# mem_access_unit

**src/rtl/mem_access_unit.sv**
```systemverilog
// rtl/mem_access_unit.sv - MEM-stage load/store unit: word-aligned memory cycles, RMW sub-word stores, load extension
module mem_access_unit #(
    parameter int len_data  = 32,
    parameter int ram_depth = 64
) (
    input  logic                              clk,
    input  logic                              rst_n,
    input  logic                              req_valid,
    output logic                              req_ready,
    input  logic                              req_wr,
    input  logic [1:0]                        req_size,
    input  logic                              req_unsigned,
    input  logic [31:0]                       req_addr,
    input  logic [len_data-1:0]               req_wdata,
    output logic                              rsp_valid,
    output logic                              rsp_err,
    output logic [len_data-1:0]               rsp_rdata,
    output logic [clogb2(ram_depth-1)-1:0]    mem_addr,
    output logic [len_data-1:0]               mem_wdata,
    output logic                              mem_rd,
    output logic                              mem_wr,
    input  logic [len_data-1:0]               mem_rdata
);

    function automatic int clogb2(input int value);
        int r;
        r = 0;
        for (int v = value; v > 0; v = v >> 1) r++;
        return r;
    endfunction

    localparam int AW = clogb2(ram_depth - 1);

    typedef enum logic [2:0] {S_IDLE, S_RD, S_LATCH, S_WR, S_RESP} state_t;

    state_t      state;
    logic        cap_wr;
    logic [1:0]  cap_size;
    logic        cap_uns;
    logic [1:0]  cap_off;
    logic [15:0] cap_wdata;

    logic                req_err;
    logic [7:0]          byte_sel;
    logic [15:0]         half_sel;
    logic [len_data-1:0] load_ext;
    logic [len_data-1:0] merged;

    // Upper address bits fall outside the memory and simply wrap.
    wire unused_addr = &{1'b0, req_addr[31:AW+2]};

    assign req_ready = (state == S_IDLE);

    always_comb begin
        req_err = 1'b0;
        case (req_size)
            2'b01:   req_err = req_addr[0];
            2'b10:   req_err = (req_addr[1:0] != 2'b00);
            2'b11:   req_err = 1'b1;
            default: req_err = 1'b0;
        endcase
    end

    // Big-endian lanes: offset 0 is the most significant byte.
    always_comb begin
        byte_sel = mem_rdata[7:0];
        case (cap_off)
            2'd0:    byte_sel = mem_rdata[31:24];
            2'd1:    byte_sel = mem_rdata[23:16];
            2'd2:    byte_sel = mem_rdata[15:8];
            default: byte_sel = mem_rdata[7:0];
        endcase
        half_sel = cap_off[1] ? mem_rdata[15:0] : mem_rdata[31:16];

        case (cap_size)
            2'b00:   load_ext = {{24{byte_sel[7] & ~cap_uns}}, byte_sel};
            2'b01:   load_ext = {{16{half_sel[15] & ~cap_uns}}, half_sel};
            default: load_ext = mem_rdata;
        endcase

        merged = mem_rdata;
        if (cap_size == 2'b00) begin
            case (cap_off)
                2'd0:    merged[31:24] = cap_wdata[7:0];
                2'd1:    merged[23:16] = cap_wdata[7:0];
                2'd2:    merged[15:8]  = cap_wdata[7:0];
                default: merged[7:0]   = cap_wdata[7:0];
            endcase
        end else if (cap_off[1]) begin
            merged[15:0] = cap_wdata;
        end else begin
            merged[31:16] = cap_wdata;
        end
    end

    always_ff @(posedge clk or negedge rst_n) begin
        if (!rst_n) begin
            state     <= S_IDLE;
            cap_wr    <= 1'b0;
            cap_size  <= 2'b00;
            cap_uns   <= 1'b0;
            cap_off   <= 2'b00;
            cap_wdata <= 16'h0;
            rsp_valid <= 1'b0;
            rsp_err   <= 1'b0;
            rsp_rdata <= '0;
            mem_addr  <= '0;
            mem_wdata <= '0;
            mem_rd    <= 1'b0;
            mem_wr    <= 1'b0;
        end else begin
            mem_rd    <= 1'b0;
            mem_wr    <= 1'b0;
            rsp_valid <= 1'b0;
            case (state)
                S_IDLE: begin
                    if (req_valid) begin
                        cap_wr    <= req_wr;
                        cap_size  <= req_size;
                        cap_uns   <= req_unsigned;
                        cap_off   <= req_addr[1:0];
                        cap_wdata <= req_wdata[15:0];
                        mem_addr  <= req_addr[AW+1:2];
                        if (req_err) begin
                            state     <= S_RESP;
                            rsp_valid <= 1'b1;
                            rsp_err   <= 1'b1;
                        end else if (req_wr && req_size == 2'b10) begin
                            state     <= S_WR;
                            mem_wr    <= 1'b1;
                            mem_wdata <= req_wdata;
                        end else begin
                            state  <= S_RD;
                            mem_rd <= 1'b1;
                        end
                    end
                end
                S_RD: state <= S_LATCH;
                S_LATCH: begin
                    if (cap_wr) begin
                        state     <= S_WR;
                        mem_wr    <= 1'b1;
                        mem_wdata <= merged;
                    end else begin
                        state     <= S_RESP;
                        rsp_valid <= 1'b1;
                        rsp_err   <= 1'b0;
                        rsp_rdata <= load_ext;
                    end
                end
                S_WR: begin
                    state     <= S_RESP;
                    rsp_valid <= 1'b1;
                    rsp_err   <= 1'b0;
                end
                S_RESP: begin
                    state   <= S_IDLE;
                    rsp_err <= 1'b0;
                end
                default: state <= S_IDLE;
            endcase
        end
    end

endmodule

```
**config.mk**
```make
export PLATFORM = sky130hd
export DESIGN_NAME = mem_access_unit
export DESIGN_NICKNAME = d
export VERILOG_FILES = /design/src/rtl/mem_access_unit.sv
export SDC_FILE = /design/constraint.sdc
export NUM_CORES = 1
export LEC_CHECK = 0
export CORE_MARGIN = 2
export CORE_UTILIZATION = 30
export DETAILED_ROUTE_END_ITERATION = 10
export PLACE_DENSITY_LB_ADDON = 0.05
export SYNTH_ARGS = -nofsm -noshare
export SYNTH_HDL_FRONTEND = slang
export SYNTH_SLANG_ARGS = --single-unit
```
**constraint.sdc**
```tcl
create_clock -name clk -period 5.1 [get_ports clk]
set_clock_uncertainty 0.15 [all_clocks]
set_input_delay 1.02 -clock clk [delete_from_list [all_inputs] [get_ports clk]]
set_output_delay 1.02 -clock clk [all_outputs]
set_load 0.1 [all_outputs]
```
# util_counter

## src/rtl/util_counter.sv

```systemverilog
// util_counter: per-layer utilization statistics for the conv dataflow.
//
// Watches the monitor-side signals of the conv pipeline and accumulates cycle
// statistics for every layer: total, PE-active, lane-sum, weight and input
// stalls, and DMA-busy cycles. One registered report strobe is issued per layer.
// The block is purely observational and never back-pressures the datapath.
//
// Ports:
//   clk, rstn            clock (rising edge), asynchronous active-low reset
//   dataflow_en          conv dataflow enabled
//   conv_vld[NUM_PE]     per-PE valid lanes
//   weight_req_row/frame weight loader requests (row / frame mode)
//   input_loader_req     input activation request
//   dma_start, dma_last  output DMA start and last-beat pulses
//   layer_start/done     layer boundary pulses
//   sim_done             simulation end
//   rpt_*                registered per-layer report, rpt_vld is a 1-cycle strobe
//   busy                 FSM not idle
//   sim_finished, overflow, drain_timeout, proto_err   sticky status flags
module util_counter #(
  parameter int CNT_W     = 32,
  parameter int NUM_PE    = 9,
  parameter int DRAIN_MAX = 1024
) (
  input  logic              clk,
  input  logic              rstn,
  input  logic              dataflow_en,
  input  logic [NUM_PE-1:0] conv_vld,
  input  logic              weight_req_row,
  input  logic              weight_req_frame,
  input  logic              input_loader_req,
  input  logic              dma_start,
  input  logic              dma_last,
  input  logic              layer_start,
  input  logic              layer_done,
  input  logic              sim_done,
  output logic              rpt_vld,
  output logic [15:0]       rpt_layer,
  output logic [CNT_W-1:0]  rpt_total,
  output logic [CNT_W-1:0]  rpt_active,
  output logic [CNT_W+3:0]  rpt_lane_sum,
  output logic [CNT_W-1:0]  rpt_wstall,
  output logic [CNT_W-1:0]  rpt_istall,
  output logic [CNT_W-1:0]  rpt_dma,
  output logic              busy,
  output logic              sim_finished,
  output logic              overflow,
  output logic              drain_timeout,
  output logic              proto_err
);

  localparam int PC_W = $clog2(NUM_PE + 1);
  localparam int DR_W = $clog2(DRAIN_MAX + 1);

  typedef enum logic [1:0] {
    ST_IDLE   = 2'd0,
    ST_RUN    = 2'd1,
    ST_DRAIN  = 2'd2,
    ST_REPORT = 2'd3
  } state_t;

  // Number of asserted PE valid lanes.
  function automatic logic [PC_W-1:0] popcount(input logic [NUM_PE-1:0] v);
    logic [PC_W-1:0] cnt;
    cnt = {PC_W{1'b0}};
    for (int i = 0; i < NUM_PE; i++) begin
      cnt = cnt + {{(PC_W-1){1'b0}}, v[i]};
    end
    return cnt;
  endfunction

  // Saturating +en on a cycle counter; returns {blocked_increment, next_value}.
  function automatic logic [CNT_W:0] sat_inc(input logic [CNT_W-1:0] cur, input logic en);
    if (en && (&cur)) begin
      return {1'b1, cur};
    end else begin
      return {1'b0, cur + {{(CNT_W-1){1'b0}}, en}};
    end
  endfunction

  // Saturating add of a lane count; returns {saturated, next_value}.
  function automatic logic [CNT_W+4:0] sat_add_lane(input logic [CNT_W+3:0] cur,
                                                    input logic [PC_W-1:0] inc);
    logic [CNT_W+4:0] sum;
    sum = {1'b0, cur} + {{(CNT_W+5-PC_W){1'b0}}, inc};
    if (sum[CNT_W+4]) begin
      return {1'b1, {(CNT_W+4){1'b1}}};
    end else begin
      return sum;
    end
  endfunction

  state_t            state_r, state_nxt_s;
  logic              dma_act_r;
  logic [DR_W-1:0]   drain_cnt_r;
  logic [15:0]       layer_r;
  logic [CNT_W-1:0]  total_r, active_r, wstall_r, istall_r, dma_r;
  logic [CNT_W+3:0]  lane_r;

  logic              in_run_s, in_drain_s, no_vld_s;
  logic              start_ok_s, dma_act_nxt_s, drain_expire_s;
  logic              clear_s, report_s, busy_nxt_s, proto_set_s, ovf_hit_s;
  logic [PC_W-1:0]   lanes_s;
  logic [CNT_W:0]    total_inc_s, active_inc_s, wstall_inc_s, istall_inc_s, dma_inc_s;
  logic [CNT_W+4:0]  lane_inc_s;
  logic [CNT_W-1:0]  total_nxt_s, active_nxt_s, wstall_nxt_s, istall_nxt_s, dma_nxt_s;
  logic [CNT_W+3:0]  lane_nxt_s;

  assign in_run_s      = (state_r == ST_RUN);
  assign in_drain_s    = (state_r == ST_DRAIN);
  assign no_vld_s      = ~(|conv_vld);
  // Once the simulation is over, new layers are no longer accepted.
  assign start_ok_s    = layer_start & ~sim_finished & ~sim_done;
  // DMA outstanding after this cycle (start+last together leaves it clear).
  assign dma_act_nxt_s = (dma_act_r | dma_start) & ~dma_last;
  assign drain_expire_s = in_drain_s && (drain_cnt_r == DR_W'(DRAIN_MAX - 1)) && !dma_last;
  assign lanes_s       = popcount(conv_vld);

  // FSM state register.
  always_ff @(posedge clk or negedge rstn) begin
    if (!rstn) begin
      state_r <= ST_IDLE;
    end else begin
      state_r <= state_nxt_s;
    end
  end

  // FSM next-state logic.
  always_comb begin
    state_nxt_s = state_r;
    case (state_r)
      ST_IDLE: begin
        if (start_ok_s) state_nxt_s = ST_RUN;
        else            state_nxt_s = ST_IDLE;
      end
      ST_RUN: begin
        if (sim_done)        state_nxt_s = ST_REPORT;
        else if (layer_done) state_nxt_s = dma_act_nxt_s ? ST_DRAIN : ST_REPORT;
        else                 state_nxt_s = ST_RUN;
      end
      ST_DRAIN: begin
        if (sim_done || dma_last || drain_expire_s) state_nxt_s = ST_REPORT;
        else                                        state_nxt_s = ST_DRAIN;
      end
      ST_REPORT: begin
        if (start_ok_s) state_nxt_s = ST_RUN;
        else            state_nxt_s = ST_IDLE;
      end
      default: state_nxt_s = ST_IDLE;
    endcase
  end

  // FSM output decode: counter clear, report snapshot, busy and protocol errors.
  always_comb begin
    clear_s     = 1'b0;
    report_s    = 1'b0;
    proto_set_s = 1'b0;
    busy_nxt_s  = (state_nxt_s != ST_IDLE);
    case (state_r)
      ST_IDLE: begin
        clear_s     = start_ok_s;
        proto_set_s = layer_done;
      end
      ST_RUN: begin
        report_s    = (state_nxt_s == ST_REPORT);
        proto_set_s = layer_start | (dma_last & ~dma_act_r & ~dma_start);
      end
      ST_DRAIN: begin
        report_s    = (state_nxt_s == ST_REPORT);
        proto_set_s = dma_last & ~dma_act_r & ~dma_start;
      end
      ST_REPORT: begin
        clear_s = start_ok_s;
      end
      default: begin
        clear_s = 1'b0;
      end
    endcase
  end

  // Per-cycle increments; DRAIN keeps only total and dma running.
  assign total_inc_s  = sat_inc(total_r,  in_run_s | in_drain_s);
  assign active_inc_s = sat_inc(active_r, in_run_s & dataflow_en & ~no_vld_s);
  assign lane_inc_s   = sat_add_lane(lane_r, (in_run_s & dataflow_en) ? lanes_s : {PC_W{1'b0}});
  assign wstall_inc_s = sat_inc(wstall_r, in_run_s & (weight_req_row | weight_req_frame) & no_vld_s);
  assign istall_inc_s = sat_inc(istall_r, in_run_s & input_loader_req & no_vld_s);
  assign dma_inc_s    = sat_inc(dma_r, (in_run_s | in_drain_s) & (dma_act_r | dma_start));
  assign ovf_hit_s    = total_inc_s[CNT_W] | active_inc_s[CNT_W] | lane_inc_s[CNT_W+4] |
                        wstall_inc_s[CNT_W] | istall_inc_s[CNT_W] | dma_inc_s[CNT_W];

  assign total_nxt_s  = clear_s ? {CNT_W{1'b0}}     : total_inc_s[CNT_W-1:0];
  assign active_nxt_s = clear_s ? {CNT_W{1'b0}}     : active_inc_s[CNT_W-1:0];
  assign lane_nxt_s   = clear_s ? {(CNT_W+4){1'b0}} : lane_inc_s[CNT_W+3:0];
  assign wstall_nxt_s = clear_s ? {CNT_W{1'b0}}     : wstall_inc_s[CNT_W-1:0];
  assign istall_nxt_s = clear_s ? {CNT_W{1'b0}}     : istall_inc_s[CNT_W-1:0];
  assign dma_nxt_s    = clear_s ? {CNT_W{1'b0}}     : dma_inc_s[CNT_W-1:0];

  // Live statistic counters.
  always_ff @(posedge clk or negedge rstn) begin
    if (!rstn) begin
      total_r  <= {CNT_W{1'b0}};
      active_r <= {CNT_W{1'b0}};
      lane_r   <= {(CNT_W+4){1'b0}};
      wstall_r <= {CNT_W{1'b0}};
      istall_r <= {CNT_W{1'b0}};
      dma_r    <= {CNT_W{1'b0}};
    end else begin
      total_r  <= total_nxt_s;
      active_r <= active_nxt_s;
      lane_r   <= lane_nxt_s;
      wstall_r <= wstall_nxt_s;
      istall_r <= istall_nxt_s;
      dma_r    <= dma_nxt_s;
    end
  end

  // Report snapshot; takes the counters' final values so rpt_vld appears in the REPORT cycle.
  always_ff @(posedge clk or negedge rstn) begin
    if (!rstn) begin
      rpt_vld      <= 1'b0;
      rpt_layer    <= 16'd0;
      rpt_total    <= {CNT_W{1'b0}};
      rpt_active   <= {CNT_W{1'b0}};
      rpt_lane_sum <= {(CNT_W+4){1'b0}};
      rpt_wstall   <= {CNT_W{1'b0}};
      rpt_istall   <= {CNT_W{1'b0}};
      rpt_dma      <= {CNT_W{1'b0}};
      layer_r      <= 16'd0;
    end else begin
      rpt_vld <= report_s;
      if (report_s) begin
        rpt_layer    <= layer_r;
        rpt_total    <= total_nxt_s;
        rpt_active   <= active_nxt_s;
        rpt_lane_sum <= lane_nxt_s;
        rpt_wstall   <= wstall_nxt_s;
        rpt_istall   <= istall_nxt_s;
        rpt_dma      <= dma_nxt_s;
        layer_r      <= layer_r + 16'd1;  // wraps 0xFFFF -> 0
      end
    end
  end

  // DMA tracking, drain timer, busy and sticky status flags.
  always_ff @(posedge clk or negedge rstn) begin
    if (!rstn) begin
      dma_act_r     <= 1'b0;
      drain_cnt_r   <= {DR_W{1'b0}};
      busy          <= 1'b0;
      sim_finished  <= 1'b0;
      overflow      <= 1'b0;
      drain_timeout <= 1'b0;
      proto_err     <= 1'b0;
    end else begin
      if (clear_s) begin
        dma_act_r <= 1'b0;
      end else if (in_run_s || in_drain_s) begin
        dma_act_r <= dma_act_nxt_s;
      end
      drain_cnt_r   <= in_drain_s ? drain_cnt_r + {{(DR_W-1){1'b0}}, 1'b1} : {DR_W{1'b0}};
      busy          <= busy_nxt_s;
      sim_finished  <= sim_finished | sim_done;
      overflow      <= overflow | ovf_hit_s;
      drain_timeout <= drain_timeout | drain_expire_s;
      proto_err     <= proto_err | proto_set_s;
    end
  end

endmodule

```

## config.mk

```make
export PLATFORM = sky130hd
export DESIGN_NAME = util_counter
export DESIGN_NICKNAME = d
export VERILOG_FILES = /design/src/rtl/util_counter.sv
export SDC_FILE = /design/constraint.sdc
export NUM_CORES = 1
export LEC_CHECK = 0
export CORE_MARGIN = 2
export CORE_UTILIZATION = 40
export DETAILED_ROUTE_END_ITERATION = 12
export GPL_TIMING_DRIVEN = 0
export PLACE_DENSITY_LB_ADDON = 0.15
export SLEW_MARGIN = 10
export SYNTH_ARGS = -nofsm -noshare
export SYNTH_HDL_FRONTEND = slang
export SYNTH_SLANG_ARGS = --single-unit
```

## constraint.sdc

```tcl
create_clock -name clk -period 4.3 [get_ports clk]
set_clock_uncertainty 0.15 [all_clocks]
set_input_delay 0.43 -clock clk [delete_from_list [all_inputs] [get_ports clk]]
set_output_delay 0.43 -clock clk [all_outputs]
set_load 0.05 [all_outputs]
```

# spram_march_bist

## config.mk

```make
export PLATFORM = sky130hd
export DESIGN_NAME = spram_march_bist
export DESIGN_NICKNAME = d
export VERILOG_FILES = /design/src/rtl/spram_march_bist.sv
export SDC_FILE = /design/constraint.sdc
export NUM_CORES = 1
export LEC_CHECK = 0
export CAP_MARGIN = 0
export CORE_MARGIN = 2
export CORE_UTILIZATION = 51
export CTS_CLUSTER_SIZE = 40
export DETAILED_ROUTE_END_ITERATION = 12
export GPL_TIMING_DRIVEN = 0
export PLACE_DENSITY = 0.8
export SLEW_MARGIN = 10
export SYNTH_ARGS = -nofsm -noshare
export SYNTH_HDL_FRONTEND = slang
export SYNTH_SLANG_ARGS = --single-unit
```

## constraint.sdc

```tcl
create_clock -name clk -period 3.26 [get_ports clk]
set_clock_uncertainty 0.15 [all_clocks]
set_input_delay 0.652 -clock clk [delete_from_list [all_inputs] [get_ports clk]]
set_output_delay 0.652 -clock clk [all_outputs]
set_load 0.02 [all_outputs]
```

## src/rtl/spram_march_bist.sv

```systemverilog
// March C- self-test initiator for a single-port RAM: owns the RAM port while busy,
// reports pass/fail, a saturating error count and the first failing address/data.
module spram_march_bist #(
  parameter int                    ADDR_WIDTH = 16,
  parameter int                    DATA_WIDTH = 8,
  parameter logic [DATA_WIDTH-1:0] PATTERN    = 8'h55
) (
  input  logic                  clk,
  input  logic                  rst_p,
  input  logic                  start,
  output logic                  busy,
  output logic                  done,
  output logic                  pass,
  output logic [15:0]           err_cnt,
  output logic [ADDR_WIDTH-1:0] fail_addr,
  output logic [DATA_WIDTH-1:0] fail_exp,
  output logic [DATA_WIDTH-1:0] fail_got,
  output logic [ADDR_WIDTH-1:0] ram_addr,
  output logic [DATA_WIDTH-1:0] ram_wdata,
  output logic                  ram_rdn_wr,
  input  logic [DATA_WIDTH-1:0] ram_rdata
);

  localparam logic [3:0] IDLE  = 4'd0;
  localparam logic [3:0] M0_W  = 4'd1;
  localparam logic [3:0] M1_R  = 4'd2;
  localparam logic [3:0] M1_W  = 4'd3;
  localparam logic [3:0] M2_R  = 4'd4;
  localparam logic [3:0] M2_W  = 4'd5;
  localparam logic [3:0] M3_R  = 4'd6;
  localparam logic [3:0] FLUSH = 4'd7;
  localparam logic [3:0] DONE  = 4'd8;

  localparam logic [ADDR_WIDTH-1:0] LAST  = '1;
  localparam logic [DATA_WIDTH-1:0] PAT_N = ~PATTERN;

  // state/addr describe the operation currently driven on the RAM port
  logic [3:0]            state, nstate;
  logic [ADDR_WIDTH-1:0] addr, naddr;
  logic                  nwr, nrd;
  logic [DATA_WIDTH-1:0] nwdata, nexp;
  logic                  rd_vld;
  logic [DATA_WIDTH-1:0] rd_exp;
  logic                  accept, miscmp;

  always_comb begin
    nstate = state;
    naddr  = addr;
    case (state)
      IDLE:  if (start) begin nstate = M0_W; naddr = '0; end
      M0_W:  if (addr == LAST) begin nstate = M1_R; naddr = '0; end
             else naddr = addr + 1'b1;
      M1_R:  nstate = M1_W;
      M1_W:  if (addr == LAST) nstate = M2_R;
             else begin nstate = M1_R; naddr = addr + 1'b1; end
      M2_R:  nstate = M2_W;
      M2_W:  if (addr == '0) begin nstate = M3_R; naddr = LAST; end
             else begin nstate = M2_R; naddr = addr - 1'b1; end
      M3_R:  if (addr == '0) nstate = FLUSH;
             else naddr = addr - 1'b1;
      FLUSH: nstate = DONE;
      DONE:  nstate = IDLE;
      default: nstate = IDLE;
    endcase
  end

  always_comb begin
    nwr    = (nstate == M0_W) || (nstate == M1_W) || (nstate == M2_W);
    nrd    = (nstate == M1_R) || (nstate == M2_R) || (nstate == M3_R);
    nwdata = (nstate == M1_W) ? PAT_N : PATTERN;
    nexp   = (nstate == M2_R) ? PAT_N : PATTERN;
  end

  assign accept   = (state == IDLE) && start;
  // read data belongs to the read issued one edge earlier; addr still holds its address
  assign miscmp   = rd_vld && (ram_rdata != rd_exp);
  assign ram_addr = addr;

  always_ff @(posedge clk or posedge rst_p) begin
    if (rst_p) begin
      state      <= IDLE;
      addr       <= '0;
      ram_rdn_wr <= 1'b0;
      ram_wdata  <= '0;
      rd_vld     <= 1'b0;
      rd_exp     <= '0;
      busy       <= 1'b0;
      done       <= 1'b0;
      pass       <= 1'b0;
      err_cnt    <= '0;
      fail_addr  <= '0;
      fail_exp   <= '0;
      fail_got   <= '0;
    end else begin
      state      <= nstate;
      addr       <= naddr;
      ram_rdn_wr <= nwr;
      ram_wdata  <= nwdata;
      rd_vld     <= nrd;
      rd_exp     <= nexp;
      done       <= (nstate == DONE);
      if (accept) begin
        busy      <= 1'b1;
        pass      <= 1'b0;
        err_cnt   <= '0;
        fail_addr <= '0;
        fail_exp  <= '0;
        fail_got  <= '0;
      end else begin
        if (nstate == DONE) begin
          busy <= 1'b0;
          pass <= (err_cnt == '0);
        end
        if (miscmp) begin
          if (err_cnt != 16'hFFFF) err_cnt <= err_cnt + 1'b1;
          if (err_cnt == '0) begin
            fail_addr <= addr;
            fail_exp  <= rd_exp;
            fail_got  <= ram_rdata;
          end
        end
      end
    end
  end

endmodule

```

Fig. 1: mem_access_unit, sizing map
The bar under the picture is 50 um long.
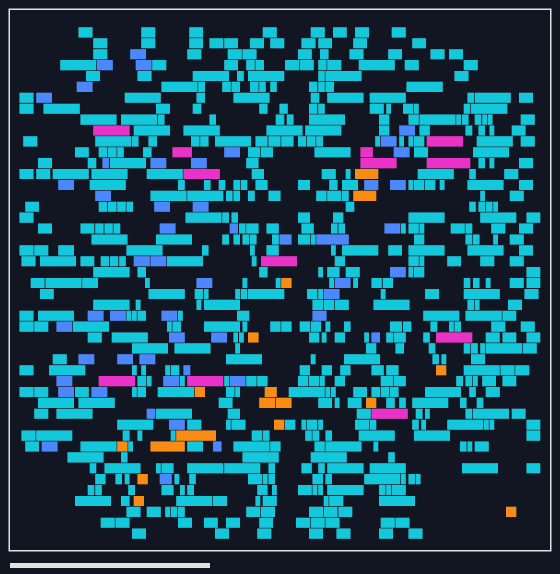
- _0 and _1 cells: cyan (cells 567; share 88%)
- _2 cells: blue (cells 51; share 7.9%)
- _6 and larger: magenta (cells 12; share 1.9%)
- _3 and _4 cells: orange (cells 17; share 2.6%)
Buffers, non-clock: 160
post-route setup slack: 1670 ps
Area Growth Syn to Fin: 37.7%
Design Area, Final: 7070 sq um

==> metrics.sh, mem_access_unit <==
YOSYS_AREA_SQ_UM=5130
IO_BUFFERS=153
INITIAL_CORE_UTIL_PCT=30.8
GRT_REMAINING_OVERFLOW=0
DP_HPWL_UM=12700
I_O_PINS=178
ROUTEDLENGTHMET1_UM=8170
ANTENNADIODECOUNT=0
WP_DATA_REQUIRED_PS=3930
CTS.CLK_SLEW.WORST_PATHS_PS=70
MOSTFREQUENTLAYOUTCELL='clkdlybuf4s50_1'
GLOBALROUTETOTALUTIL_PCT=19.5
TRITONCTS='built'
CLK_ROOT_BUFFER_CELL='clkbuf_16'
WORST_SKEW_PAIR.LATE_LATENCY_PS=360
FP.DIEH_UM=135
ROUTE.FINAL.WIRE_LENGTH_UM=17300
GRT_PASS1_WL_UM=26700
POST-CTS-SETUP-BUFFERS=0
BUFAREASHARENONCLOCK_PCT=22.4
PIN_COUNT_OF_THE_BIGGEST_NET_ENTERING_GLOBAL_ROUTING=75
COMMONEST_FLOP='dfrtp_1'
RUN_STATUS='complete, no violations'
DR.FIRST_ITER.DRC_COUNT=266
FLOORPLAN.CORE_AREA_SQ_UM=16600
START_KIND='flop'
==> mem_access_unit: cells by family after synthesis <==
logic type	synth area share, %
AOI/OAI and AO/OA	20.6
buffers and inverters	4.68
DFF	48.3
muxes	10.0
and+or+nand+nor	16.4
==> mem_access_unit: final timing paths <==
kind | from | end | slack [ps] | cells past startpoint
setup / recovery | state[0] | req_ready | 1670 | 2
hold / removal | rsp_rdata[1] | rsp_rdata[1] | 330 | 2
setup reg to reg | state[2] | mem_wdata[0] | 2210 | 4
hold reg to reg | rsp_rdata[1] | rsp_rdata[1] | 330 | 2
max in group asynchronous | rst_n | rsp_rdata[16] | 3140 | 2
min in group asynchronous | rst_n | rsp_rdata[4] | 630 | 1
==> mem_access_unit: synthesized netlist by cell type (all sizes together) (3+ instances only) <==
library cell  number  area share, %
nand3             33            3.2
buf               24            3.0
nor2              41            3.2
nor3               5           0.90
o21ai             38            3.9
or2                3           0.37
dfrtp             99             48
clkbuf            19            1.4
nand2             52            3.9
nand2b            16            2.0
o221ai            16            2.7
a21oi             25            2.5
o21a               8            1.2
a31oi             24            2.9
nor3b              9            1.3
o31ai              9            1.3
mux2              42            9.2
o22ai              6           0.73
o22a               7            1.2
a211oi            15            2.2
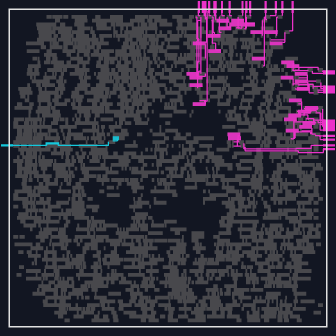
Fig. 2. Port wiring (util_counter).
- `weight_req_row`: cyan (bits 1; direction input; edge left; end cells 1; buffers 1; wire 80.3 um)
- `rpt_wstall`: magenta (bits 32; direction output; edge 16 right, 16 top; end cells 32; buffers 32; wire 1,060 um)
I/O pins: 238
count of buffers inserted at the top-level ports: 237

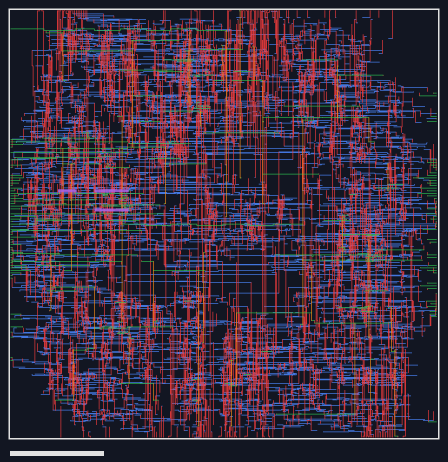
Fig. 3. Metal layers overlaid (util_counter).
The bar under the picture is 50 um long.
- metal 2: red (wire length 26.5 mm)
- metal 5: purple (wire length 41.4 um)
- metal 1: blue (wire length 25.3 mm)
- metal 4: orange (wire length 1,460 um)
- metal 3: green (wire length 2,780 um)
Total Wirelength: 56,100 um
GRT Total Usage: 22.2%
wire length per cell after detailed routing: 18.4 um
Via Count: 15,900

==> metrics.sh, util_counter <==
RUN_STATUS='complete, but fails checks'
FAILED_CHECKS='setup timing'
FIRSTDRTPASSITERS=7
SYNTHCELLS=2018
SYNTH_FLOPS=444
POSTLAYOUTCELLAREA_SQ_UM=25800
COUNT_OF_LIBRARY_FLOPS_WITH_AN_ENABLE_PIN=0
FINAL_CRITICAL_PATH_SETUP_SLACK_PS=-250
FP.DIEH_UM=227
YOSYS-TOP-CELLS-COUNT='dfrtp_1, nand2_1, nor2_1'
CRITPATHARRIVALTIME_PS=4910
POST-CTS-SETUP-BUFFERS=25
CTS_HOLD_BUFFERS=1
TIMING.CRITICAL_PATH.FANOUT_MAX=3
TIMING.FMAX_GHz=0.220
CLK_ROOT_BUFFER_CELL='clkbuf_16'
TOP_CELLS_BY_AREA='dfrtp_1, nand2_1, nor2_1'
RSZ0062_AT_GRT='true'
FINAL_CELLS=3047
HOLD_SLACK_PS=219
GLOBAL_ROUTE.USAGE.MET1_PCT=30.3
MAXCAPVIOLCOUNT=0
WORST_CASE_SETUP_SLACK_AFTER_PLACEMENT_PS=-1470
SETUP_VIOLATIONS=54
FINALWEIGHTEDCONGESTION=0.876
DIEAREA_SQ_UM=51400
CLOCK_TREE_SINKS=444
==> util_counter: worst paths after layout <==
check                                   endpoint  slack [ps]  depth (start not counted)            from
worst max-delay path            rpt_lane_sum[34]        -250                         17     conv_vld[1]
worst min register to register    drain_cnt_r[0]         310                          1  drain_cnt_r[0]
max in group asynchronous           active_r[13]        2380                          4            rstn
min in group clk                  drain_cnt_r[0]         310                          1  drain_cnt_r[0]
worst min-delay path                 rpt_dma[26]         220                          2            rstn
worst max register to register     rpt_total[28]         620                         10      state_r[0]
==> util_counter: final cells by class <==
cell class	count	area, sq um
tap	664	831
clock buffer	72	1410
multi-input combinational	1448	8830
buffer	85	382
clock inverter	11	183
fill	4397	23100
antenna	2	5.00
timing repair buffer	283	2890
sequential	444	11100
inverter	38	153
==> util_counter: routing by layer <==
layer  vias up  wire length (um)
met3        94              2780
met2       355             26500
li1       7556                 -
met4         6              1460
met5         -                41
met1      7875             25300
==> util_counter: critical path, delay by kind of cell <==
family	cells	cell delay, ps
buffers and inverters	4	400
adders and majority gates	6	2700
muxes	1	120
and+or+nand+nor	3	750
AOI/OAI and AO/OA	3	490
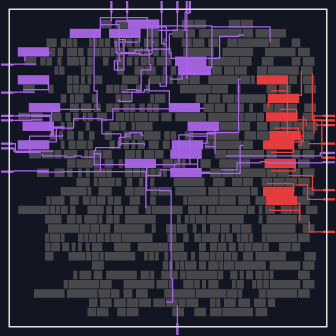
Fig. 4. Port wiring (spram_march_bist).
- `fail_got`: red (bits 8; direction output; edge right; end cells 8; buffers 8; wire 203 um)
- `ram_addr`: purple (bits 16; direction output; edge 7 left, 6 top, 2 right, 1 bottom; end cells 16; buffers 16; wire 987 um)
count of buffers inserted at the top-level ports: 86
I/O pins: 87

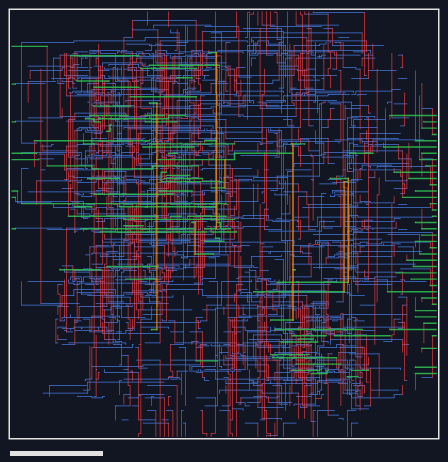
Fig. 5. Metal layers overlaid (spram_march_bist).
The bar under the picture is 20 um long.
- metal 1: blue (wire length 5,020 um)
- metal 4: orange (wire length 184 um)
- metal 3: green (wire length 890 um)
- metal 2: red (wire length 5,070 um)
Total Wirelength: 11,200 um
Via Count: 3,747
GRT Total Usage: 26.9%
wire length per cell after detailed routing: 17.7 um

==> metrics.sh, spram_march_bist <==
TOP_CELLS_BY_AREA='dfrtp_1, a22o_1, o21ai_0'
COUNT_OF_LIBRARY_FLOPS_WITH_AN_ENABLE_PIN=0
FINAL_CRITICAL_PATH_SETUP_SLACK_PS=126
RUN_STATUS='complete, no violations'
WP_DATA_REQUIRED_PS=3300
WORST_CASE_SETUP_SLACK_AFTER_PLACEMENT_PS=-58.9
GRT_PASS1_WL_UM=18300
YOSYSTOPAREACELLSHARE_PCT=44.5
CLOCK_TREE_SINKS=71
CTS-ROOT-TO-SINK-BUFFERS=2
TRITONCTS='built'
TIMING.FINAL.MAX_SLEW_VIOLATIONS=0
FINAL_PERIOD_MINUS_WORST_SETUP_SLACK_PS=3130
POSTLAYOUTCELLAREA_SQ_UM=5250
CRIT_FAMILY='simple AND/OR/NAND/NOR gates'
FINAL_CELLS=630
CRITICAL_PATH.STARTPOINT='ram_addr[1]'
HOLD_SLACK_PS=328
WORSTHOLDPATHTYPE='flop to flop'
AOI_SHARE_PCT=18.9
HOLD-PATH-CELL-COUNT=1
TIMING.HOLD.WORST_ENDPOINT='busy'
SYNTH_CELL_TYPES=59
INITIAL_CORE_UTIL_PCT=52.3
SYNTH-SEQ-AREA-SHARE_PCT=44.5
[spram_march_bist: metal layers]
layer / vias up / global-route usage, % / routed length [um]
li1: 1748 / - / -
met5: - / 0 / 0
met3: 20 / 4.48 / 890
met2: 187 / 40.8 / 5070
met1: 1792 / 38.9 / 5020
met4: 0 / 10.2 / 184
[spram_march_bist: final cells by class]
| type | instances | area share [%] |
|---|---|---|
| Buffer | 41 | 5.00 |
| Clock buffer | 9 | 2.36 |
| Clock inverter | 7 | 2.00 |
| Inverter | 13 | 0.977 |
| Multi-Input combinational cell | 300 | 36.5 |
| Sequential cell | 71 | 33.8 |
| Tap cell | 102 | 2.43 |
| Timing Repair Buffer | 87 | 16.9 |
[spram_march_bist: flip-flops by register name (all words and copies together), names as in the netlist]
name and cells:
err_cnt 16, fail_addr 16, ram_addr 16, fail_got 8, state 4, fail_exp 2
ram_wdata 2, rd_exp 2, busy 1, done 1, pass 1, ram_rdn_wr 1
rd_vld 1
[spram_march_bist: repair_timing]
item | 4_1_cts | 5_1_grt
setup endpoints to repair | 0 | 9
hold endpoints to repair | 0 | 0
resized | 0 | 3

==> screenshots <==
Clock nets.
(a)
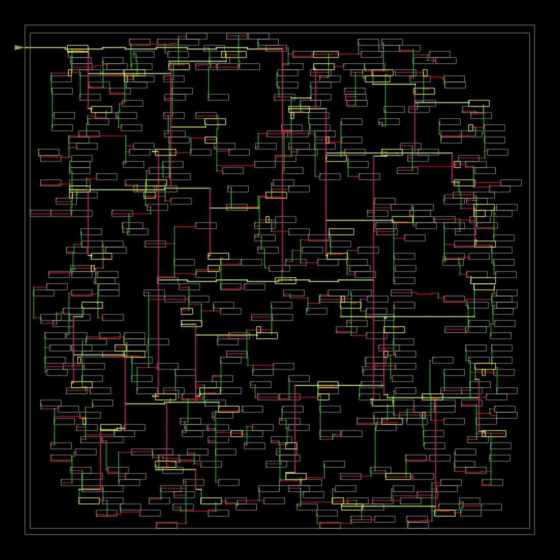
(b)
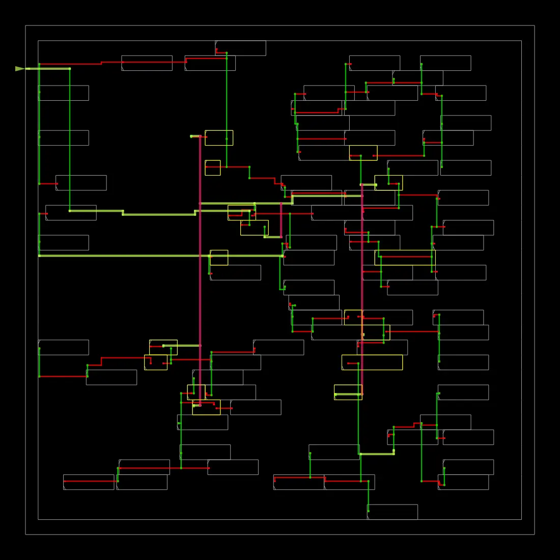
(c)
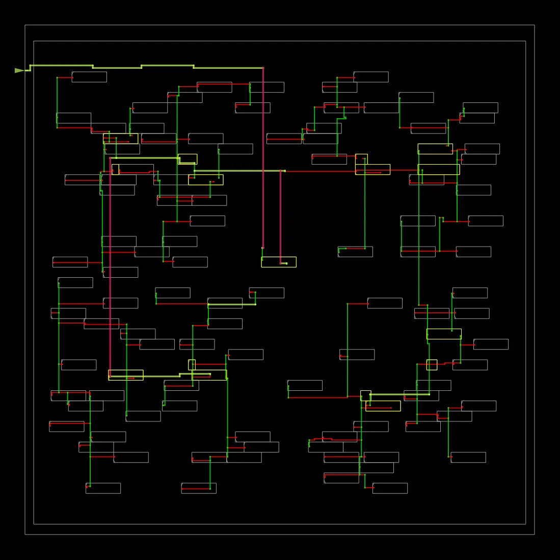
(a) -> util_counter
(b) -> spram_march_bist
(c) -> mem_access_unit
- fewest sequential cells: (b)
- most clock buffers: (a)


# seq_instruction_decoder_flat

==> config.mk <==
export PLATFORM = sky130hd
export DESIGN_NAME = seq_instruction_decoder_flat
export DESIGN_NICKNAME = d
export VERILOG_FILES = /design/src/rtl/seq_instruction_decoder_if.sv /design/src/rtl/seq_instruction_decoder.sv /design/src/flat_wrapper.sv
export SDC_FILE = /design/constraint.sdc
export NUM_CORES = 1
export LEC_CHECK = 0
export CORE_MARGIN = 1.5
export CORE_UTILIZATION = 55
export DETAILED_ROUTE_END_ITERATION = 10
export DONT_BUFFER_PORTS = 1
export PLACE_DENSITY_LB_ADDON = 0.3
export SETUP_SLACK_MARGIN = 0.2
export SYNTH_ARGS = -nofsm -noshare
export SYNTH_HDL_FRONTEND = slang
export SYNTH_SLANG_ARGS = --single-unit
==> constraint.sdc <==
create_clock -name clk -period 5.2 [get_ports clk]
set_input_delay 0.52 -clock clk [delete_from_list [all_inputs] [get_ports clk]]
set_output_delay 0.52 -clock clk [all_outputs]
set_load 0.1 [all_outputs]
==> src/rtl/seq_instruction_decoder_if.sv <==
// Instruction handshake and datapath control bundle for seq_instruction_decoder.
// slave is the decoder side; master is the program source / datapath side.
interface seq_instruction_decoder_if #(
  parameter int unsigned OPW  = 4,
  parameter int unsigned ARGW = 4,
  parameter int unsigned NREG = 2
);
  logic                 instr_valid;
  logic                 instr_ready;
  logic [OPW+ARGW-1:0]  instr;
  logic                 clear;
  logic [NREG-1:0]      en_reg;
  logic [ARGW-1:0]      alu_sel;
  logic                 en_out;
  logic                 busy;
  logic                 halted;
  logic                 err;

  modport master (
    output instr_valid, instr,
    input  instr_ready, clear, en_reg, alu_sel, en_out, busy, halted, err
  );

  modport slave (
    input  instr_valid, instr,
    output instr_ready, clear, en_reg, alu_sel, en_out, busy, halted, err
  );
endinterface

==> src/rtl/seq_instruction_decoder.sv <==
// Multi-cycle TinyCPU instruction decoder: latches instructions into ir and
// sequences datapath controls, with a repeat prefix, HALT and sticky err flag.
module seq_instruction_decoder #(
  parameter int unsigned OPW  = 4,
  parameter int unsigned ARGW = 4,
  parameter int unsigned NREG = 2
) (
  input  logic                    clk,
  input  logic                    rst_n,
  seq_instruction_decoder_if.slave bus
);
  localparam int unsigned IW = OPW + ARGW;

  localparam logic [OPW-1:0] OP_CLR     = OPW'(1);
  localparam logic [OPW-1:0] OP_LOAD    = OPW'(2);
  localparam logic [OPW-1:0] OP_ALU     = OPW'(3);
  localparam logic [OPW-1:0] OP_REP     = OPW'(4);
  localparam logic [OPW-1:0] OP_HALT    = OPW'(5);
  localparam logic [OPW-1:0] OP_ILL_MIN = OPW'(6);

  typedef enum logic [1:0] {IDLE, EXEC, OUT, HALTED} state_t;

  state_t          state, stateNext;
  logic [IW-1:0]   ir, irNext;
  logic [ARGW-1:0] repCnt, repCntNext;
  logic            repArmed, repArmedNext;
  logic            errQ, errNext;
  logic            lastCycle;
  logic [OPW-1:0]  opCur, opNext;
  logic [ARGW-1:0] argCur, argNext;

  logic            clearQ, clearNext;
  logic [NREG-1:0] enRegQ, enRegNext;
  logic [ARGW-1:0] aluSelQ, aluSelNext;
  logic            enOutQ, enOutNext;
  logic            readyQ, readyNext;
  logic            busyQ, busyNext;
  logic            haltedQ, haltedNext;

  assign opCur  = ir[IW-1:ARGW];
  assign argCur = ir[ARGW-1:0];

  // LOAD to a register that does not exist is flagged like an undefined opcode
  function automatic logic isIllegal(input logic [OPW-1:0] op, input logic [ARGW-1:0] arg);
    return (op >= OP_ILL_MIN) || ((op == OP_LOAD) && (32'(arg) >= NREG));
  endfunction

  always_comb begin
    stateNext    = state;
    irNext       = ir;
    repCntNext   = repCnt;
    repArmedNext = repArmed;
    errNext      = errQ;
    lastCycle    = 1'b0;
    opNext       = '0;
    argNext      = '0;
    clearNext    = 1'b0;
    enRegNext    = '0;
    aluSelNext   = '0;
    enOutNext    = 1'b0;
    readyNext    = 1'b0;
    busyNext     = 1'b0;
    haltedNext   = 1'b0;

    case (state)
      IDLE: begin
        if (bus.instr_valid) begin
          irNext    = bus.instr;
          stateNext = EXEC;
        end
      end
      EXEC: begin
        if (isIllegal(opCur, argCur)) errNext = 1'b1;
        if (opCur == OP_HALT) begin
          stateNext    = HALTED;
          repArmedNext = 1'b0;
          repCntNext   = '0;
        end else if (opCur == OP_REP) begin
          repCntNext   = argCur;
          repArmedNext = 1'b1;
          stateNext    = IDLE;
        end else if (opCur == OP_ALU) begin
          stateNext = OUT;
        end else begin
          lastCycle = 1'b1;
        end
      end
      OUT:     lastCycle = 1'b1;
      HALTED:  stateNext = HALTED;
      default: stateNext = IDLE;
    endcase

    // End of an instruction: either re-run it under the repeat prefix or retire
    if (lastCycle) begin
      if (repArmed && (repCnt != '0)) begin
        repCntNext = repCnt - ARGW'(1);
        stateNext  = EXEC;
      end else begin
        repArmedNext = 1'b0;
        stateNext    = IDLE;
      end
    end

    // Outputs are registered, so decode them from the state being entered
    opNext  = irNext[IW-1:ARGW];
    argNext = irNext[ARGW-1:0];
    case (stateNext)
      EXEC: begin
        busyNext = 1'b1;
        if (opNext == OP_CLR) clearNext = 1'b1;
        if ((opNext == OP_LOAD) && (32'(argNext) < NREG)) enRegNext = NREG'(1) << argNext;
        if (opNext == OP_ALU) aluSelNext = argNext;
      end
      OUT: begin
        busyNext   = 1'b1;
        aluSelNext = argNext;
        enOutNext  = 1'b1;
      end
      HALTED: begin
        busyNext   = 1'b1;
        haltedNext = 1'b1;
      end
      default: readyNext = 1'b1;
    endcase
  end

  always_ff @(posedge clk or negedge rst_n) begin
    if (!rst_n) begin
      state    <= IDLE;
      ir       <= '0;
      repCnt   <= '0;
      repArmed <= 1'b0;
      errQ     <= 1'b0;
      clearQ   <= 1'b0;
      enRegQ   <= '0;
      aluSelQ  <= '0;
      enOutQ   <= 1'b0;
      readyQ   <= 1'b1;
      busyQ    <= 1'b0;
      haltedQ  <= 1'b0;
    end else begin
      state    <= stateNext;
      ir       <= irNext;
      repCnt   <= repCntNext;
      repArmed <= repArmedNext;
      errQ     <= errNext;
      clearQ   <= clearNext;
      enRegQ   <= enRegNext;
      aluSelQ  <= aluSelNext;
      enOutQ   <= enOutNext;
      readyQ   <= readyNext;
      busyQ    <= busyNext;
      haltedQ  <= haltedNext;
    end
  end

  assign bus.instr_ready = readyQ;
  assign bus.clear       = clearQ;
  assign bus.en_reg      = enRegQ;
  assign bus.alu_sel     = aluSelQ;
  assign bus.en_out      = enOutQ;
  assign bus.busy        = busyQ;
  assign bus.halted      = haltedQ;
  assign bus.err         = errQ;
endmodule

==> src/flat_wrapper.sv <==
// flat-port wrapper written by rule: the top's interface ports become plain ports
module seq_instruction_decoder_flat 
#(
  parameter int unsigned OPW  = 4,
  parameter int unsigned ARGW = 4,
  parameter int unsigned NREG = 2
)
  (clk, rst_n, bus_instr_valid, bus_instr, bus_instr_ready, bus_clear, bus_en_reg, bus_alu_sel, bus_en_out, bus_busy, bus_halted, bus_err);
  seq_instruction_decoder_if #(.OPW(OPW), .ARGW(ARGW), .NREG(NREG)) bus_i ();
  input  logic clk;
  input  logic rst_n;
  input wire logic [$bits(bus_i.instr_valid)-1:0] bus_instr_valid;
  input wire logic [$bits(bus_i.instr)-1:0] bus_instr;
  output wire logic [$bits(bus_i.instr_ready)-1:0] bus_instr_ready;
  output wire logic [$bits(bus_i.clear)-1:0] bus_clear;
  output wire logic [$bits(bus_i.en_reg)-1:0] bus_en_reg;
  output wire logic [$bits(bus_i.alu_sel)-1:0] bus_alu_sel;
  output wire logic [$bits(bus_i.en_out)-1:0] bus_en_out;
  output wire logic [$bits(bus_i.busy)-1:0] bus_busy;
  output wire logic [$bits(bus_i.halted)-1:0] bus_halted;
  output wire logic [$bits(bus_i.err)-1:0] bus_err;
  assign bus_i.instr_valid = bus_instr_valid;
  assign bus_i.instr = bus_instr;
  assign bus_instr_ready = bus_i.instr_ready;
  assign bus_clear = bus_i.clear;
  assign bus_en_reg = bus_i.en_reg;
  assign bus_alu_sel = bus_i.alu_sel;
  assign bus_en_out = bus_i.en_out;
  assign bus_busy = bus_i.busy;
  assign bus_halted = bus_i.halted;
  assign bus_err = bus_i.err;
  seq_instruction_decoder #(.OPW(OPW), .ARGW(ARGW), .NREG(NREG)) u_core (.clk(clk), .rst_n(rst_n), .bus(bus_i));
endmodule
# board_turn_ctrl

<file path="config.mk">
export PLATFORM = sky130hd
export DESIGN_NAME = board_turn_ctrl
export DESIGN_NICKNAME = d
export VERILOG_FILES = /design/src/rtl/board_turn_ctrl.sv
export SDC_FILE = /design/constraint.sdc
export NUM_CORES = 1
export LEC_CHECK = 0
export CAP_MARGIN = 20
export CELL_PAD_IN_SITES_DETAIL_PLACEMENT = 0
export CELL_PAD_IN_SITES_GLOBAL_PLACEMENT = 1
export CORE_MARGIN = 5
export CORE_UTILIZATION = 37
export CTS_CLUSTER_SIZE = 30
export DETAILED_ROUTE_END_ITERATION = 6
export GPL_TIMING_DRIVEN = 0
export PLACE_DENSITY = 0.95
export SLEW_MARGIN = 40
export SYNTH_ARGS = -nofsm -noshare
export SYNTH_HDL_FRONTEND = slang
export SYNTH_SLANG_ARGS = --single-unit
</file>
<file path="constraint.sdc">
create_clock -name clk -period 6.5 [get_ports clk]
set_clock_uncertainty 0.2 [all_clocks]
set_input_delay 1.3 -clock clk [delete_from_list [all_inputs] [get_ports clk]]
set_output_delay 1.3 -clock clk [all_outputs]
set_load 0.1 [all_outputs]
</file>
<file path="src/rtl/board_turn_ctrl.sv">
`default_nettype none
// ============================================================================
//  Module   : board_turn_ctrl
//  Brief    : Turn sequencer for the 8x8 board game. Owns the cursor and the
//             cell-ownership matrix, claims cells on select, passes the turn
//             when the per-turn timer expires and ends the game at 64 moves.
//  Revision : 1.0 - initial release
// ============================================================================
module board_turn_ctrl #(
  parameter int TURN_CYCLES = 250_000_000
) (
  input  logic                  clk,
  input  logic                  rst,
  input  logic                  btn_up,
  input  logic                  btn_down,
  input  logic                  btn_left,
  input  logic                  btn_right,
  input  logic                  btn_sel,
  output logic [2:0]            pos_x,
  output logic [2:0]            pos_y,
  output logic [7:0][7:0][3:0]  mJ,
  output logic                  player,
  output logic [6:0]            move_count,
  output logic                  timeout,
  output logic                  game_over
);

  localparam int             TIMER_W    = (TURN_CYCLES > 1) ? $clog2(TURN_CYCLES) : 1;
  localparam logic [TIMER_W-1:0] TIMER_LAST = TIMER_W'(TURN_CYCLES - 1);

  // Button vector bit positions, highest bit is highest priority.
  localparam int B_SEL   = 4;
  localparam int B_UP    = 3;
  localparam int B_DOWN  = 2;
  localparam int B_LEFT  = 1;
  localparam int B_RIGHT = 0;

  typedef enum logic [1:0] {
    S_WAIT   = 2'd0,
    S_PLACE  = 2'd1,
    S_SWITCH = 2'd2,
    S_DONE   = 2'd3
  } state_t;

  state_t               state_q, state_d;
  logic [4:0]           btn_prev_q, btn_prev_d;
  logic [2:0]           pos_x_q, pos_x_d;
  logic [2:0]           pos_y_q, pos_y_d;
  logic [7:0][7:0][3:0] mj_q, mj_d;
  logic                 player_q, player_d;
  logic [6:0]           move_count_q, move_count_d;
  logic                 timeout_q, timeout_d;
  logic                 game_over_q, game_over_d;
  logic [TIMER_W-1:0]   timer_q, timer_d;

  logic [4:0]           btn_vec_w;
  logic [4:0]           btn_edge_w;
  logic                 cell_empty_w;

  assign btn_vec_w    = {btn_sel, btn_up, btn_down, btn_left, btn_right};
  assign btn_edge_w   = btn_vec_w & ~btn_prev_q;
  assign cell_empty_w = (mj_q[pos_y_q][pos_x_q] == 4'd0);

  // Next-state and output computation for the turn FSM.
  always_comb begin
    state_d      = state_q;
    btn_prev_d   = btn_vec_w;
    pos_x_d      = pos_x_q;
    pos_y_d      = pos_y_q;
    mj_d         = mj_q;
    player_d     = player_q;
    move_count_d = move_count_q;
    timeout_d    = 1'b0;
    game_over_d  = game_over_q;
    timer_d      = timer_q;

    case (state_q)
      S_WAIT: begin
        if (btn_edge_w[B_SEL] && cell_empty_w) begin
          // Starting a placement outranks a timer expiry in the same cycle.
          state_d = S_PLACE;
        end else begin
          if (timer_q == TIMER_LAST) begin
            timeout_d = 1'b1;
            player_d  = ~player_q;
            timer_d   = '0;
          end else begin
            timer_d = timer_q + 1'b1;
          end
          // A select on an occupied cell still consumes the cycle's action slot.
          if (!btn_edge_w[B_SEL]) begin
            if (btn_edge_w[B_UP]) begin
              if (pos_y_q != 3'd0) pos_y_d = pos_y_q - 3'd1;
            end else if (btn_edge_w[B_DOWN]) begin
              if (pos_y_q != 3'd7) pos_y_d = pos_y_q + 3'd1;
            end else if (btn_edge_w[B_LEFT]) begin
              if (pos_x_q != 3'd0) pos_x_d = pos_x_q - 3'd1;
            end else if (btn_edge_w[B_RIGHT]) begin
              if (pos_x_q != 3'd7) pos_x_d = pos_x_q + 3'd1;
            end
          end
        end
      end
      S_PLACE: begin
        mj_d[pos_y_q][pos_x_q] = player_q ? 4'd2 : 4'd1;
        state_d                = S_SWITCH;
      end
      S_SWITCH: begin
        move_count_d = move_count_q + 7'd1;
        player_d     = ~player_q;
        timer_d      = '0;
        if (move_count_q == 7'd63) begin
          game_over_d = 1'b1;
          state_d     = S_DONE;
        end else begin
          state_d = S_WAIT;
        end
      end
      S_DONE: begin
        state_d = S_DONE;
      end
      default: begin
        state_d = S_WAIT;
      end
    endcase
  end

  // State and output registers with synchronous reset.
  always_ff @(posedge clk) begin
    if (rst) begin
      state_q      <= S_WAIT;
      btn_prev_q   <= '0;
      pos_x_q      <= '0;
      pos_y_q      <= '0;
      mj_q         <= '0;
      player_q     <= 1'b0;
      move_count_q <= '0;
      timeout_q    <= 1'b0;
      game_over_q  <= 1'b0;
      timer_q      <= '0;
    end else begin
      state_q      <= state_d;
      btn_prev_q   <= btn_prev_d;
      pos_x_q      <= pos_x_d;
      pos_y_q      <= pos_y_d;
      mj_q         <= mj_d;
      player_q     <= player_d;
      move_count_q <= move_count_d;
      timeout_q    <= timeout_d;
      game_over_q  <= game_over_d;
      timer_q      <= timer_d;
    end
  end

  assign pos_x      = pos_x_q;
  assign pos_y      = pos_y_q;
  assign mJ         = mj_q;
  assign player     = player_q;
  assign move_count = move_count_q;
  assign timeout    = timeout_q;
  assign game_over  = game_over_q;

endmodule
`default_nettype wire

</file>
# pipeline_stage_buf

[src/rtl/pipeline_stage_buf.sv]
// Elastic pipeline register between two processor stages: a 1- or 2-entry in-order
// FIFO whose outputs come straight from storage registers, with flush and a stall counter.
module pipeline_stage_buf #(
  parameter int DATA_W = 149,
  parameter int CTRL_W = 18,
  parameter int DEPTH  = 2,
  parameter int CNT_W  = 16
) (
  input  logic              clk,
  input  logic              reset,
  input  logic              in_valid,
  output logic              in_ready,
  input  logic [DATA_W-1:0] in_data,
  input  logic [CTRL_W-1:0] in_ctrl,
  output logic              out_valid,
  input  logic              out_ready,
  output logic [DATA_W-1:0] out_data,
  output logic [CTRL_W-1:0] out_ctrl,
  input  logic              flush,
  output logic [1:0]        occupancy,
  output logic [CNT_W-1:0]  stall_cnt
);

  if (DEPTH != 1 && DEPTH != 2) begin : gBadDepth
    $error("pipeline_stage_buf: DEPTH must be 1 or 2");
  end

  localparam logic [1:0] DEPTH_C = 2'(DEPTH);

  logic [DATA_W-1:0] data_q [DEPTH];
  logic [CTRL_W-1:0] ctrl_q [DEPTH];
  logic              rdPtr_q, rdPtr_d;
  logic              wrPtr_q, wrPtr_d;
  logic              shownPtr_q, shownPtr_d;
  logic [1:0]        count_q, count_d;
  logic [CNT_W-1:0]  stall_q, stall_d;
  logic              push, pop;

  function automatic logic ptrInc(input logic p);
    return (p == 1'(DEPTH - 1)) ? 1'b0 : ~p;
  endfunction

  assign in_ready  = (count_q < DEPTH_C);
  assign out_valid = (count_q != 2'd0);
  assign occupancy = count_q;
  assign stall_cnt = stall_q;

  // While empty, out_data keeps showing the slot that was last presented downstream.
  assign out_data = data_q[out_valid ? rdPtr_q : shownPtr_q];
  assign out_ctrl = out_valid ? ctrl_q[rdPtr_q] : '0;

  assign push = in_valid & in_ready & ~flush;
  assign pop  = out_valid & out_ready & ~flush;

  always_comb begin
    rdPtr_d    = rdPtr_q;
    wrPtr_d    = wrPtr_q;
    count_d    = count_q;
    stall_d    = stall_q;
    shownPtr_d = out_valid ? rdPtr_q : shownPtr_q;

    if (flush) begin
      count_d = 2'd0;
      rdPtr_d = wrPtr_q;
    end else begin
      if (push) wrPtr_d = ptrInc(wrPtr_q);
      if (pop)  rdPtr_d = ptrInc(rdPtr_q);
      count_d = count_q + {1'b0, push} - {1'b0, pop};
    end

    if (out_valid && !out_ready && !flush && (stall_q != '1)) begin
      stall_d = stall_q + 1'b1;
    end
  end

  always_ff @(posedge clk) begin
    if (reset) begin
      rdPtr_q    <= 1'b0;
      wrPtr_q    <= 1'b0;
      shownPtr_q <= 1'b0;
      count_q    <= 2'd0;
      stall_q    <= '0;
      for (int i = 0; i < DEPTH; i++) begin
        data_q[i] <= '0;
        ctrl_q[i] <= '0;
      end
    end else begin
      rdPtr_q    <= rdPtr_d;
      wrPtr_q    <= wrPtr_d;
      shownPtr_q <= shownPtr_d;
      count_q    <= count_d;
      stall_q    <= stall_d;
      if (push) begin
        data_q[wrPtr_q] <= in_data;
        ctrl_q[wrPtr_q] <= in_ctrl;
      end
    end
  end

endmodule

[config.mk]
export PLATFORM = sky130hd
export DESIGN_NAME = pipeline_stage_buf
export DESIGN_NICKNAME = d
export VERILOG_FILES = /design/src/rtl/pipeline_stage_buf.sv
export SDC_FILE = /design/constraint.sdc
export NUM_CORES = 1
export LEC_CHECK = 0
export CORE_ASPECT_RATIO = 0.6
export CORE_MARGIN = 5
export CORE_UTILIZATION = 55
export CTS_CLUSTER_DIAMETER = 120
export DETAILED_ROUTE_END_ITERATION = 10
export PLACE_DENSITY = 0.86
export RECOVER_POWER = 25
export SYNTH_ARGS = -nofsm -noshare
export SYNTH_HDL_FRONTEND = slang
export SYNTH_SLANG_ARGS = --single-unit
export TNS_END_PERCENT = 1
[constraint.sdc]
create_clock -name clk -period 30.6 [get_ports clk]
set_clock_uncertainty 0.1 [all_clocks]
set_input_delay 9.18 -clock clk [delete_from_list [all_inputs] [get_ports clk]]
set_output_delay 9.18 -clock clk [all_outputs]
set_load 0.01 [all_outputs]
# conv1d_seq

## config.mk

```make
export PLATFORM = sky130hd
export DESIGN_NAME = conv1d_seq
export DESIGN_NICKNAME = d
export VERILOG_FILES = /design/src/rtl/conv_pkg.sv /design/src/rtl/conv1d_seq_mac_step.sv /design/src/rtl/conv1d_seq.sv
export SDC_FILE = /design/constraint.sdc
export NUM_CORES = 1
export LEC_CHECK = 0
export CAP_MARGIN = 20
export CORE_MARGIN = 8
export CORE_UTILIZATION = 25
export DETAILED_ROUTE_END_ITERATION = 6
export HOLD_SLACK_MARGIN = 0.06
export PLACE_DENSITY = 0.52
export SYNTH_ARGS = -nofsm -noshare
export SYNTH_HDL_FRONTEND = slang
export SYNTH_SLANG_ARGS = --single-unit
```

## constraint.sdc

```tcl
create_clock -name clk -period 6.05 [get_ports clk]
set_clock_uncertainty 0.15 [all_clocks]
set_input_delay 0.9075 -clock clk [delete_from_list [all_inputs] [get_ports clk]]
set_output_delay 0.9075 -clock clk [all_outputs]
set_load 0.03 [all_outputs]
```

## src/rtl/conv_pkg.sv

```systemverilog
// conv_pkg: shared definitions for the 1-D convolution sequencer.
//   state_e       sequencer states (IDLE, MAC, OUT)
//   DW_DEF/AW_DEF default sample/weight and accumulator widths
//   k_width()     width of the tap counter for a given kernel length
package conv_pkg;

  typedef enum logic [1:0] {
    IDLE = 2'd0,
    MAC  = 2'd1,
    OUT  = 2'd2
  } state_e;

  localparam int DW_DEF = 8;
  localparam int AW_DEF = 16;

  // Tap index runs 0..taps-1; keep at least one bit for degenerate sizes.
  function automatic int k_width(input int taps);
    return (taps > 2) ? $clog2(taps) : 1;
  endfunction

endpackage

```

## src/rtl/conv1d_seq_mac_step.sv

```systemverilog
// mac_step: one combinational multiply-accumulate step.
//   acc_i  AW-bit running sum
//   a_i    DW-bit unsigned sample
//   b_i    DW-bit unsigned weight
//   sum_o  (acc_i + a_i*b_i) mod 2^AW
module mac_step #(
  parameter int DW = 8,
  parameter int AW = 16
) (
  input  logic [AW-1:0] acc_i,
  input  logic [DW-1:0] a_i,
  input  logic [DW-1:0] b_i,
  output logic [AW-1:0] sum_o
);

  // Work in the wider of the full product and the accumulator, then wrap.
  localparam int PW = (AW > 2 * DW) ? AW : 2 * DW;

  logic [PW-1:0] prod_s;
  logic [PW-1:0] sum_w_s;

  // Unsigned product and wrapping add.
  always_comb begin
    prod_s  = PW'(a_i) * PW'(b_i);
    sum_w_s = PW'(acc_i) + prod_s;
    sum_o   = sum_w_s[AW-1:0];
  end

endmodule

```

## src/rtl/conv1d_seq.sv

```systemverilog
// conv1d_seq: sliding-window sequencer and accumulator for one 1-D
// convolution channel. Each accepted sample (once the window is full)
// triggers TAPS serial MAC steps and one result on a valid/ready port.
//   clk, rst          clock, synchronous active-high reset
//   w_load/w_idx/w_data  weight slot write (honoured in IDLE only)
//   win_clr           clear window and fill count (IDLE only)
//   in_valid/in_ready/in_data     sample input handshake
//   out_valid/out_ready/out_data  result output handshake
//   busy              sequencer not in IDLE
module conv1d_seq
  import conv_pkg::*;
#(
  parameter int TAPS = 3,
  parameter int DW   = DW_DEF,
  parameter int AW   = AW_DEF
) (
  input  logic                    clk,
  input  logic                    rst,
  input  logic                    w_load,
  input  logic [$clog2(TAPS)-1:0] w_idx,
  input  logic [DW-1:0]           w_data,
  input  logic                    win_clr,
  input  logic                    in_valid,
  output logic                    in_ready,
  input  logic [DW-1:0]           in_data,
  output logic                    out_valid,
  input  logic                    out_ready,
  output logic [AW-1:0]           out_data,
  output logic                    busy
);

  localparam int KW = k_width(TAPS);
  localparam int FW = $clog2(TAPS + 1);
  localparam int IW = $clog2(TAPS);

  state_e        state_q, state_d;
  logic [FW-1:0] fill_q,  fill_d;
  logic [KW-1:0] k_q,     k_d;
  logic [AW-1:0] acc_q,   acc_d;
  logic [AW-1:0] out_q,   out_d;
  logic [DW-1:0] win_q [TAPS];
  logic [DW-1:0] win_d [TAPS];
  logic [DW-1:0] wt_q  [TAPS];
  logic [DW-1:0] wt_d  [TAPS];

  logic [DW-1:0] tap_a_s;
  logic [DW-1:0] tap_b_s;
  logic [AW-1:0] mac_sum_s;

  mac_step #(
    .DW(DW),
    .AW(AW)
  ) u_mac (
    .acc_i(acc_q),
    .a_i  (tap_a_s),
    .b_i  (tap_b_s),
    .sum_o(mac_sum_s)
  );

  // Select the current tap by comparison so k never indexes past the arrays.
  always_comb begin
    tap_a_s = '0;
    tap_b_s = '0;
    for (int i = 0; i < TAPS; i++) begin
      if (k_q == KW'(i)) begin
        tap_a_s = win_q[i];
        tap_b_s = wt_q[i];
      end else begin
        tap_a_s = tap_a_s;
        tap_b_s = tap_b_s;
      end
    end
  end

  // Next-state and handshake outputs of the sequencer.
  always_comb begin
    state_d   = state_q;
    fill_d    = fill_q;
    k_d       = k_q;
    acc_d     = acc_q;
    out_d     = out_q;
    win_d     = win_q;
    wt_d      = wt_q;
    in_ready  = 1'b0;
    out_valid = 1'b0;

    case (state_q)
      IDLE: begin
        in_ready = ~win_clr;
        if (w_load) begin
          // Slots at or above TAPS match no entry and are dropped.
          for (int i = 0; i < TAPS; i++) begin
            if (w_idx == IW'(i)) begin
              wt_d[i] = w_data;
            end else begin
              wt_d[i] = wt_d[i];
            end
          end
        end else begin
          wt_d = wt_q;
        end
        if (win_clr) begin
          for (int i = 0; i < TAPS; i++) begin
            win_d[i] = '0;
          end
          fill_d = '0;
        end else if (in_valid) begin
          for (int i = TAPS - 1; i > 0; i--) begin
            win_d[i] = win_q[i-1];
          end
          win_d[0] = in_data;
          if (fill_q < FW'(TAPS - 1)) begin
            fill_d = fill_q + FW'(1);
          end else begin
            // Fill saturates at TAPS; every later sample yields a result.
            if (fill_q != FW'(TAPS)) begin
              fill_d = fill_q + FW'(1);
            end else begin
              fill_d = fill_q;
            end
            acc_d   = '0;
            k_d     = '0;
            state_d = MAC;
          end
        end else begin
          fill_d = fill_q;
        end
      end
      MAC: begin
        acc_d = mac_sum_s;
        k_d   = k_q + KW'(1);
        if (k_q == KW'(TAPS - 1)) begin
          out_d   = mac_sum_s;
          state_d = OUT;
        end else begin
          state_d = MAC;
        end
      end
      OUT: begin
        out_valid = 1'b1;
        if (out_ready) begin
          state_d = IDLE;
        end else begin
          state_d = OUT;
        end
      end
      default: begin
        state_d = IDLE;
      end
    endcase
  end

  assign busy     = (state_q != IDLE);
  assign out_data = out_q;

  // State registers with synchronous reset.
  always_ff @(posedge clk) begin
    if (rst) begin
      state_q <= IDLE;
      fill_q  <= '0;
      k_q     <= '0;
      acc_q   <= '0;
      out_q   <= '0;
      for (int i = 0; i < TAPS; i++) begin
        win_q[i] <= '0;
        wt_q[i]  <= '0;
      end
    end else begin
      state_q <= state_d;
      fill_q  <= fill_d;
      k_q     <= k_d;
      acc_q   <= acc_d;
      out_q   <= out_d;
      for (int i = 0; i < TAPS; i++) begin
        win_q[i] <= win_d[i];
        wt_q[i]  <= wt_d[i];
      end
    end
  end

endmodule
```

Fig. 6: conv1d_seq, clock nets
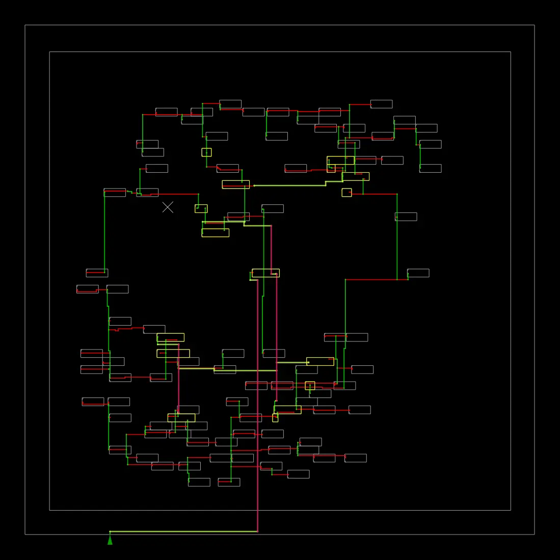
CTS buffer count: 9
clock tree sinks: 86
clock buffer instance count of the final layout: 9
Worst-Skew Late Latency: 350 ps
count of sequential standard cells: 86

==> metrics.sh, conv1d_seq <==
I_O_PINS=43
CLK_ROOT_BUFFER_CELL='clkbuf_16'
FLOORPLAN.CORE_AREA_SQ_UM=24200
SLEW-LIMIT-HEADROOM_PCT=37.2
CTS-ROOT-TO-SINK-BUFFERS=2
SYNTHESIS.NETS=859
DRT-VIAS-PER-INSTANCE=4.58
POST_CTS_RESIZED=0
VIA_COUNT=5091
IO_BUFFERS=42
COUNT_OF_LIBRARY_FLOPS_WITH_AN_ENABLE_PIN=0
ASYNCSETRESETFLOPFRACSYNTH_PCT=0
FAILED_CHECKS='DRC'
DRC=1
CRITPATHARRIVALTIME_PS=5770
END_KIND='flop'
LOG.WARNING_COUNT=28
RUN_STATUS='complete, but fails checks'
## conv1d_seq: cell families (layout without fill, tap and decap cells)
group,count (synthesis),count (layout),synth area share (%)
flip-flops,86,86,28.2
AND-OR/OR-AND,131,131,14.2
buffers and inverters,139,180,8.67
XOR/XNOR,9,9,1.29
adder cells (fa/ha/maj),89,89,24.4
AND/OR/NAND/NOR,267,267,19.1
multiplexers,25,25,4.12
## conv1d_seq: final timing paths
| check | cells after the start | startpoint | slack (ps) | to |
|---|---|---|---|---|
| setup / recovery | 20 | k_q[1] | 370 | acc_q[14] |
| setup reg to reg | 20 | k_q[1] | 370 | acc_q[14] |
| hold / removal | 2 | out_data[5] | 300 | out_data[5] |
| hold reg to reg | 2 | out_data[5] | 300 | out_data[5] |
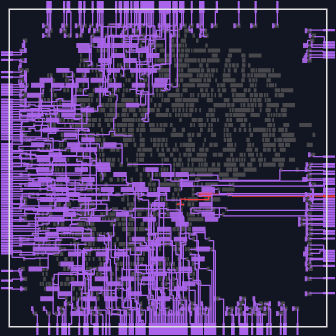
Fig. 7. Port wiring (board_turn_ctrl).
- `player`: red (bits 1; direction output; edge right; end cells 1; buffers 1; wire 89.8 um)
- `mJ`: purple (bits 256; direction output; edge 87 bottom, 75 left, 53 top, 41 right; end cells 256; buffers 256; wire 9,200 um)
count of buffers inserted at the top-level ports: 150
I/O pins: 279

==> metrics.sh, board_turn_ctrl <==
GRT_PASS1_WL_UM=58300
MOST_USED_CELL_ALONG_THE_CRITICAL_PATH='clkbuf_1'
TIMING.CRITICAL_PATH.FANOUT_MAX=10
SIMPLE_GATE_SHARE_PCT=22.6
PIN_COUNT_OF_THE_BIGGEST_NET_ENTERING_GLOBAL_ROUTING=21
NON_CLK_INVS=18
FAILED_CHECKS='DRC'
WP_DATA_REQUIRED_PS=6640
NUMCTSBUFFERS=17
SYNTH-CELLS-YOSYS=1277
SLEW-LIMIT-HEADROOM_PCT=41.9
POST_CTS_RESIZED=0
CRIT_FAMILY='buffers and inverters'
MIN-DELAY-START='mJ[69]'
MIN_PERIOD_OVER_PERIOD_PCT=64.7
CRIT-REG2REG-CAPTURE='timer_q[1]'
DRC=2
YOSYS_AREA_SQ_UM=9850
POST-CTS-SETUP-BUFFERS=0
CORE.ROWCOUNT=59
RUN_STATUS='complete, but fails checks'
HOLD_SLACK_PS=270
SYN-CELL-AREA_SQ_UM=9850
FIRSTDRTPASSITERS=7
DRT-VIAS-PER-INSTANCE=5.42
ROUTE.DETAILED.WL_PER_INST_UM=20.1
==> board_turn_ctrl: registers in the layout (all words and copies together) (netlist names), 2 cells and up <==
register,cells
timer_q,28
pos_y,3
state_q,2
btn_prev_q,5
move_count,7
mJ,128
pos_x,3
==> board_turn_ctrl: cells in the final DEF, fill, tap and decap left out, drive strengths merged, types with 7 or more instances in the layout <==
master / netlist / routed
a211oi: 9 / 9
a21oi: 133 / 133
a31oi: 12 / 12
and3: 15 / 15
buf: 149 / 293
clkbuf: 82 / 99
clkinv: 0 / 7
conb: 1 / 128
dfxtp: 179 / 179
inv: 18 / 24
mux2i: 26 / 26
nand2: 107 / 107
nand2b: 8 / 8
nand3: 60 / 60
nand4: 14 / 14
nor2: 141 / 141
nor2b: 14 / 14
nor3: 22 / 22
nor3b: 10 / 10
nor4: 7 / 7
o211a: 11 / 11
o211ai: 12 / 12
o21ai: 91 / 91
o22a: 10 / 10
or3: 41 / 41
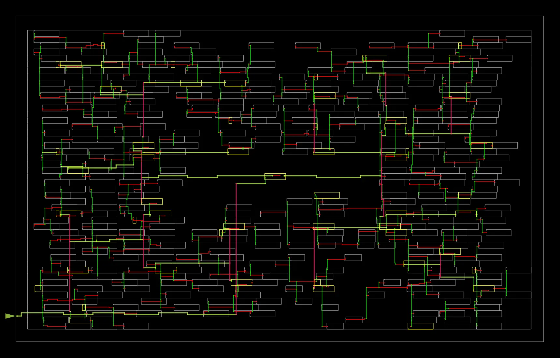
Fig. 8. Clock nets (pipeline_stage_buf).
clock buffer instance count of the final layout: 46
clock tree sinks: 356
count of sequential standard cells: 356
CTS buffer count: 35

==> metrics.sh, pipeline_stage_buf <==
PLACED_CELLS_INCL_TAPS=1733
DRC=0
SETUP.REG_TO_REG.WORST_SLACK_PS=25880
TIMING.FINAL.MAX_SLEW_VIOLATIONS=234
TIMING.FMAX_GHz=0.0697
POST-CTS-SETUP-BUFFERS=0
RSZ0062_AT_GRT='false'
MAXCAPVIOLCOUNT=5
GLOBALROUTEMET2UTIL_PCT=37.8
DIEAREA_SQ_UM=32800
FAILED_CHECKS='capacitance limit, slew limit'
CLK_ROOT_BUFFER_CELL='clkbuf_16'
NON_CLK_INVS=8
CP-ENDPOINT='ctrl_q[0][4]'
SLOWEST_DELAY_PS=2220
SETUP_VIOLATIONS=0
LAYOUT_CELL_SHARE_WITH_DRIVE_STRENGTH_BEYOND_1_PCT=15.5
WORST_CASE_SETUP_SLACK_AFTER_PLACEMENT_PS=17680
NMULTIINPUTCOMBCELLS=623
DRT-VIAS-PER-INSTANCE=5.28
SYN-CELL-AREA_SQ_UM=16000
MOSTFREQUENTLAYOUTCELL='clkdlybuf4s50_1'
CLOCKNETWORKAREASHARE_PCT=5.16
YOSYS_AREA_SQ_UM=16000
RUN_STATUS='complete, but fails checks'
SYNTH.YOSYS.WARNINGS=0
MIN-DELAY-START='stall_cnt[1]'
TIMING.HOLD.WORST_ENDPOINT='stall_cnt[1]'
YOSYSMOSTFREQUENTCELL='and2_1'
==> pipeline_stage_buf: logic make-up (layout without fill, tap and decap cells) <==
| kind of cell | after synthesis | after routing | share of synthesized area [%] |
|---|---|---|---|
| multiplexers | 178 | 178 | 14.7 |
| buffers and inverters | 69 | 437 | 2.35 |
| AND-OR/OR-AND | 17 | 17 | 0.687 |
| adder cells (fa/ha/maj) | 3 | 3 | 0.234 |
| XOR/XNOR | 4 | 4 | 0.219 |
| AND/OR/NAND/NOR | 421 | 421 | 16.4 |
| flip-flops | 356 | 356 | 65.3 |
| other | 0 | 3 | 0 |
==> pipeline_stage_buf: state kept, by name, indices dropped and copies added, names as in the netlist, named ones only <==
register	flops
data_q	298
ctrl_q	36
stall_cnt	16
occupancy	2
rdPtr_q	1
shownPtr_q	1
wrPtr_q	1
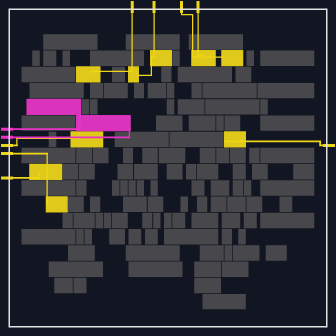
Fig. 9. Port wiring (seq_instruction_decoder_flat).
- `bus_instr`: yellow (bits 8; direction input; edge 4 top, 3 left, 1 right; end cells 9; buffers 0; wire 103 um)
- `bus_en_reg`: magenta (bits 2; direction output; edge left; end cells 2; buffers 0; wire 35.2 um)
count of buffers inserted at the top-level ports: 0
I/O pins: 23

==> metrics.sh, seq_instruction_decoder_flat <==
SETUP_VIOLATIONS=0
RUN_STATUS='complete, no violations'
START_KIND='flop'
CLOCK_TREE_SINKS=27
FP.DIEH_UM=53.0
LAYOUT_CELL_SHARE_WITH_DRIVE_STRENGTH_BEYOND_1_PCT=9.30
FIN_NETS=151
YOSYS-DOMINANT-COMB-FAMILY='simple AND/OR/NAND/NOR gates'
CP_NUM_BUF_INV=1
TRITONCTS='built'
ASYNCSETRESETFLOPFRACSYNTH_PCT=100
SYNTH-CELLS-YOSYS=126
CRIT-REG2REG-CAPTURE='u_core.bus.en_reg[1]'
ROUTE.FINAL.WIRE_LENGTH_UM=2610
DIEAREA_SQ_UM=2800
FIRSTDRTPASSITERS=4
LARGEST_AREA_CELL='dfrtp_1'
## seq_instruction_decoder_flat: worst register-to-register path: cells and delay by family, from the launching register on
family | cells | cell delay [ps]
AND/OR/NAND/NOR | 5 | 1450
adder cells (fa/ha/maj) | 2 | 500
flip-flops | 1 | 460
AND-OR/OR-AND | 2 | 340
buffers and inverters | 1 | 120
## seq_instruction_decoder_flat: metrics by stage
step	utilization, %	hold slack (ps)	setup WS (ps)	area (sq um)	std cells
finish	64.0	353	2280	1460	157
global placement	61.1	225	2490	1390	150
global route	64.0	342	2050	1460	157
detailed placement	61.1	225	2320	1390	150
CTS	63.6	15.7	2290	1450	156
floorplan	-	224	2820	1370	126
## seq_instruction_decoder_flat: layer usage
layer | vias up | part of all wire (%) | GRT usage, %
met3 | 2 | 5.9 | 6.21
li1 | 451 | - | -
met4 | 0 | 0.54 | 2.56
met5 | - | 0 | 0
met1 | 455 | 44 | 27.9
met2 | 36 | 50 | 38.8
## seq_instruction_decoder_flat: layout make-up
class	instances	area, sq um	area share (%)
Inverter	10	37.5	2.58
Timing Repair Buffer	3	40.0	2.75
Tap cell	28	35.0	2.41
Multi-Input combinational cell	85	641	44.0
Clock buffer	4	26.3	1.80
Sequential cell	27	677	46.5

## Gallery

Register map, names as in the netlist.
image #1
The bar under the picture is 50 um long. Other sequential cells in the stronger grey, the rest of the logic in the fainter grey.
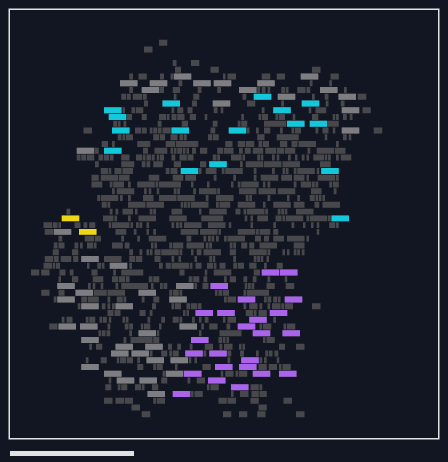
image #2
The bar under the picture is 50 um long. Other sequential cells in the stronger grey, the rest of the logic in the fainter grey.
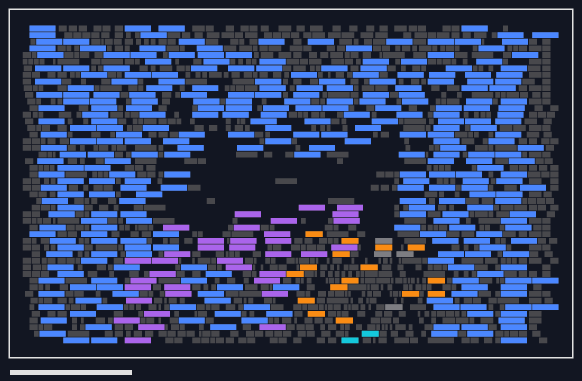
image #3
The bar under the picture is 50 um long. Other sequential cells in the stronger grey, the rest of the logic in the fainter grey.
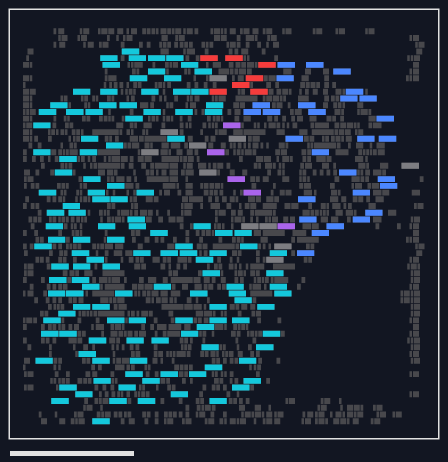
image #4
The bar under the picture is 20 um long. Other sequential cells in the stronger grey, the rest of the logic in the fainter grey.
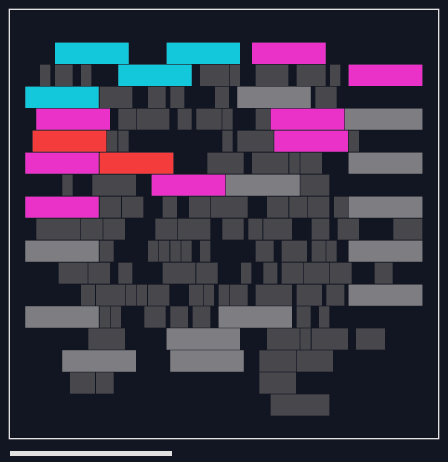
The one with the fewest cells is image #4.
The one with the fewest sequential cells is image #4.
seq_instruction_decoder_flat is image #4.
pipeline_stage_buf is image #2.
board_turn_ctrl is image #3.
conv1d_seq is image #1.


# nios2_oci_dct_packer

`src/rtl/nios2_oci_dct_packer.sv`:
```
// DCT atom packer: 2-bit atoms into 30-bit frames; a frame is visible the cycle after its filling atom or flush.
// A blocked emit holds the accumulator (atom_ready drops when full); NIOS_OCI_DCT_TIMEOUT_EN adds an idle-timeout flush.
module nios2_oci_dct_packer #(
  parameter int MAX_ATOMS     = 15,
  parameter int FLUSH_TIMEOUT = 64
) (
  input  logic        clk,
  input  logic        reset_n,
  input  logic        trc_on,
  input  logic        atom_valid,
  input  logic [1:0]  atom,
  output logic        atom_ready,
  input  logic        flush,
  input  logic        frame_ready,
  output logic        frame_valid,
  output logic [29:0] dct_buffer,
  output logic [3:0]  dct_count,
  output logic        frame_partial,
  output logic        overflow
);

  typedef enum logic [1:0] {IDLE, ACCUM, DRAIN} state_t;

  localparam logic [3:0] MAX_CNT = 4'(MAX_ATOMS);

  if (MAX_ATOMS < 1 || MAX_ATOMS > 15 || FLUSH_TIMEOUT < 2 || FLUSH_TIMEOUT > 255) begin : g_bad_param
    $error("nios2_oci_dct_packer: parameter out of range");
  end

  state_t      state;
  logic [29:0] acc;
  logic [3:0]  acc_cnt;
  logic        flush_pend;

  logic        accept;
  logic        drop;
  logic [29:0] post_acc;
  logic [3:0]  post_cnt;
  logic        emit_req;
  logic        emit;
  logic        timeout;

  assign atom_ready = (state == ACCUM) && (acc_cnt < MAX_CNT);

  // Emit decisions look at post-accept contents so a same-cycle atom rides along in the frame.
  always_comb begin
    accept   = 1'b0;
    drop     = 1'b0;
    post_acc = acc;
    post_cnt = acc_cnt;
    emit_req = 1'b0;
    emit     = 1'b0;
    accept   = atom_valid && (atom != 2'b00) && atom_ready;
    drop     = atom_valid && (atom != 2'b00) && (state == ACCUM) && (acc_cnt == MAX_CNT);
    if (accept) begin
      post_acc = {acc[27:0], atom};
      post_cnt = acc_cnt + 4'd1;
    end
    emit_req = (state != IDLE) &&
               ((post_cnt == MAX_CNT) ||
                ((flush || flush_pend) && (post_cnt != 4'd0)) ||
                ((state == DRAIN) && (acc_cnt != 4'd0)) ||
                timeout);
    emit     = emit_req && (!frame_valid || frame_ready);
  end

`ifdef NIOS_OCI_DCT_TIMEOUT_EN
  logic [7:0] idle_cnt;

  assign timeout = (state == ACCUM) && (acc_cnt != 4'd0) && (idle_cnt >= 8'(FLUSH_TIMEOUT));

  // Saturates at the threshold so a blocked timeout emit stays requested.
  always_ff @(posedge clk) begin
    if (!reset_n || (state != ACCUM) || accept || emit) begin
      idle_cnt <= 8'd0;
    end else if ((acc_cnt != 4'd0) && (idle_cnt < 8'(FLUSH_TIMEOUT))) begin
      idle_cnt <= idle_cnt + 8'd1;
    end
  end
`else
  assign timeout = 1'b0;
`endif

  always_ff @(posedge clk) begin
    if (!reset_n) begin
      state         <= IDLE;
      acc           <= 30'd0;
      acc_cnt       <= 4'd0;
      flush_pend    <= 1'b0;
      frame_valid   <= 1'b0;
      dct_buffer    <= 30'd0;
      dct_count     <= 4'd0;
      frame_partial <= 1'b0;
      overflow      <= 1'b0;
    end else begin
      if (drop) begin
        overflow <= 1'b1;
      end
      if (emit) begin
        dct_buffer    <= post_acc;
        dct_count     <= post_cnt;
        frame_partial <= (post_cnt < MAX_CNT);
        frame_valid   <= 1'b1;
        acc           <= 30'd0;
        acc_cnt       <= 4'd0;
        flush_pend    <= 1'b0;
      end else begin
        if (frame_valid && frame_ready) begin
          frame_valid <= 1'b0;
        end
        acc     <= post_acc;
        acc_cnt <= post_cnt;
        if (flush && (post_cnt != 4'd0)) begin
          flush_pend <= 1'b1;
        end
      end
      case (state)
        IDLE:    if (trc_on) state <= ACCUM;
        ACCUM:   if (!trc_on) state <= DRAIN;
        DRAIN:   if ((acc_cnt == 4'd0) || emit) state <= IDLE;
        default: state <= IDLE;
      endcase
    end
  end

endmodule

```
`config.mk`:
```
export PLATFORM = sky130hd
export DESIGN_NAME = nios2_oci_dct_packer
export DESIGN_NICKNAME = d
export VERILOG_FILES = /design/src/rtl/nios2_oci_dct_packer.sv
export SDC_FILE = /design/constraint.sdc
export NUM_CORES = 1
export LEC_CHECK = 0
export CORE_MARGIN = 1.5
export CORE_UTILIZATION = 53
export CTS_CLUSTER_SIZE = 40
export DETAILED_ROUTE_END_ITERATION = 12
export PLACE_DENSITY = 0.77
export SLEW_MARGIN = 20
export SYNTH_ARGS = -nofsm -noshare
export SYNTH_HDL_FRONTEND = slang
export SYNTH_SLANG_ARGS = --single-unit
```
`constraint.sdc`:
```
create_clock -name clk -period 3.2 [get_ports clk]
set_clock_uncertainty 0.2 [all_clocks]
set_input_delay 0.64 -clock clk [delete_from_list [all_inputs] [get_ports clk]]
set_output_delay 0.64 -clock clk [all_outputs]
set_load 0.02 [all_outputs]
```
# imm_gen_pipe

<file path="src/rtl/imm_pkg.sv">
// Shared types and defaults for the pipelined RV immediate generator.
//   imm_type_e   : 3-bit instruction format code driven by the decoder
//   skid_state_e : occupancy of the two-entry output skid buffer
//   XLEN_DEFAULT : default datapath width (legal widths are 32 and 64)
package imm_pkg;

  localparam int unsigned XLEN_DEFAULT = 64;

  typedef enum logic [2:0] {
    IMM_I     = 3'b000,
    IMM_S     = 3'b001,
    IMM_B     = 3'b010,
    IMM_J     = 3'b011,
    IMM_U     = 3'b100,
    IMM_SHAMT = 3'b101,
    IMM_ZIMM  = 3'b110,
    IMM_BAD   = 3'b111
  } imm_type_e;

  typedef enum logic [1:0] {
    EMPTY = 2'b00,
    ONE   = 2'b01,
    FULL  = 2'b10
  } skid_state_e;

endpackage

</file>
<file path="src/rtl/imm_decode.sv">
// Combinational format decoder / extender: turns a 32-bit instruction word and a
// format code into the XLEN-wide immediate.
// Optional feature macro: IMM_ZIMM_EN (code 110 yields the CSR zimm field;
// without it code 110 is reported as an unsupported format).
// Ports:
//   instr_i : instruction word
//   type_i  : format code
//   imm_o   : extended immediate
//   err_o   : format code not supported
module imm_decode
  import imm_pkg::*;
#(
  parameter int unsigned XLEN = XLEN_DEFAULT
) (
  input  logic [31:0]     instr_i,
  input  imm_type_e       type_i,
  output logic [XLEN-1:0] imm_o,
  output logic            err_o
);

  logic        s;
  logic [31:0] imm32;
  logic        sext;

  // Opcode bits never contribute to an immediate.
  logic unused_opcode;
  assign unused_opcode = ^instr_i[6:0];

  assign s = instr_i[31];

  // Build a 32-bit result first, then widen; sext selects sign vs zero fill.
  always_comb begin
    imm32 = '0;
    sext  = 1'b1;
    err_o = 1'b0;
    unique case (type_i)
      IMM_I:     imm32 = {{20{s}}, instr_i[31:20]};
      IMM_S:     imm32 = {{20{s}}, instr_i[31:25], instr_i[11:7]};
      IMM_B:     imm32 = {{20{s}}, instr_i[7], instr_i[30:25], instr_i[11:8], 1'b0};
      IMM_J:     imm32 = {{12{s}}, instr_i[19:12], instr_i[20], instr_i[30:21], 1'b0};
      IMM_U:     imm32 = {instr_i[31:12], 12'b0};
      IMM_SHAMT: begin
        sext = 1'b0;
        if (XLEN == 64) begin
          imm32 = {26'b0, instr_i[25:20]};
        end else begin
          imm32 = {27'b0, instr_i[24:20]};
        end
      end
`ifdef IMM_ZIMM_EN
      IMM_ZIMM: begin
        sext  = 1'b0;
        imm32 = {27'b0, instr_i[19:15]};
      end
      IMM_BAD: begin
        sext  = 1'b0;
        err_o = 1'b1;
      end
`else
      IMM_ZIMM, IMM_BAD: begin
        sext  = 1'b0;
        err_o = 1'b1;
      end
`endif
      default: begin
        sext  = 1'b0;
        err_o = 1'b1;
      end
    endcase
  end

  always_comb begin
    imm_o        = (sext && imm32[31]) ? {XLEN{1'b1}} : {XLEN{1'b0}};
    imm_o[31:0]  = imm32;
  end

endmodule

</file>
<file path="src/rtl/imm_gen_pipe.sv">
// Pipelined RV immediate generator for the decode stage. The decoder sits ahead
// of a two-entry skid buffer (main reg M drives the outputs, skid reg K catches
// the beat accepted while the output is stalled), so in_ready is a flop.
// Optional feature macro: IMM_ZIMM_EN (enables CSR zimm for format code 110).
// Ports:
//   clock, reset        : single clock, synchronous active-high reset
//   in_valid / in_ready : upstream handshake (in_ready registered)
//   in_instr, in_type   : instruction word and format code
//   in_tag              : sideband carried unchanged with the beat
//   out_valid/out_ready : downstream handshake
//   out_imm, out_tag    : extended immediate and its tag
//   out_err             : unsupported format code
module imm_gen_pipe
  import imm_pkg::*;
#(
  parameter int unsigned XLEN  = XLEN_DEFAULT,
  parameter int unsigned TAG_W = 4
) (
  input  logic             clock,
  input  logic             reset,
  input  logic             in_valid,
  output logic             in_ready,
  input  logic [31:0]      in_instr,
  input  logic [2:0]       in_type,
  input  logic [TAG_W-1:0] in_tag,
  output logic             out_valid,
  input  logic             out_ready,
  output logic [XLEN-1:0]  out_imm,
  output logic [TAG_W-1:0] out_tag,
  output logic             out_err
);

  skid_state_e state_q, state_d;

  logic [XLEN-1:0]  dec_imm;
  logic             dec_err;

  logic [XLEN-1:0]  m_imm_q, k_imm_q;
  logic [TAG_W-1:0] m_tag_q, k_tag_q;
  logic             m_err_q, k_err_q;
  logic             in_ready_q;

  logic accept, drain;
  logic load_m_in, load_m_k, load_k;

  imm_decode #(
    .XLEN (XLEN)
  ) u_decode (
    .instr_i (in_instr),
    .type_i  (imm_type_e'(in_type)),
    .imm_o   (dec_imm),
    .err_o   (dec_err)
  );

  assign accept = in_valid && in_ready_q;
  assign drain  = (state_q != EMPTY) && out_ready;

  always_comb begin
    state_d   = state_q;
    load_m_in = 1'b0;
    load_m_k  = 1'b0;
    load_k    = 1'b0;
    unique case (state_q)
      EMPTY: begin
        if (accept) begin
          state_d   = ONE;
          load_m_in = 1'b1;
        end
      end
      ONE: begin
        if (accept && !drain) begin
          state_d = FULL;
          load_k  = 1'b1;
        end else if (drain && !accept) begin
          state_d = EMPTY;
        end else if (accept && drain) begin
          load_m_in = 1'b1;
        end
      end
      FULL: begin
        // in_ready is low here, so only a drain can happen.
        if (drain) begin
          state_d  = ONE;
          load_m_k = 1'b1;
        end
      end
      default: state_d = EMPTY;
    endcase
  end

  always_ff @(posedge clock) begin
    if (reset) begin
      state_q    <= EMPTY;
      in_ready_q <= 1'b1;
      m_imm_q    <= '0;
      m_tag_q    <= '0;
      m_err_q    <= 1'b0;
      k_imm_q    <= '0;
      k_tag_q    <= '0;
      k_err_q    <= 1'b0;
    end else begin
      state_q    <= state_d;
      in_ready_q <= (state_d != FULL);
      if (load_m_in) begin
        m_imm_q <= dec_imm;
        m_tag_q <= in_tag;
        m_err_q <= dec_err;
      end else if (load_m_k) begin
        m_imm_q <= k_imm_q;
        m_tag_q <= k_tag_q;
        m_err_q <= k_err_q;
      end
      if (load_k) begin
        k_imm_q <= dec_imm;
        k_tag_q <= in_tag;
        k_err_q <= dec_err;
      end
    end
  end

  assign in_ready  = in_ready_q;
  assign out_valid = (state_q != EMPTY);
  assign out_imm   = m_imm_q;
  assign out_tag   = m_tag_q;
  assign out_err   = m_err_q;

endmodule

</file>
<file path="config.mk">
export PLATFORM = sky130hd
export DESIGN_NAME = imm_gen_pipe
export DESIGN_NICKNAME = d
export VERILOG_FILES = /design/src/rtl/imm_pkg.sv /design/src/rtl/imm_decode.sv /design/src/rtl/imm_gen_pipe.sv
export SDC_FILE = /design/constraint.sdc
export NUM_CORES = 1
export LEC_CHECK = 0
export ABC_CLOCK_PERIOD_IN_PS = 2100
export CORE_ASPECT_RATIO = 0.75
export CORE_MARGIN = 2
export CORE_UTILIZATION = 47
export CTS_BUF_LIST = sky130_fd_sc_hd__clkbuf_8
export CTS_CLUSTER_DIAMETER = 40
export DETAILED_ROUTE_END_ITERATION = 7
export HOLD_SLACK_MARGIN = 0.02
export PLACE_DENSITY = 0.82
export SYNTH_ARGS = -nofsm -noshare
export SYNTH_HDL_FRONTEND = slang
export SYNTH_SLANG_ARGS = --single-unit
</file>
<file path="constraint.sdc">
create_clock -name clock -period 2.1 [get_ports clock]
set_clock_uncertainty 0.1 [all_clocks]
set_input_delay 0.21 -clock clock [delete_from_list [all_inputs] [get_ports clock]]
set_output_delay 0.21 -clock clock [all_outputs]
set_load 0.01 [all_outputs]
</file>
# count_enable_debouncer

==> config.mk <==
export PLATFORM = sky130hd
export DESIGN_NAME = count_enable_debouncer
export DESIGN_NICKNAME = d
export VERILOG_FILES = /design/src/rtl/count_enable_debouncer.sv
export SDC_FILE = /design/constraint.sdc
export NUM_CORES = 1
export LEC_CHECK = 0
export ABC_AREA = 1
export ABC_CLOCK_PERIOD_IN_PS = 2600
export CAP_MARGIN = 20
export CORE_MARGIN = 10
export CORE_UTILIZATION = 30
export DETAILED_ROUTE_END_ITERATION = 8
export GPL_TIMING_DRIVEN = 1
export PLACE_DENSITY = 0.43
export RECOVER_POWER = 100
export SLEW_MARGIN = 25
export SYNTH_ARGS = -nofsm -noshare
export SYNTH_HDL_FRONTEND = slang
export SYNTH_SLANG_ARGS = --single-unit
==> constraint.sdc <==
create_clock -name clk -period 2.6 [get_ports clk]
set_input_delay 0.52 -clock clk [delete_from_list [all_inputs] [get_ports clk]]
set_output_delay 0.52 -clock clk [all_outputs]
set_load 0.1 [all_outputs]
==> src/rtl/count_enable_debouncer.sv <==
// count_enable_debouncer
// Conditions a raw, bouncing, asynchronous button or sensor line for the
// T-flip-flop ripple counter chain. The line is synchronised to clk and then
// qualified by a stability counter and a four-state FSM. Each accepted
// transition that matches EDGE produces a clean one-cycle toggle-enable pulse.
//
// Parameters:
//   CW            width of the stability counter
//   STABLE_CYCLES cycles a new level must persist (1 .. 2**CW-1)
//   EDGE          0 = pulse on rising, 1 = pulse on falling, 2 = pulse on both
//
// Ports:
//   clk        system clock, rising edge
//   rst        synchronous active-high reset
//   btn_in     raw asynchronous input, may bounce
//   en         pulse enable, sampled only at the acceptance edge
//   t          registered one-cycle toggle-enable pulse
//   btn_state  debounced level
//   busy       high while a candidate transition is being qualified
module count_enable_debouncer #(
    parameter int CW            = 16,
    parameter int STABLE_CYCLES = 50000,
    parameter int EDGE          = 0
) (
    input  logic clk,
    input  logic rst,
    input  logic btn_in,
    input  logic en,
    output logic t,
    output logic btn_state,
    output logic busy
);

    // Elaboration-time guard against an unusable configuration.
    generate
        if (STABLE_CYCLES < 1 || STABLE_CYCLES > (2 ** CW) - 1) begin : g_cfg_stable_err
            $error("count_enable_debouncer: STABLE_CYCLES out of range for CW");
        end
        if (EDGE < 0 || EDGE > 2) begin : g_cfg_edge_err
            $error("count_enable_debouncer: EDGE must be 0, 1 or 2");
        end
    endgenerate

    localparam logic [CW-1:0] LAST_CNT   = CW'(STABLE_CYCLES - 1);
    localparam logic          PULSE_RISE = (EDGE == 0) || (EDGE == 2);
    localparam logic          PULSE_FALL = (EDGE == 1) || (EDGE == 2);

    typedef enum logic [1:0] {
        IDLE_LOW,
        WAIT_HIGH,
        IDLE_HIGH,
        WAIT_LOW
    } state_t;

    // Two-flop synchroniser: stage 0 samples btn_in, each later stage samples
    // the one before. Only the last stage is used downstream.
    logic [1:0] sync_reg;
    logic       s2;

    generate
        for (genvar gi = 0; gi < 2; gi++) begin : g_sync
            always_ff @(posedge clk) begin
                if (rst) begin
                    sync_reg[gi] <= 1'b0;
                end else if (gi == 0) begin
                    sync_reg[gi] <= btn_in;
                end else begin
                    sync_reg[gi] <= sync_reg[(gi == 0) ? 0 : gi - 1];
                end
            end
        end
    endgenerate

    assign s2 = sync_reg[1];

    state_t        state_reg, state_next;
    logic [CW-1:0] cnt_reg, cnt_next;
    logic          btn_state_reg, btn_state_next;
    logic          busy_reg, busy_next;
    logic          t_reg, t_next;
    logic          accept;

    always_comb begin
        state_next     = state_reg;
        cnt_next       = cnt_reg;
        btn_state_next = btn_state_reg;
        accept         = 1'b0;

        case (state_reg)
            IDLE_LOW: begin
                if (s2) begin
                    state_next = WAIT_HIGH;
                    cnt_next   = '0;
                end
            end
            WAIT_HIGH: begin
                if (!s2) begin
                    // Bounce: abandon the candidate without touching outputs.
                    state_next = IDLE_LOW;
                    cnt_next   = '0;
                end else if (cnt_reg == LAST_CNT) begin
                    state_next     = IDLE_HIGH;
                    btn_state_next = 1'b1;
                    accept         = 1'b1;
                end else begin
                    cnt_next = cnt_reg + CW'(1);
                end
            end
            IDLE_HIGH: begin
                if (!s2) begin
                    state_next = WAIT_LOW;
                    cnt_next   = '0;
                end
            end
            WAIT_LOW: begin
                if (s2) begin
                    state_next = IDLE_HIGH;
                    cnt_next   = '0;
                end else if (cnt_reg == LAST_CNT) begin
                    state_next     = IDLE_LOW;
                    btn_state_next = 1'b0;
                    accept         = 1'b1;
                end else begin
                    cnt_next = cnt_reg + CW'(1);
                end
            end
            default: begin
                state_next = IDLE_LOW;
                cnt_next   = '0;
            end
        endcase

        // Acceptance leads straight into an IDLE state, so two pulses can
        // never be produced on consecutive cycles.
        t_next    = accept && en &&
                    ((btn_state_next && PULSE_RISE) || (!btn_state_next && PULSE_FALL));
        busy_next = (state_next == WAIT_HIGH) || (state_next == WAIT_LOW);
    end

    always_ff @(posedge clk) begin
        if (rst) begin
            state_reg     <= IDLE_LOW;
            cnt_reg       <= '0;
            btn_state_reg <= 1'b0;
            busy_reg      <= 1'b0;
            t_reg         <= 1'b0;
        end else begin
            state_reg     <= state_next;
            cnt_reg       <= cnt_next;
            btn_state_reg <= btn_state_next;
            busy_reg      <= busy_next;
            t_reg         <= t_next;
        end
    end

    assign t         = t_reg;
    assign btn_state = btn_state_reg;
    assign busy      = busy_reg;

endmodule

# instruction_loader

File: config.mk
export PLATFORM = sky130hd
export DESIGN_NAME = instruction_loader
export DESIGN_NICKNAME = d
export VERILOG_FILES = /design/src/rtl/instruction_loader_pkg.sv /design/src/rtl/instruction_loader_word_packer.sv /design/src/rtl/instruction_loader.sv
export SDC_FILE = /design/constraint.sdc
export NUM_CORES = 1
export LEC_CHECK = 0
export ABC_CLOCK_PERIOD_IN_PS = 1990
export CAP_MARGIN = 10
export CELL_PAD_IN_SITES_DETAIL_PLACEMENT = 0
export CELL_PAD_IN_SITES_GLOBAL_PLACEMENT = 1
export CORE_ASPECT_RATIO = 0.5
export CORE_UTILIZATION = 34
export CTS_BUF_LIST = sky130_fd_sc_hd__clkbuf_2
export CTS_CLUSTER_SIZE = 24
export DETAILED_ROUTE_END_ITERATION = 16
export HOLD_SLACK_MARGIN = 0.15
export PLACE_DENSITY_LB_ADDON = 0.05
export SYNTH_ARGS = -nofsm -noshare
export SYNTH_HDL_FRONTEND = slang
export SYNTH_SLANG_ARGS = --single-unit
export TNS_END_PERCENT = 5
File: constraint.sdc
create_clock -name i_clk -period 1.99 [get_ports i_clk]
set_clock_uncertainty 0.05 [all_clocks]
set_input_delay 0.199 -clock i_clk [delete_from_list [all_inputs] [get_ports i_clk]]
set_output_delay 0.199 -clock i_clk [all_outputs]
set_load 0.02 [all_outputs]
File: src/rtl/instruction_loader_pkg.sv
// Shared definitions for the instruction loader: byte width and loader FSM states.
package instruction_loader_pkg;

   localparam int BYTE_SIZE = 8;

   typedef enum logic [2:0] {
      ST_IDLE,
      ST_CLEAR,
      ST_RECEIVE,
      ST_WRITE,
      ST_DONE,
      ST_ERROR
   } state_t;

endpackage

File: src/rtl/instruction_loader_word_packer.sv
// Shifts incoming bytes MSB-first into an instruction word and tracks the byte index.
// 'full' is high during the shift that completes the word.
module instruction_loader_word_packer
   import instruction_loader_pkg::*;
#(
   parameter int WORD_SIZE_IN_BYTES = 4
) (
   input  logic                                     clk,
   input  logic                                     reset,
   input  logic                                     clear,
   input  logic                                     shift,
   input  logic [BYTE_SIZE-1:0]                     data,
   output logic [WORD_SIZE_IN_BYTES*BYTE_SIZE-1:0]  word,
   output logic                                     full
);

   localparam int WORD_BITS  = WORD_SIZE_IN_BYTES * BYTE_SIZE;
   localparam int INDEX_BITS = (WORD_SIZE_IN_BYTES > 1) ? $clog2(WORD_SIZE_IN_BYTES) : 1;
   localparam logic [INDEX_BITS-1:0] LAST_INDEX = INDEX_BITS'(WORD_SIZE_IN_BYTES - 1);

   logic [INDEX_BITS-1:0] index;

   assign full = shift && (index == LAST_INDEX);

   // Index wraps on the completing byte so the next word starts cleanly
   always_ff @(posedge clk) begin
      if (reset) begin
         word  <= '0;
         index <= '0;
      end else if (clear) begin
         index <= '0;
      end else if (shift) begin
         word  <= {word[WORD_BITS-BYTE_SIZE-1:0], data};
         index <= full ? '0 : index + INDEX_BITS'(1);
      end
   end

endmodule

File: src/rtl/instruction_loader.sv
// Loads a byte-streamed program into instruction memory: clears memory, packs bytes into
// words, strobes one write per word and stops on the HALT word or when memory is full.
module instruction_loader
   import instruction_loader_pkg::*;
#(
   parameter int WORD_SIZE_IN_BYTES = 4,
   parameter int MEM_SIZE_IN_WORDS  = 10,
   parameter logic [WORD_SIZE_IN_BYTES*BYTE_SIZE-1:0] HALT_INSTRUCTION = 'h1
) (
   input  logic                                       i_clk,
   input  logic                                       i_reset,
   input  logic                                       i_start,
   input  logic                                       i_byte_valid,
   input  logic [BYTE_SIZE-1:0]                       i_byte,
   output logic                                       o_byte_ready,
   output logic [WORD_SIZE_IN_BYTES*BYTE_SIZE-1:0]    o_instruction,
   output logic                                       o_instruction_write,
   output logic                                       o_clear_mem,
   output logic [$clog2(MEM_SIZE_IN_WORDS+1)-1:0]     o_word_count,
   output logic                                       o_loading,
   output logic                                       o_done,
   output logic                                       o_overflow
);

   localparam int COUNT_BITS = $clog2(MEM_SIZE_IN_WORDS + 1);
   localparam int WORD_BITS  = WORD_SIZE_IN_BYTES * BYTE_SIZE;
   localparam logic [COUNT_BITS-1:0] COUNT_MAX = COUNT_BITS'(MEM_SIZE_IN_WORDS);
   localparam logic [COUNT_BITS:0]   MEM_LIMIT = (COUNT_BITS + 1)'(MEM_SIZE_IN_WORDS);

   state_t                state;
   state_t                state_next;
   logic [COUNT_BITS-1:0] word_count;
   logic [WORD_BITS-1:0]  word;
   logic                  transfer;
   logic                  word_full;

   assign transfer = i_byte_valid && (state == ST_RECEIVE);

   instruction_loader_word_packer #(
      .WORD_SIZE_IN_BYTES(WORD_SIZE_IN_BYTES)
   ) u_word_packer (
      .clk   (i_clk),
      .reset (i_reset),
      .clear (state == ST_CLEAR),
      .shift (transfer),
      .data  (i_byte),
      .word  (word),
      .full  (word_full)
   );

   always_ff @(posedge i_clk) begin
      if (i_reset) begin
         state <= ST_IDLE;
      end else begin
         state <= state_next;
      end
   end

   // Count saturates at capacity and holds through DONE/ERROR until the next clear
   always_ff @(posedge i_clk) begin
      if (i_reset || (state == ST_CLEAR)) begin
         word_count <= '0;
      end else if ((state == ST_WRITE) && (word_count < COUNT_MAX)) begin
         word_count <= word_count + COUNT_BITS'(1);
      end
   end

   always_comb begin
      state_next = state;
      case (state)
         ST_IDLE, ST_DONE, ST_ERROR: begin
            if (i_start) state_next = ST_CLEAR;
         end
         ST_CLEAR: state_next = ST_RECEIVE;
         ST_RECEIVE: begin
            if (word_full) state_next = ST_WRITE;
         end
         ST_WRITE: begin
            // HALT wins even when it lands in the last free slot
            if (word == HALT_INSTRUCTION) begin
               state_next = ST_DONE;
            end else if (({1'b0, word_count} + (COUNT_BITS + 1)'(1)) == MEM_LIMIT) begin
               state_next = ST_ERROR;
            end else begin
               state_next = ST_RECEIVE;
            end
         end
         default: state_next = ST_IDLE;
      endcase
   end

   // Moore outputs decoded straight from the state register
   assign o_byte_ready        = (state == ST_RECEIVE);
   assign o_instruction_write = (state == ST_WRITE);
   assign o_clear_mem         = (state == ST_CLEAR);
   assign o_loading           = (state == ST_CLEAR) || (state == ST_RECEIVE) || (state == ST_WRITE);
   assign o_done              = (state == ST_DONE);
   assign o_overflow          = (state == ST_ERROR);
   assign o_instruction       = word;
   assign o_word_count        = word_count;

endmodule

Fig. 10: nios2_oci_dct_packer, port wiring
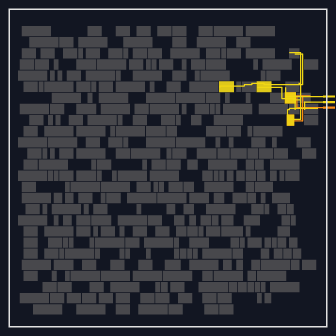
- `atom_valid`: orange (bits 1; direction input; edge right; end cells 2; buffers 1; wire 23.0 um)
- `atom`: yellow (bits 2; direction input; edge right; end cells 4; buffers 4; wire 98.1 um)
count of buffers inserted at the top-level ports: 45
I/O pins: 46

==> metrics.sh, nios2_oci_dct_packer <==
YOSYS.AREA_SHARE.XOR_XNOR_PCT=0.300
GRT_REMAINING_OVERFLOW=0
TOP_SIGNAL_LAYER_USED='met4'
DRT-VIAS-PER-INSTANCE=5.36
AOI_SHARE_PCT=17.5
POSTLAYOUTCELLAREA_SQ_UM=3630
FINAL_CRITICAL_PATH_SETUP_SLACK_PS=350
RUN_STATUS='complete, no violations'
LEAK_PWR_nW=1.77
P_SW_SHARE_PCT=23.3
CTS-HTREE-LEVELS=3
NUMCTSBUFFERS=9
SYNTH.YOSYS.WARNINGS=0
POWER.GROUP.TOP='sequential cells'
DIEAREA_SQ_UM=5970
WP_DATA_REQUIRED_PS=2360
CP_NUM_BUF_INV=1
R2R_CELLS=8
CLK_ROOT_BUFFER_CELL='clkbuf_8'
SYN-CELL-AREA_SQ_UM=2920
SLOWEST_DELAY_PS=540
FIN_NETS=349
SYNTHCELLS=293
nios2_oci_dct_packer: worst register-to-register path, cell delays in order (launching register included):
cell and delay (ps):
dfxtp_1 470, inv_1 120, ha_1 330, nand2b_1 170, o41a_1 330, a221oi_2 410
a211oi_4 130, buf_4 270, o211a_1 260
nios2_oci_dct_packer: registers in the layout (all words and copies together) (netlist names):
signal,flops
state,2
dct_count,4
acc_cnt,4
frame_partial,1
dct_buffer,30
acc,30
flush_pend,1
frame_valid,1
overflow,1
nios2_oci_dct_packer: cell type report:
type                    instances  area [sq um]
fillers                       428          1570
flip-flops and latches         74          1480
multi-input cells             194          1320
repair buffers                 58           561
clock buffers                  13           159
well taps                      70          87.6
clock inverters                 2          12.5
inverters                       2          7.51
nios2_oci_dct_packer: cell usage after synthesis (all sizes together), types with 2 or more instances:
cell type / n
mux2i: 31
and3: 3
a31oi: 2
o41a: 2
ha: 2
nand2: 37
o211a: 33
nand3: 3
inv: 2
buf: 12
nor2: 43
nand4: 2
clkbuf: 11
a211oi: 2
dfxtp: 74
o21ai: 4
a21oi: 4
nand2b: 6
nor2b: 4
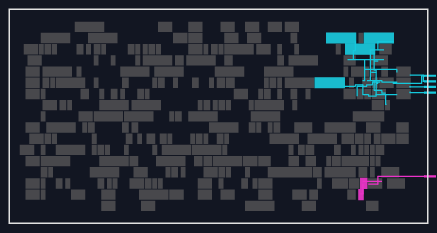
Fig. 11. Port wiring (instruction_loader).
- `i_start`: magenta (bits 1; direction input; edge right; end cells 2; buffers 1; wire 23.0 um)
- `o_word_count`: cyan (bits 4; direction output; edge right; end cells 4; buffers 4; wire 120 um)
count of buffers inserted at the top-level ports: 53
I/O pins: 54

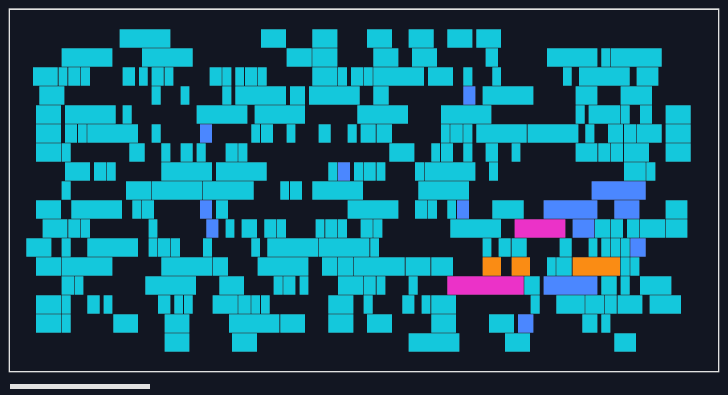
Fig. 12. Sizing map (instruction_loader).
The bar under the picture is 20 um long.
- _0 and _1 cells: cyan (cells 244; share 93%)
- _2 cells: blue (cells 13; share 5.0%)
- _6 and larger: magenta (cells 2; share 0.76%)
- _3 and _4 cells: orange (cells 3; share 1.1%)
Design Area, Final: 2320 sq um
post-route setup slack: 121 ps
Buffers, non-clock: 56

==> metrics.sh, instruction_loader <==
TIMING.HOLD.WORST_ENDPOINT='u_word_packer.word[4]'
WORSTHOLDPATHTYPE='input port to flop'
POWER.SHARE.SEQUENTIAL_PCT=58.0
POST_SYNTH_MUX_AREA_SHARE_PCT=0
TIMING.FMAX_GHz=0.535
FIN_NETS=276
FINAL_CELLS=328
LOG.WARNING_COUNT=27
CP-ENDPOINT='o_loading'
GLOBALROUTETOTALUTIL_PCT=17.3
TIMING.CRITICAL_PATH.DEPTH=3
RUN_STATUS='complete, no violations'
COMB-POWER_uW=133
POST_CTS_RESIZED=7
LEAK_PWR_nW=0.827
LAYOUT_CELL_SHARE_WITH_DRIVE_STRENGTH_BEYOND_1_PCT=6.87
POSTSYNTHAREAPERCELL_SQ_UM=7.96
R2R_CELLS=5
TIMING.CRITICAL_PATH.SLOWEST_STAGE_CELL='clkdlybuf4s50_1'
WORST_SLEW_PIN_SLEW_PS=459
TIMING.FINAL.MAX_SLEW_VIOLATIONS=0
POWERCLK_uW=478
ANTENNADIODECOUNT=0
FLOORPLAN.CORE_AREA_SQ_UM=4570
CRIT_FAMILY='buffers and inverters'
DIE_W_UM=101
GLOBALROUTEMET2UTIL_PCT=26.8
MAX_FFS_PER_REGISTER=32
SETUP_VIOLATIONS=0
==> instruction_loader: cells in the mapped netlist (2+ instances only) <==
library cell / number / share of area (%)
o22ai_1: 2 / 0.75
buf_6: 3 / 2.0
clkbuf_1: 7 / 1.6
nand4_1: 2 / 0.75
nor4_1: 7 / 2.6
o21ai_0: 2 / 0.60
inv_1: 5 / 1.1
xor2_1: 2 / 1.0
nand2_1: 70 / 16
nor3_1: 2 / 0.60
buf_2: 2 / 0.60
dfxtp_1: 41 / 49
nor2_1: 8 / 1.8
a21oi_1: 37 / 11
ha_1: 3 / 2.2
==> instruction_loader: stage by stage <==
stage	power [mW]	cell area (sq um)	utilization [%]	hold slack (ps)
finish	1.46	2320	50.7	271
global route	1.52	2320	50.7	254
CTS	1.47	2310	50.6	251
detailed placement	0.997	2250	49.2	413
global placement	0.996	2250	49.2	400
floorplan	0.937	1680	-	285
==> instruction_loader: area by class of cell <==
type	count	area share, %
Inverter	5	0.809
Sequential cell	41	35.5
Clock buffer	6	1.29
Tap cell	66	3.56
Timing Repair Buffer	56	24.4
Multi-Input combinational cell	152	32.9
Clock inverter	2	1.46
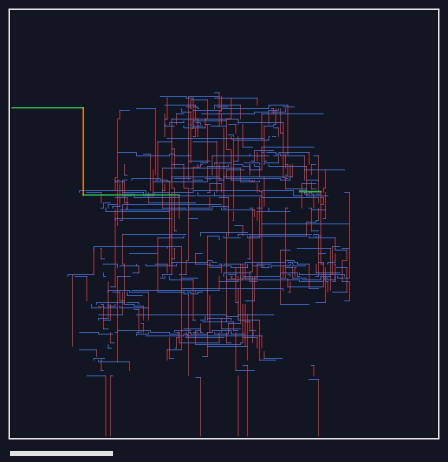
Fig. 13. Metal layers overlaid (count_enable_debouncer).
The bar under the picture is 20 um long.
- metal 1: blue (wire length 1,300 um)
- metal 2: red (wire length 1,100 um)
- metal 4: orange (wire length 17.0 um)
- metal 3: green (wire length 36.6 um)
wire length per cell after detailed routing: 11.1 um
GRT Total Usage: 6.89%
Via Count: 982
Total Wirelength: 2450 um

==> metrics.sh, count_enable_debouncer <==
RUN_STATUS='complete, no violations'
DRT-VIAS-PER-INSTANCE=4.44
SLEW-LIMIT-HEADROOM_PCT=22.6
SLOWEST_DELAY_PS=870
TIMING.CRITICAL_PATH.SLOWEST_STAGE_CELL='clkbuf_1'
I_O_PINS=7
FINAL_CRITICAL_PATH_SETUP_SLACK_PS=583
SETUP_VIOLATIONS=0
GRT_PASS1_WL_UM=4100
DR.FIRST_ITER.DRC_COUNT=34
NUMBER_OF_GLOBAL_ROUTE_VIAS_BEFORE_REPAIR=920
TIMING.CRITICAL_PATH.FANOUT_MAX=2
R2R-START='state_reg[1]'
MULTI_INPUT_GATE_AREA_SQ_UM=619
ANTENNA_VIOLATIONS_BEFORE_REPAIR=0
CP_NUM_BUF_INV=1
POST_SYNTH_MUX_AREA_SHARE_PCT=0
SYNTHESIS.NETS=169
FLOP-COUNT=22
CRITPATHARRIVALTIME_PS=1500
GLOBALROUTEMET2UTIL_PCT=10.5
POSTLAYOUTCELLAREA_SQ_UM=1320
DIEAREA_SQ_UM=6930
SYNTH-CELLS-YOSYS=164
YOSYS.AREA_SHARE.XOR_XNOR_PCT=2.92
FINAL_PERIOD_MINUS_WORST_SETUP_SLACK_PS=2020
WORST_CASE_SETUP_SLACK_AFTER_PLACEMENT_PS=776
POSTSYNTHAREAPERCELL_SQ_UM=7.32
DRC=0
IO_BUFFERS=6
SYNTHCELLS=164
LEAK_PWR_nW=0.509
GRT_REMAINING_OVERFLOW=0
CLOCKNETWORKAREASHARE_PCT=4.19
LOG.WARNING_COUNT=26
MET3_USAGE_PCT=1.46
## count_enable_debouncer: stage by stage
stage,hold WS [ps],utilization (%)
floorplan,388,-
global placement,397,34.5
detailed placement,399,34.5
CTS,412,36.0
global route,434,34.9
finish,407,34.9
## count_enable_debouncer: cell usage in the layout (no fill, tap or decap)
master	n
nor3_4	1
o21ai_0	1
nand4_1	2
clkinvlp_2	1
o21bai_1	1
clkbuf_1	2
nor2_4	3
nand2_2	3
nand3_4	2
nor2_2	3
clkbuf_8	4
dlygate4sd3_1	1
inv_1	19
nand3_1	12
o21a_1	1
xor2_1	3
clkinv_1	1
nand2_4	2
clkdlybuf4s50_1	2
nand3b_1	2
inv_2	4
nor3_1	3
ha_1	1
dfxtp_1	22
nor3_2	1
buf_4	1
nor2_1	28
xnor2_1	1
nand2_1	33
o21ai_1	4
a21oi_1	9
## count_enable_debouncer: where the power goes
| group | internal [mW] | total [mW] | switching (mW) | leakage [nW] |
|---|---|---|---|---|
| Combinational | 0.0101 | 0.0305 | 0.0204 | 0.302 |
| Sequential | 0.338 | 0.340 | 0.00148 | 0.178 |
| Clock | 0.135 | 0.246 | 0.111 | 0.0288 |
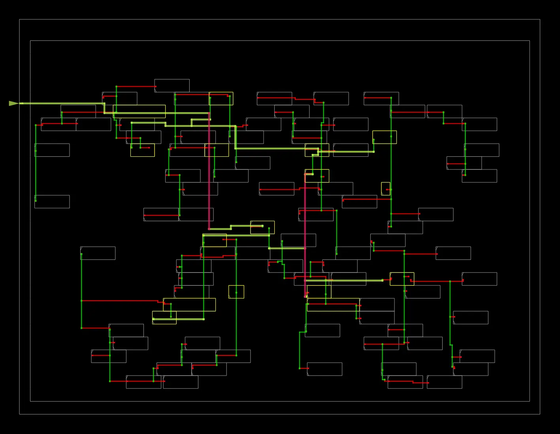
Fig. 14. Clock nets (imm_gen_pipe).
clock tree sinks: 79
total clock network power: 1.41 mW

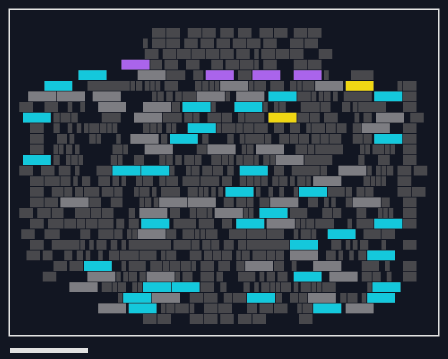
Fig. 15. Register map, names as in the netlist (imm_gen_pipe).
The bar under the picture is 20 um long. Other sequential cells in the stronger grey, the rest of the logic in the fainter grey.
- `state_q`: yellow (placed flops 2)
- `out_imm`: cyan (placed flops 33; where widely spread)
- `out_tag`: purple (placed flops 4; where top middle)
- not coloured: 40
Seq power: 1.64 mW
flop share of the area: 30.2%
Flop area: 1580 sq um

==> metrics.sh, imm_gen_pipe <==
NUMCTSBUFFERS=9
MULTI_INPUT_GATE_AREA_SQ_UM=1910
ANTENNADIODECOUNT=0
INITIAL_CORE_UTIL_PCT=49.2
FIN_UTIL_PCT=65.4
LOG.WARNING_COUNT=33
ROUTE.FINAL.WIRE_LENGTH_UM=11000
RUN_STATUS='complete, no violations'
CP_NUM_BUF_INV=1
CLK_ROOT_BUFFER_CELL='clkbuf_8'
FIN_NETS=599
GRT_REMAINING_OVERFLOW=0
RSZ0062_AT_GRT='false'
PIN_COUNT_OF_THE_BIGGEST_NET_ENTERING_GLOBAL_ROUTING=52
TIMING.FMAX_GHz=0.513
FINAL_PERIOD_MINUS_WORST_SETUP_SLACK_PS=1950
TRITONCTS='built'
==> imm_gen_pipe: state kept, by name (all words and copies together) (netlist names) <==
signal	cells
k_imm_q	33
out_imm	33
k_tag_q	4
out_tag	4
state_q	2
in_ready	1
k_err_q	1
out_err	1
==> imm_gen_pipe: per-layer routing <==
layer | share of wire [%] | routed length [um] | global-route usage [%] | up-vias
met4 | 1.3 | 142 | 5.98 | 0
met5 | 0 | 0 | 0 | -
met2 | 49 | 5400 | 40.0 | 155
met1 | 42 | 4600 | 32.5 | 1809
met3 | 7.8 | 860 | 6.44 | 16
li1 | - | - | - | 1820
==> imm_gen_pipe: worst min path at each step <==
stage | start | to | slack [ps] | cells after the start
after floorplan | in_tag[0] | k_tag_q[0] | 250 | 2
after global placement | k_imm_q[8] | k_imm_q[8] | 340 | 2
final | reset | state_q[1] | 280 | 2
after CTS | reset | state_q[1] | 280 | 2
after detailed placement | k_imm_q[6] | k_imm_q[6] | 350 | 2
after global routing | reset | state_q[1] | 340 | 2
==> imm_gen_pipe: report_power, final <==
part	leakage [nW]	total, mW	internal (mW)	switching, mW
registers	0.646	1.64	1.59	0.0548
logic	1.08	0.785	0.401	0.384
clock network	0.130	1.41	0.855	0.552


==> screenshots <==
Metal layers overlaid.
Plate I
The bar under the picture is 50 um long.
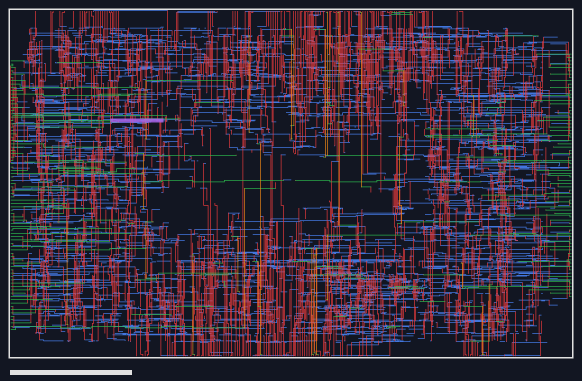
Plate II
The bar under the picture is 50 um long.
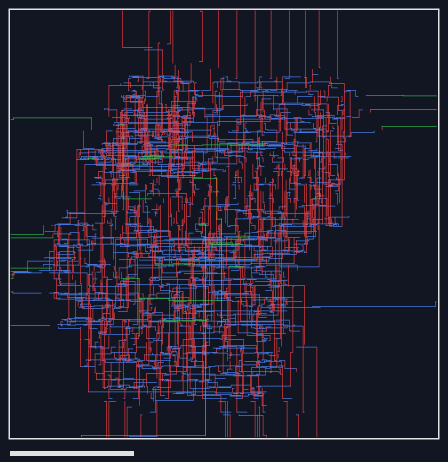
Plate III
The bar under the picture is 20 um long.
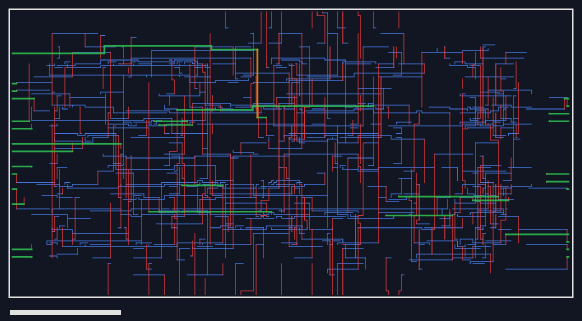
Plate IV
The bar under the picture is 20 um long.
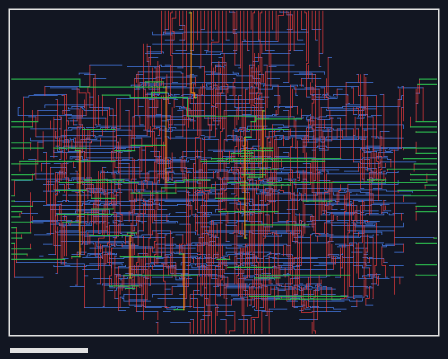
Plate V
The bar under the picture is 20 um long.
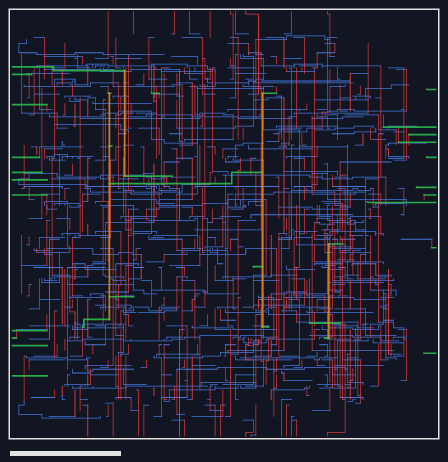
Plate VI
The bar under the picture is 20 um long.
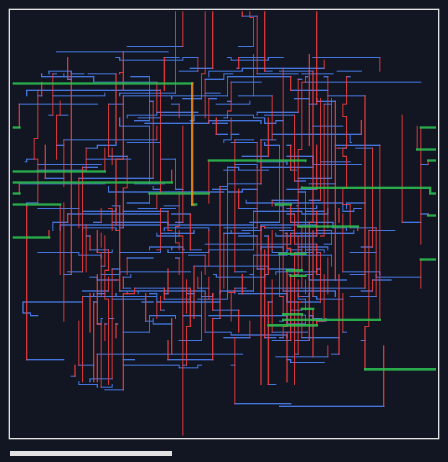
The one with the least wire is Plate VI.
- nios2_oci_dct_packer = Plate V
- pipeline_stage_buf = Plate I
- seq_instruction_decoder_flat = Plate VI
- imm_gen_pipe = Plate IV
- conv1d_seq = Plate II
- instruction_loader = Plate III


==> layout pictures side by side <==
Sizing map.
panel A
The bar under the picture is 20 um long.
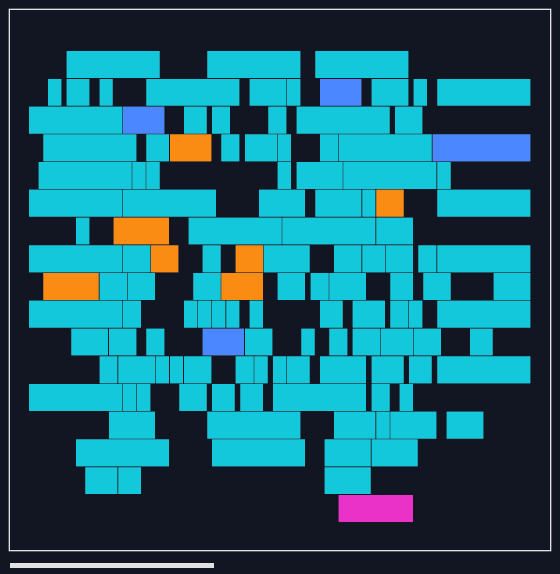
panel B
The bar under the picture is 20 um long.
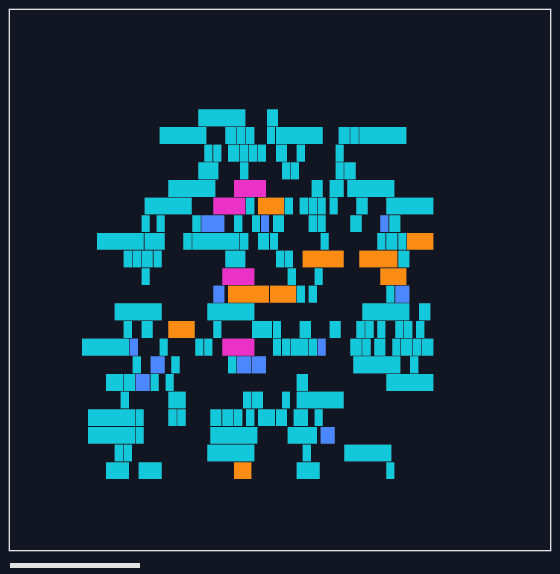
panel C
The bar under the picture is 50 um long.
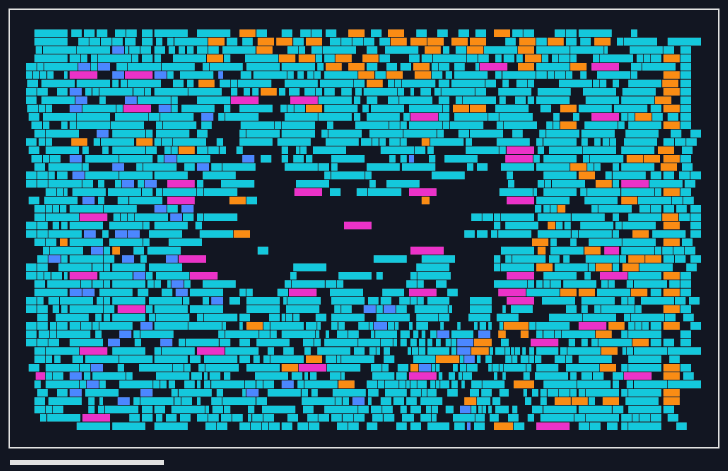
panel D
The bar under the picture is 20 um long.
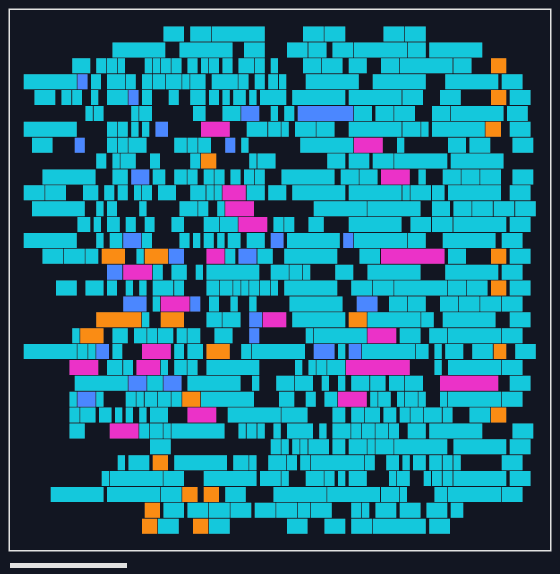
panel E
The bar under the picture is 20 um long.
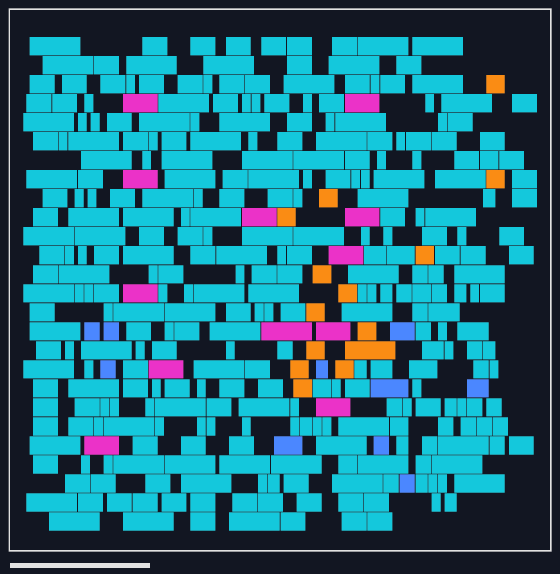
panel F
The bar under the picture is 50 um long.
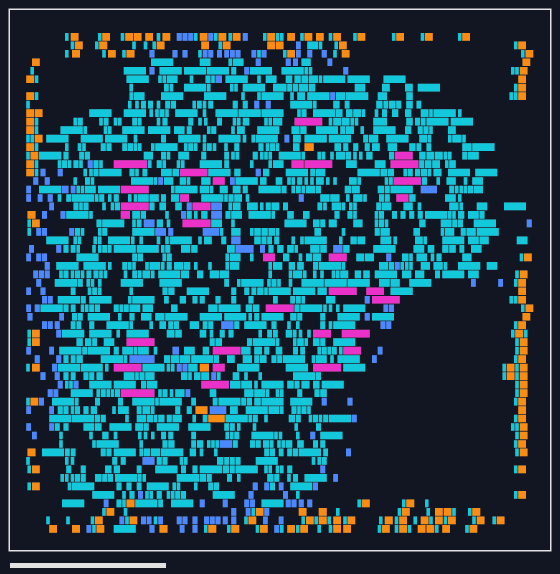
panel B -> count_enable_debouncer
panel C -> pipeline_stage_buf
panel D -> spram_march_bist
panel E -> nios2_oci_dct_packer
panel F -> board_turn_ctrl
panel A -> seq_instruction_decoder_flat
- fewest cells: panel A
- smallest die: panel A

Power is estimated from default activity; no workload was simulated.
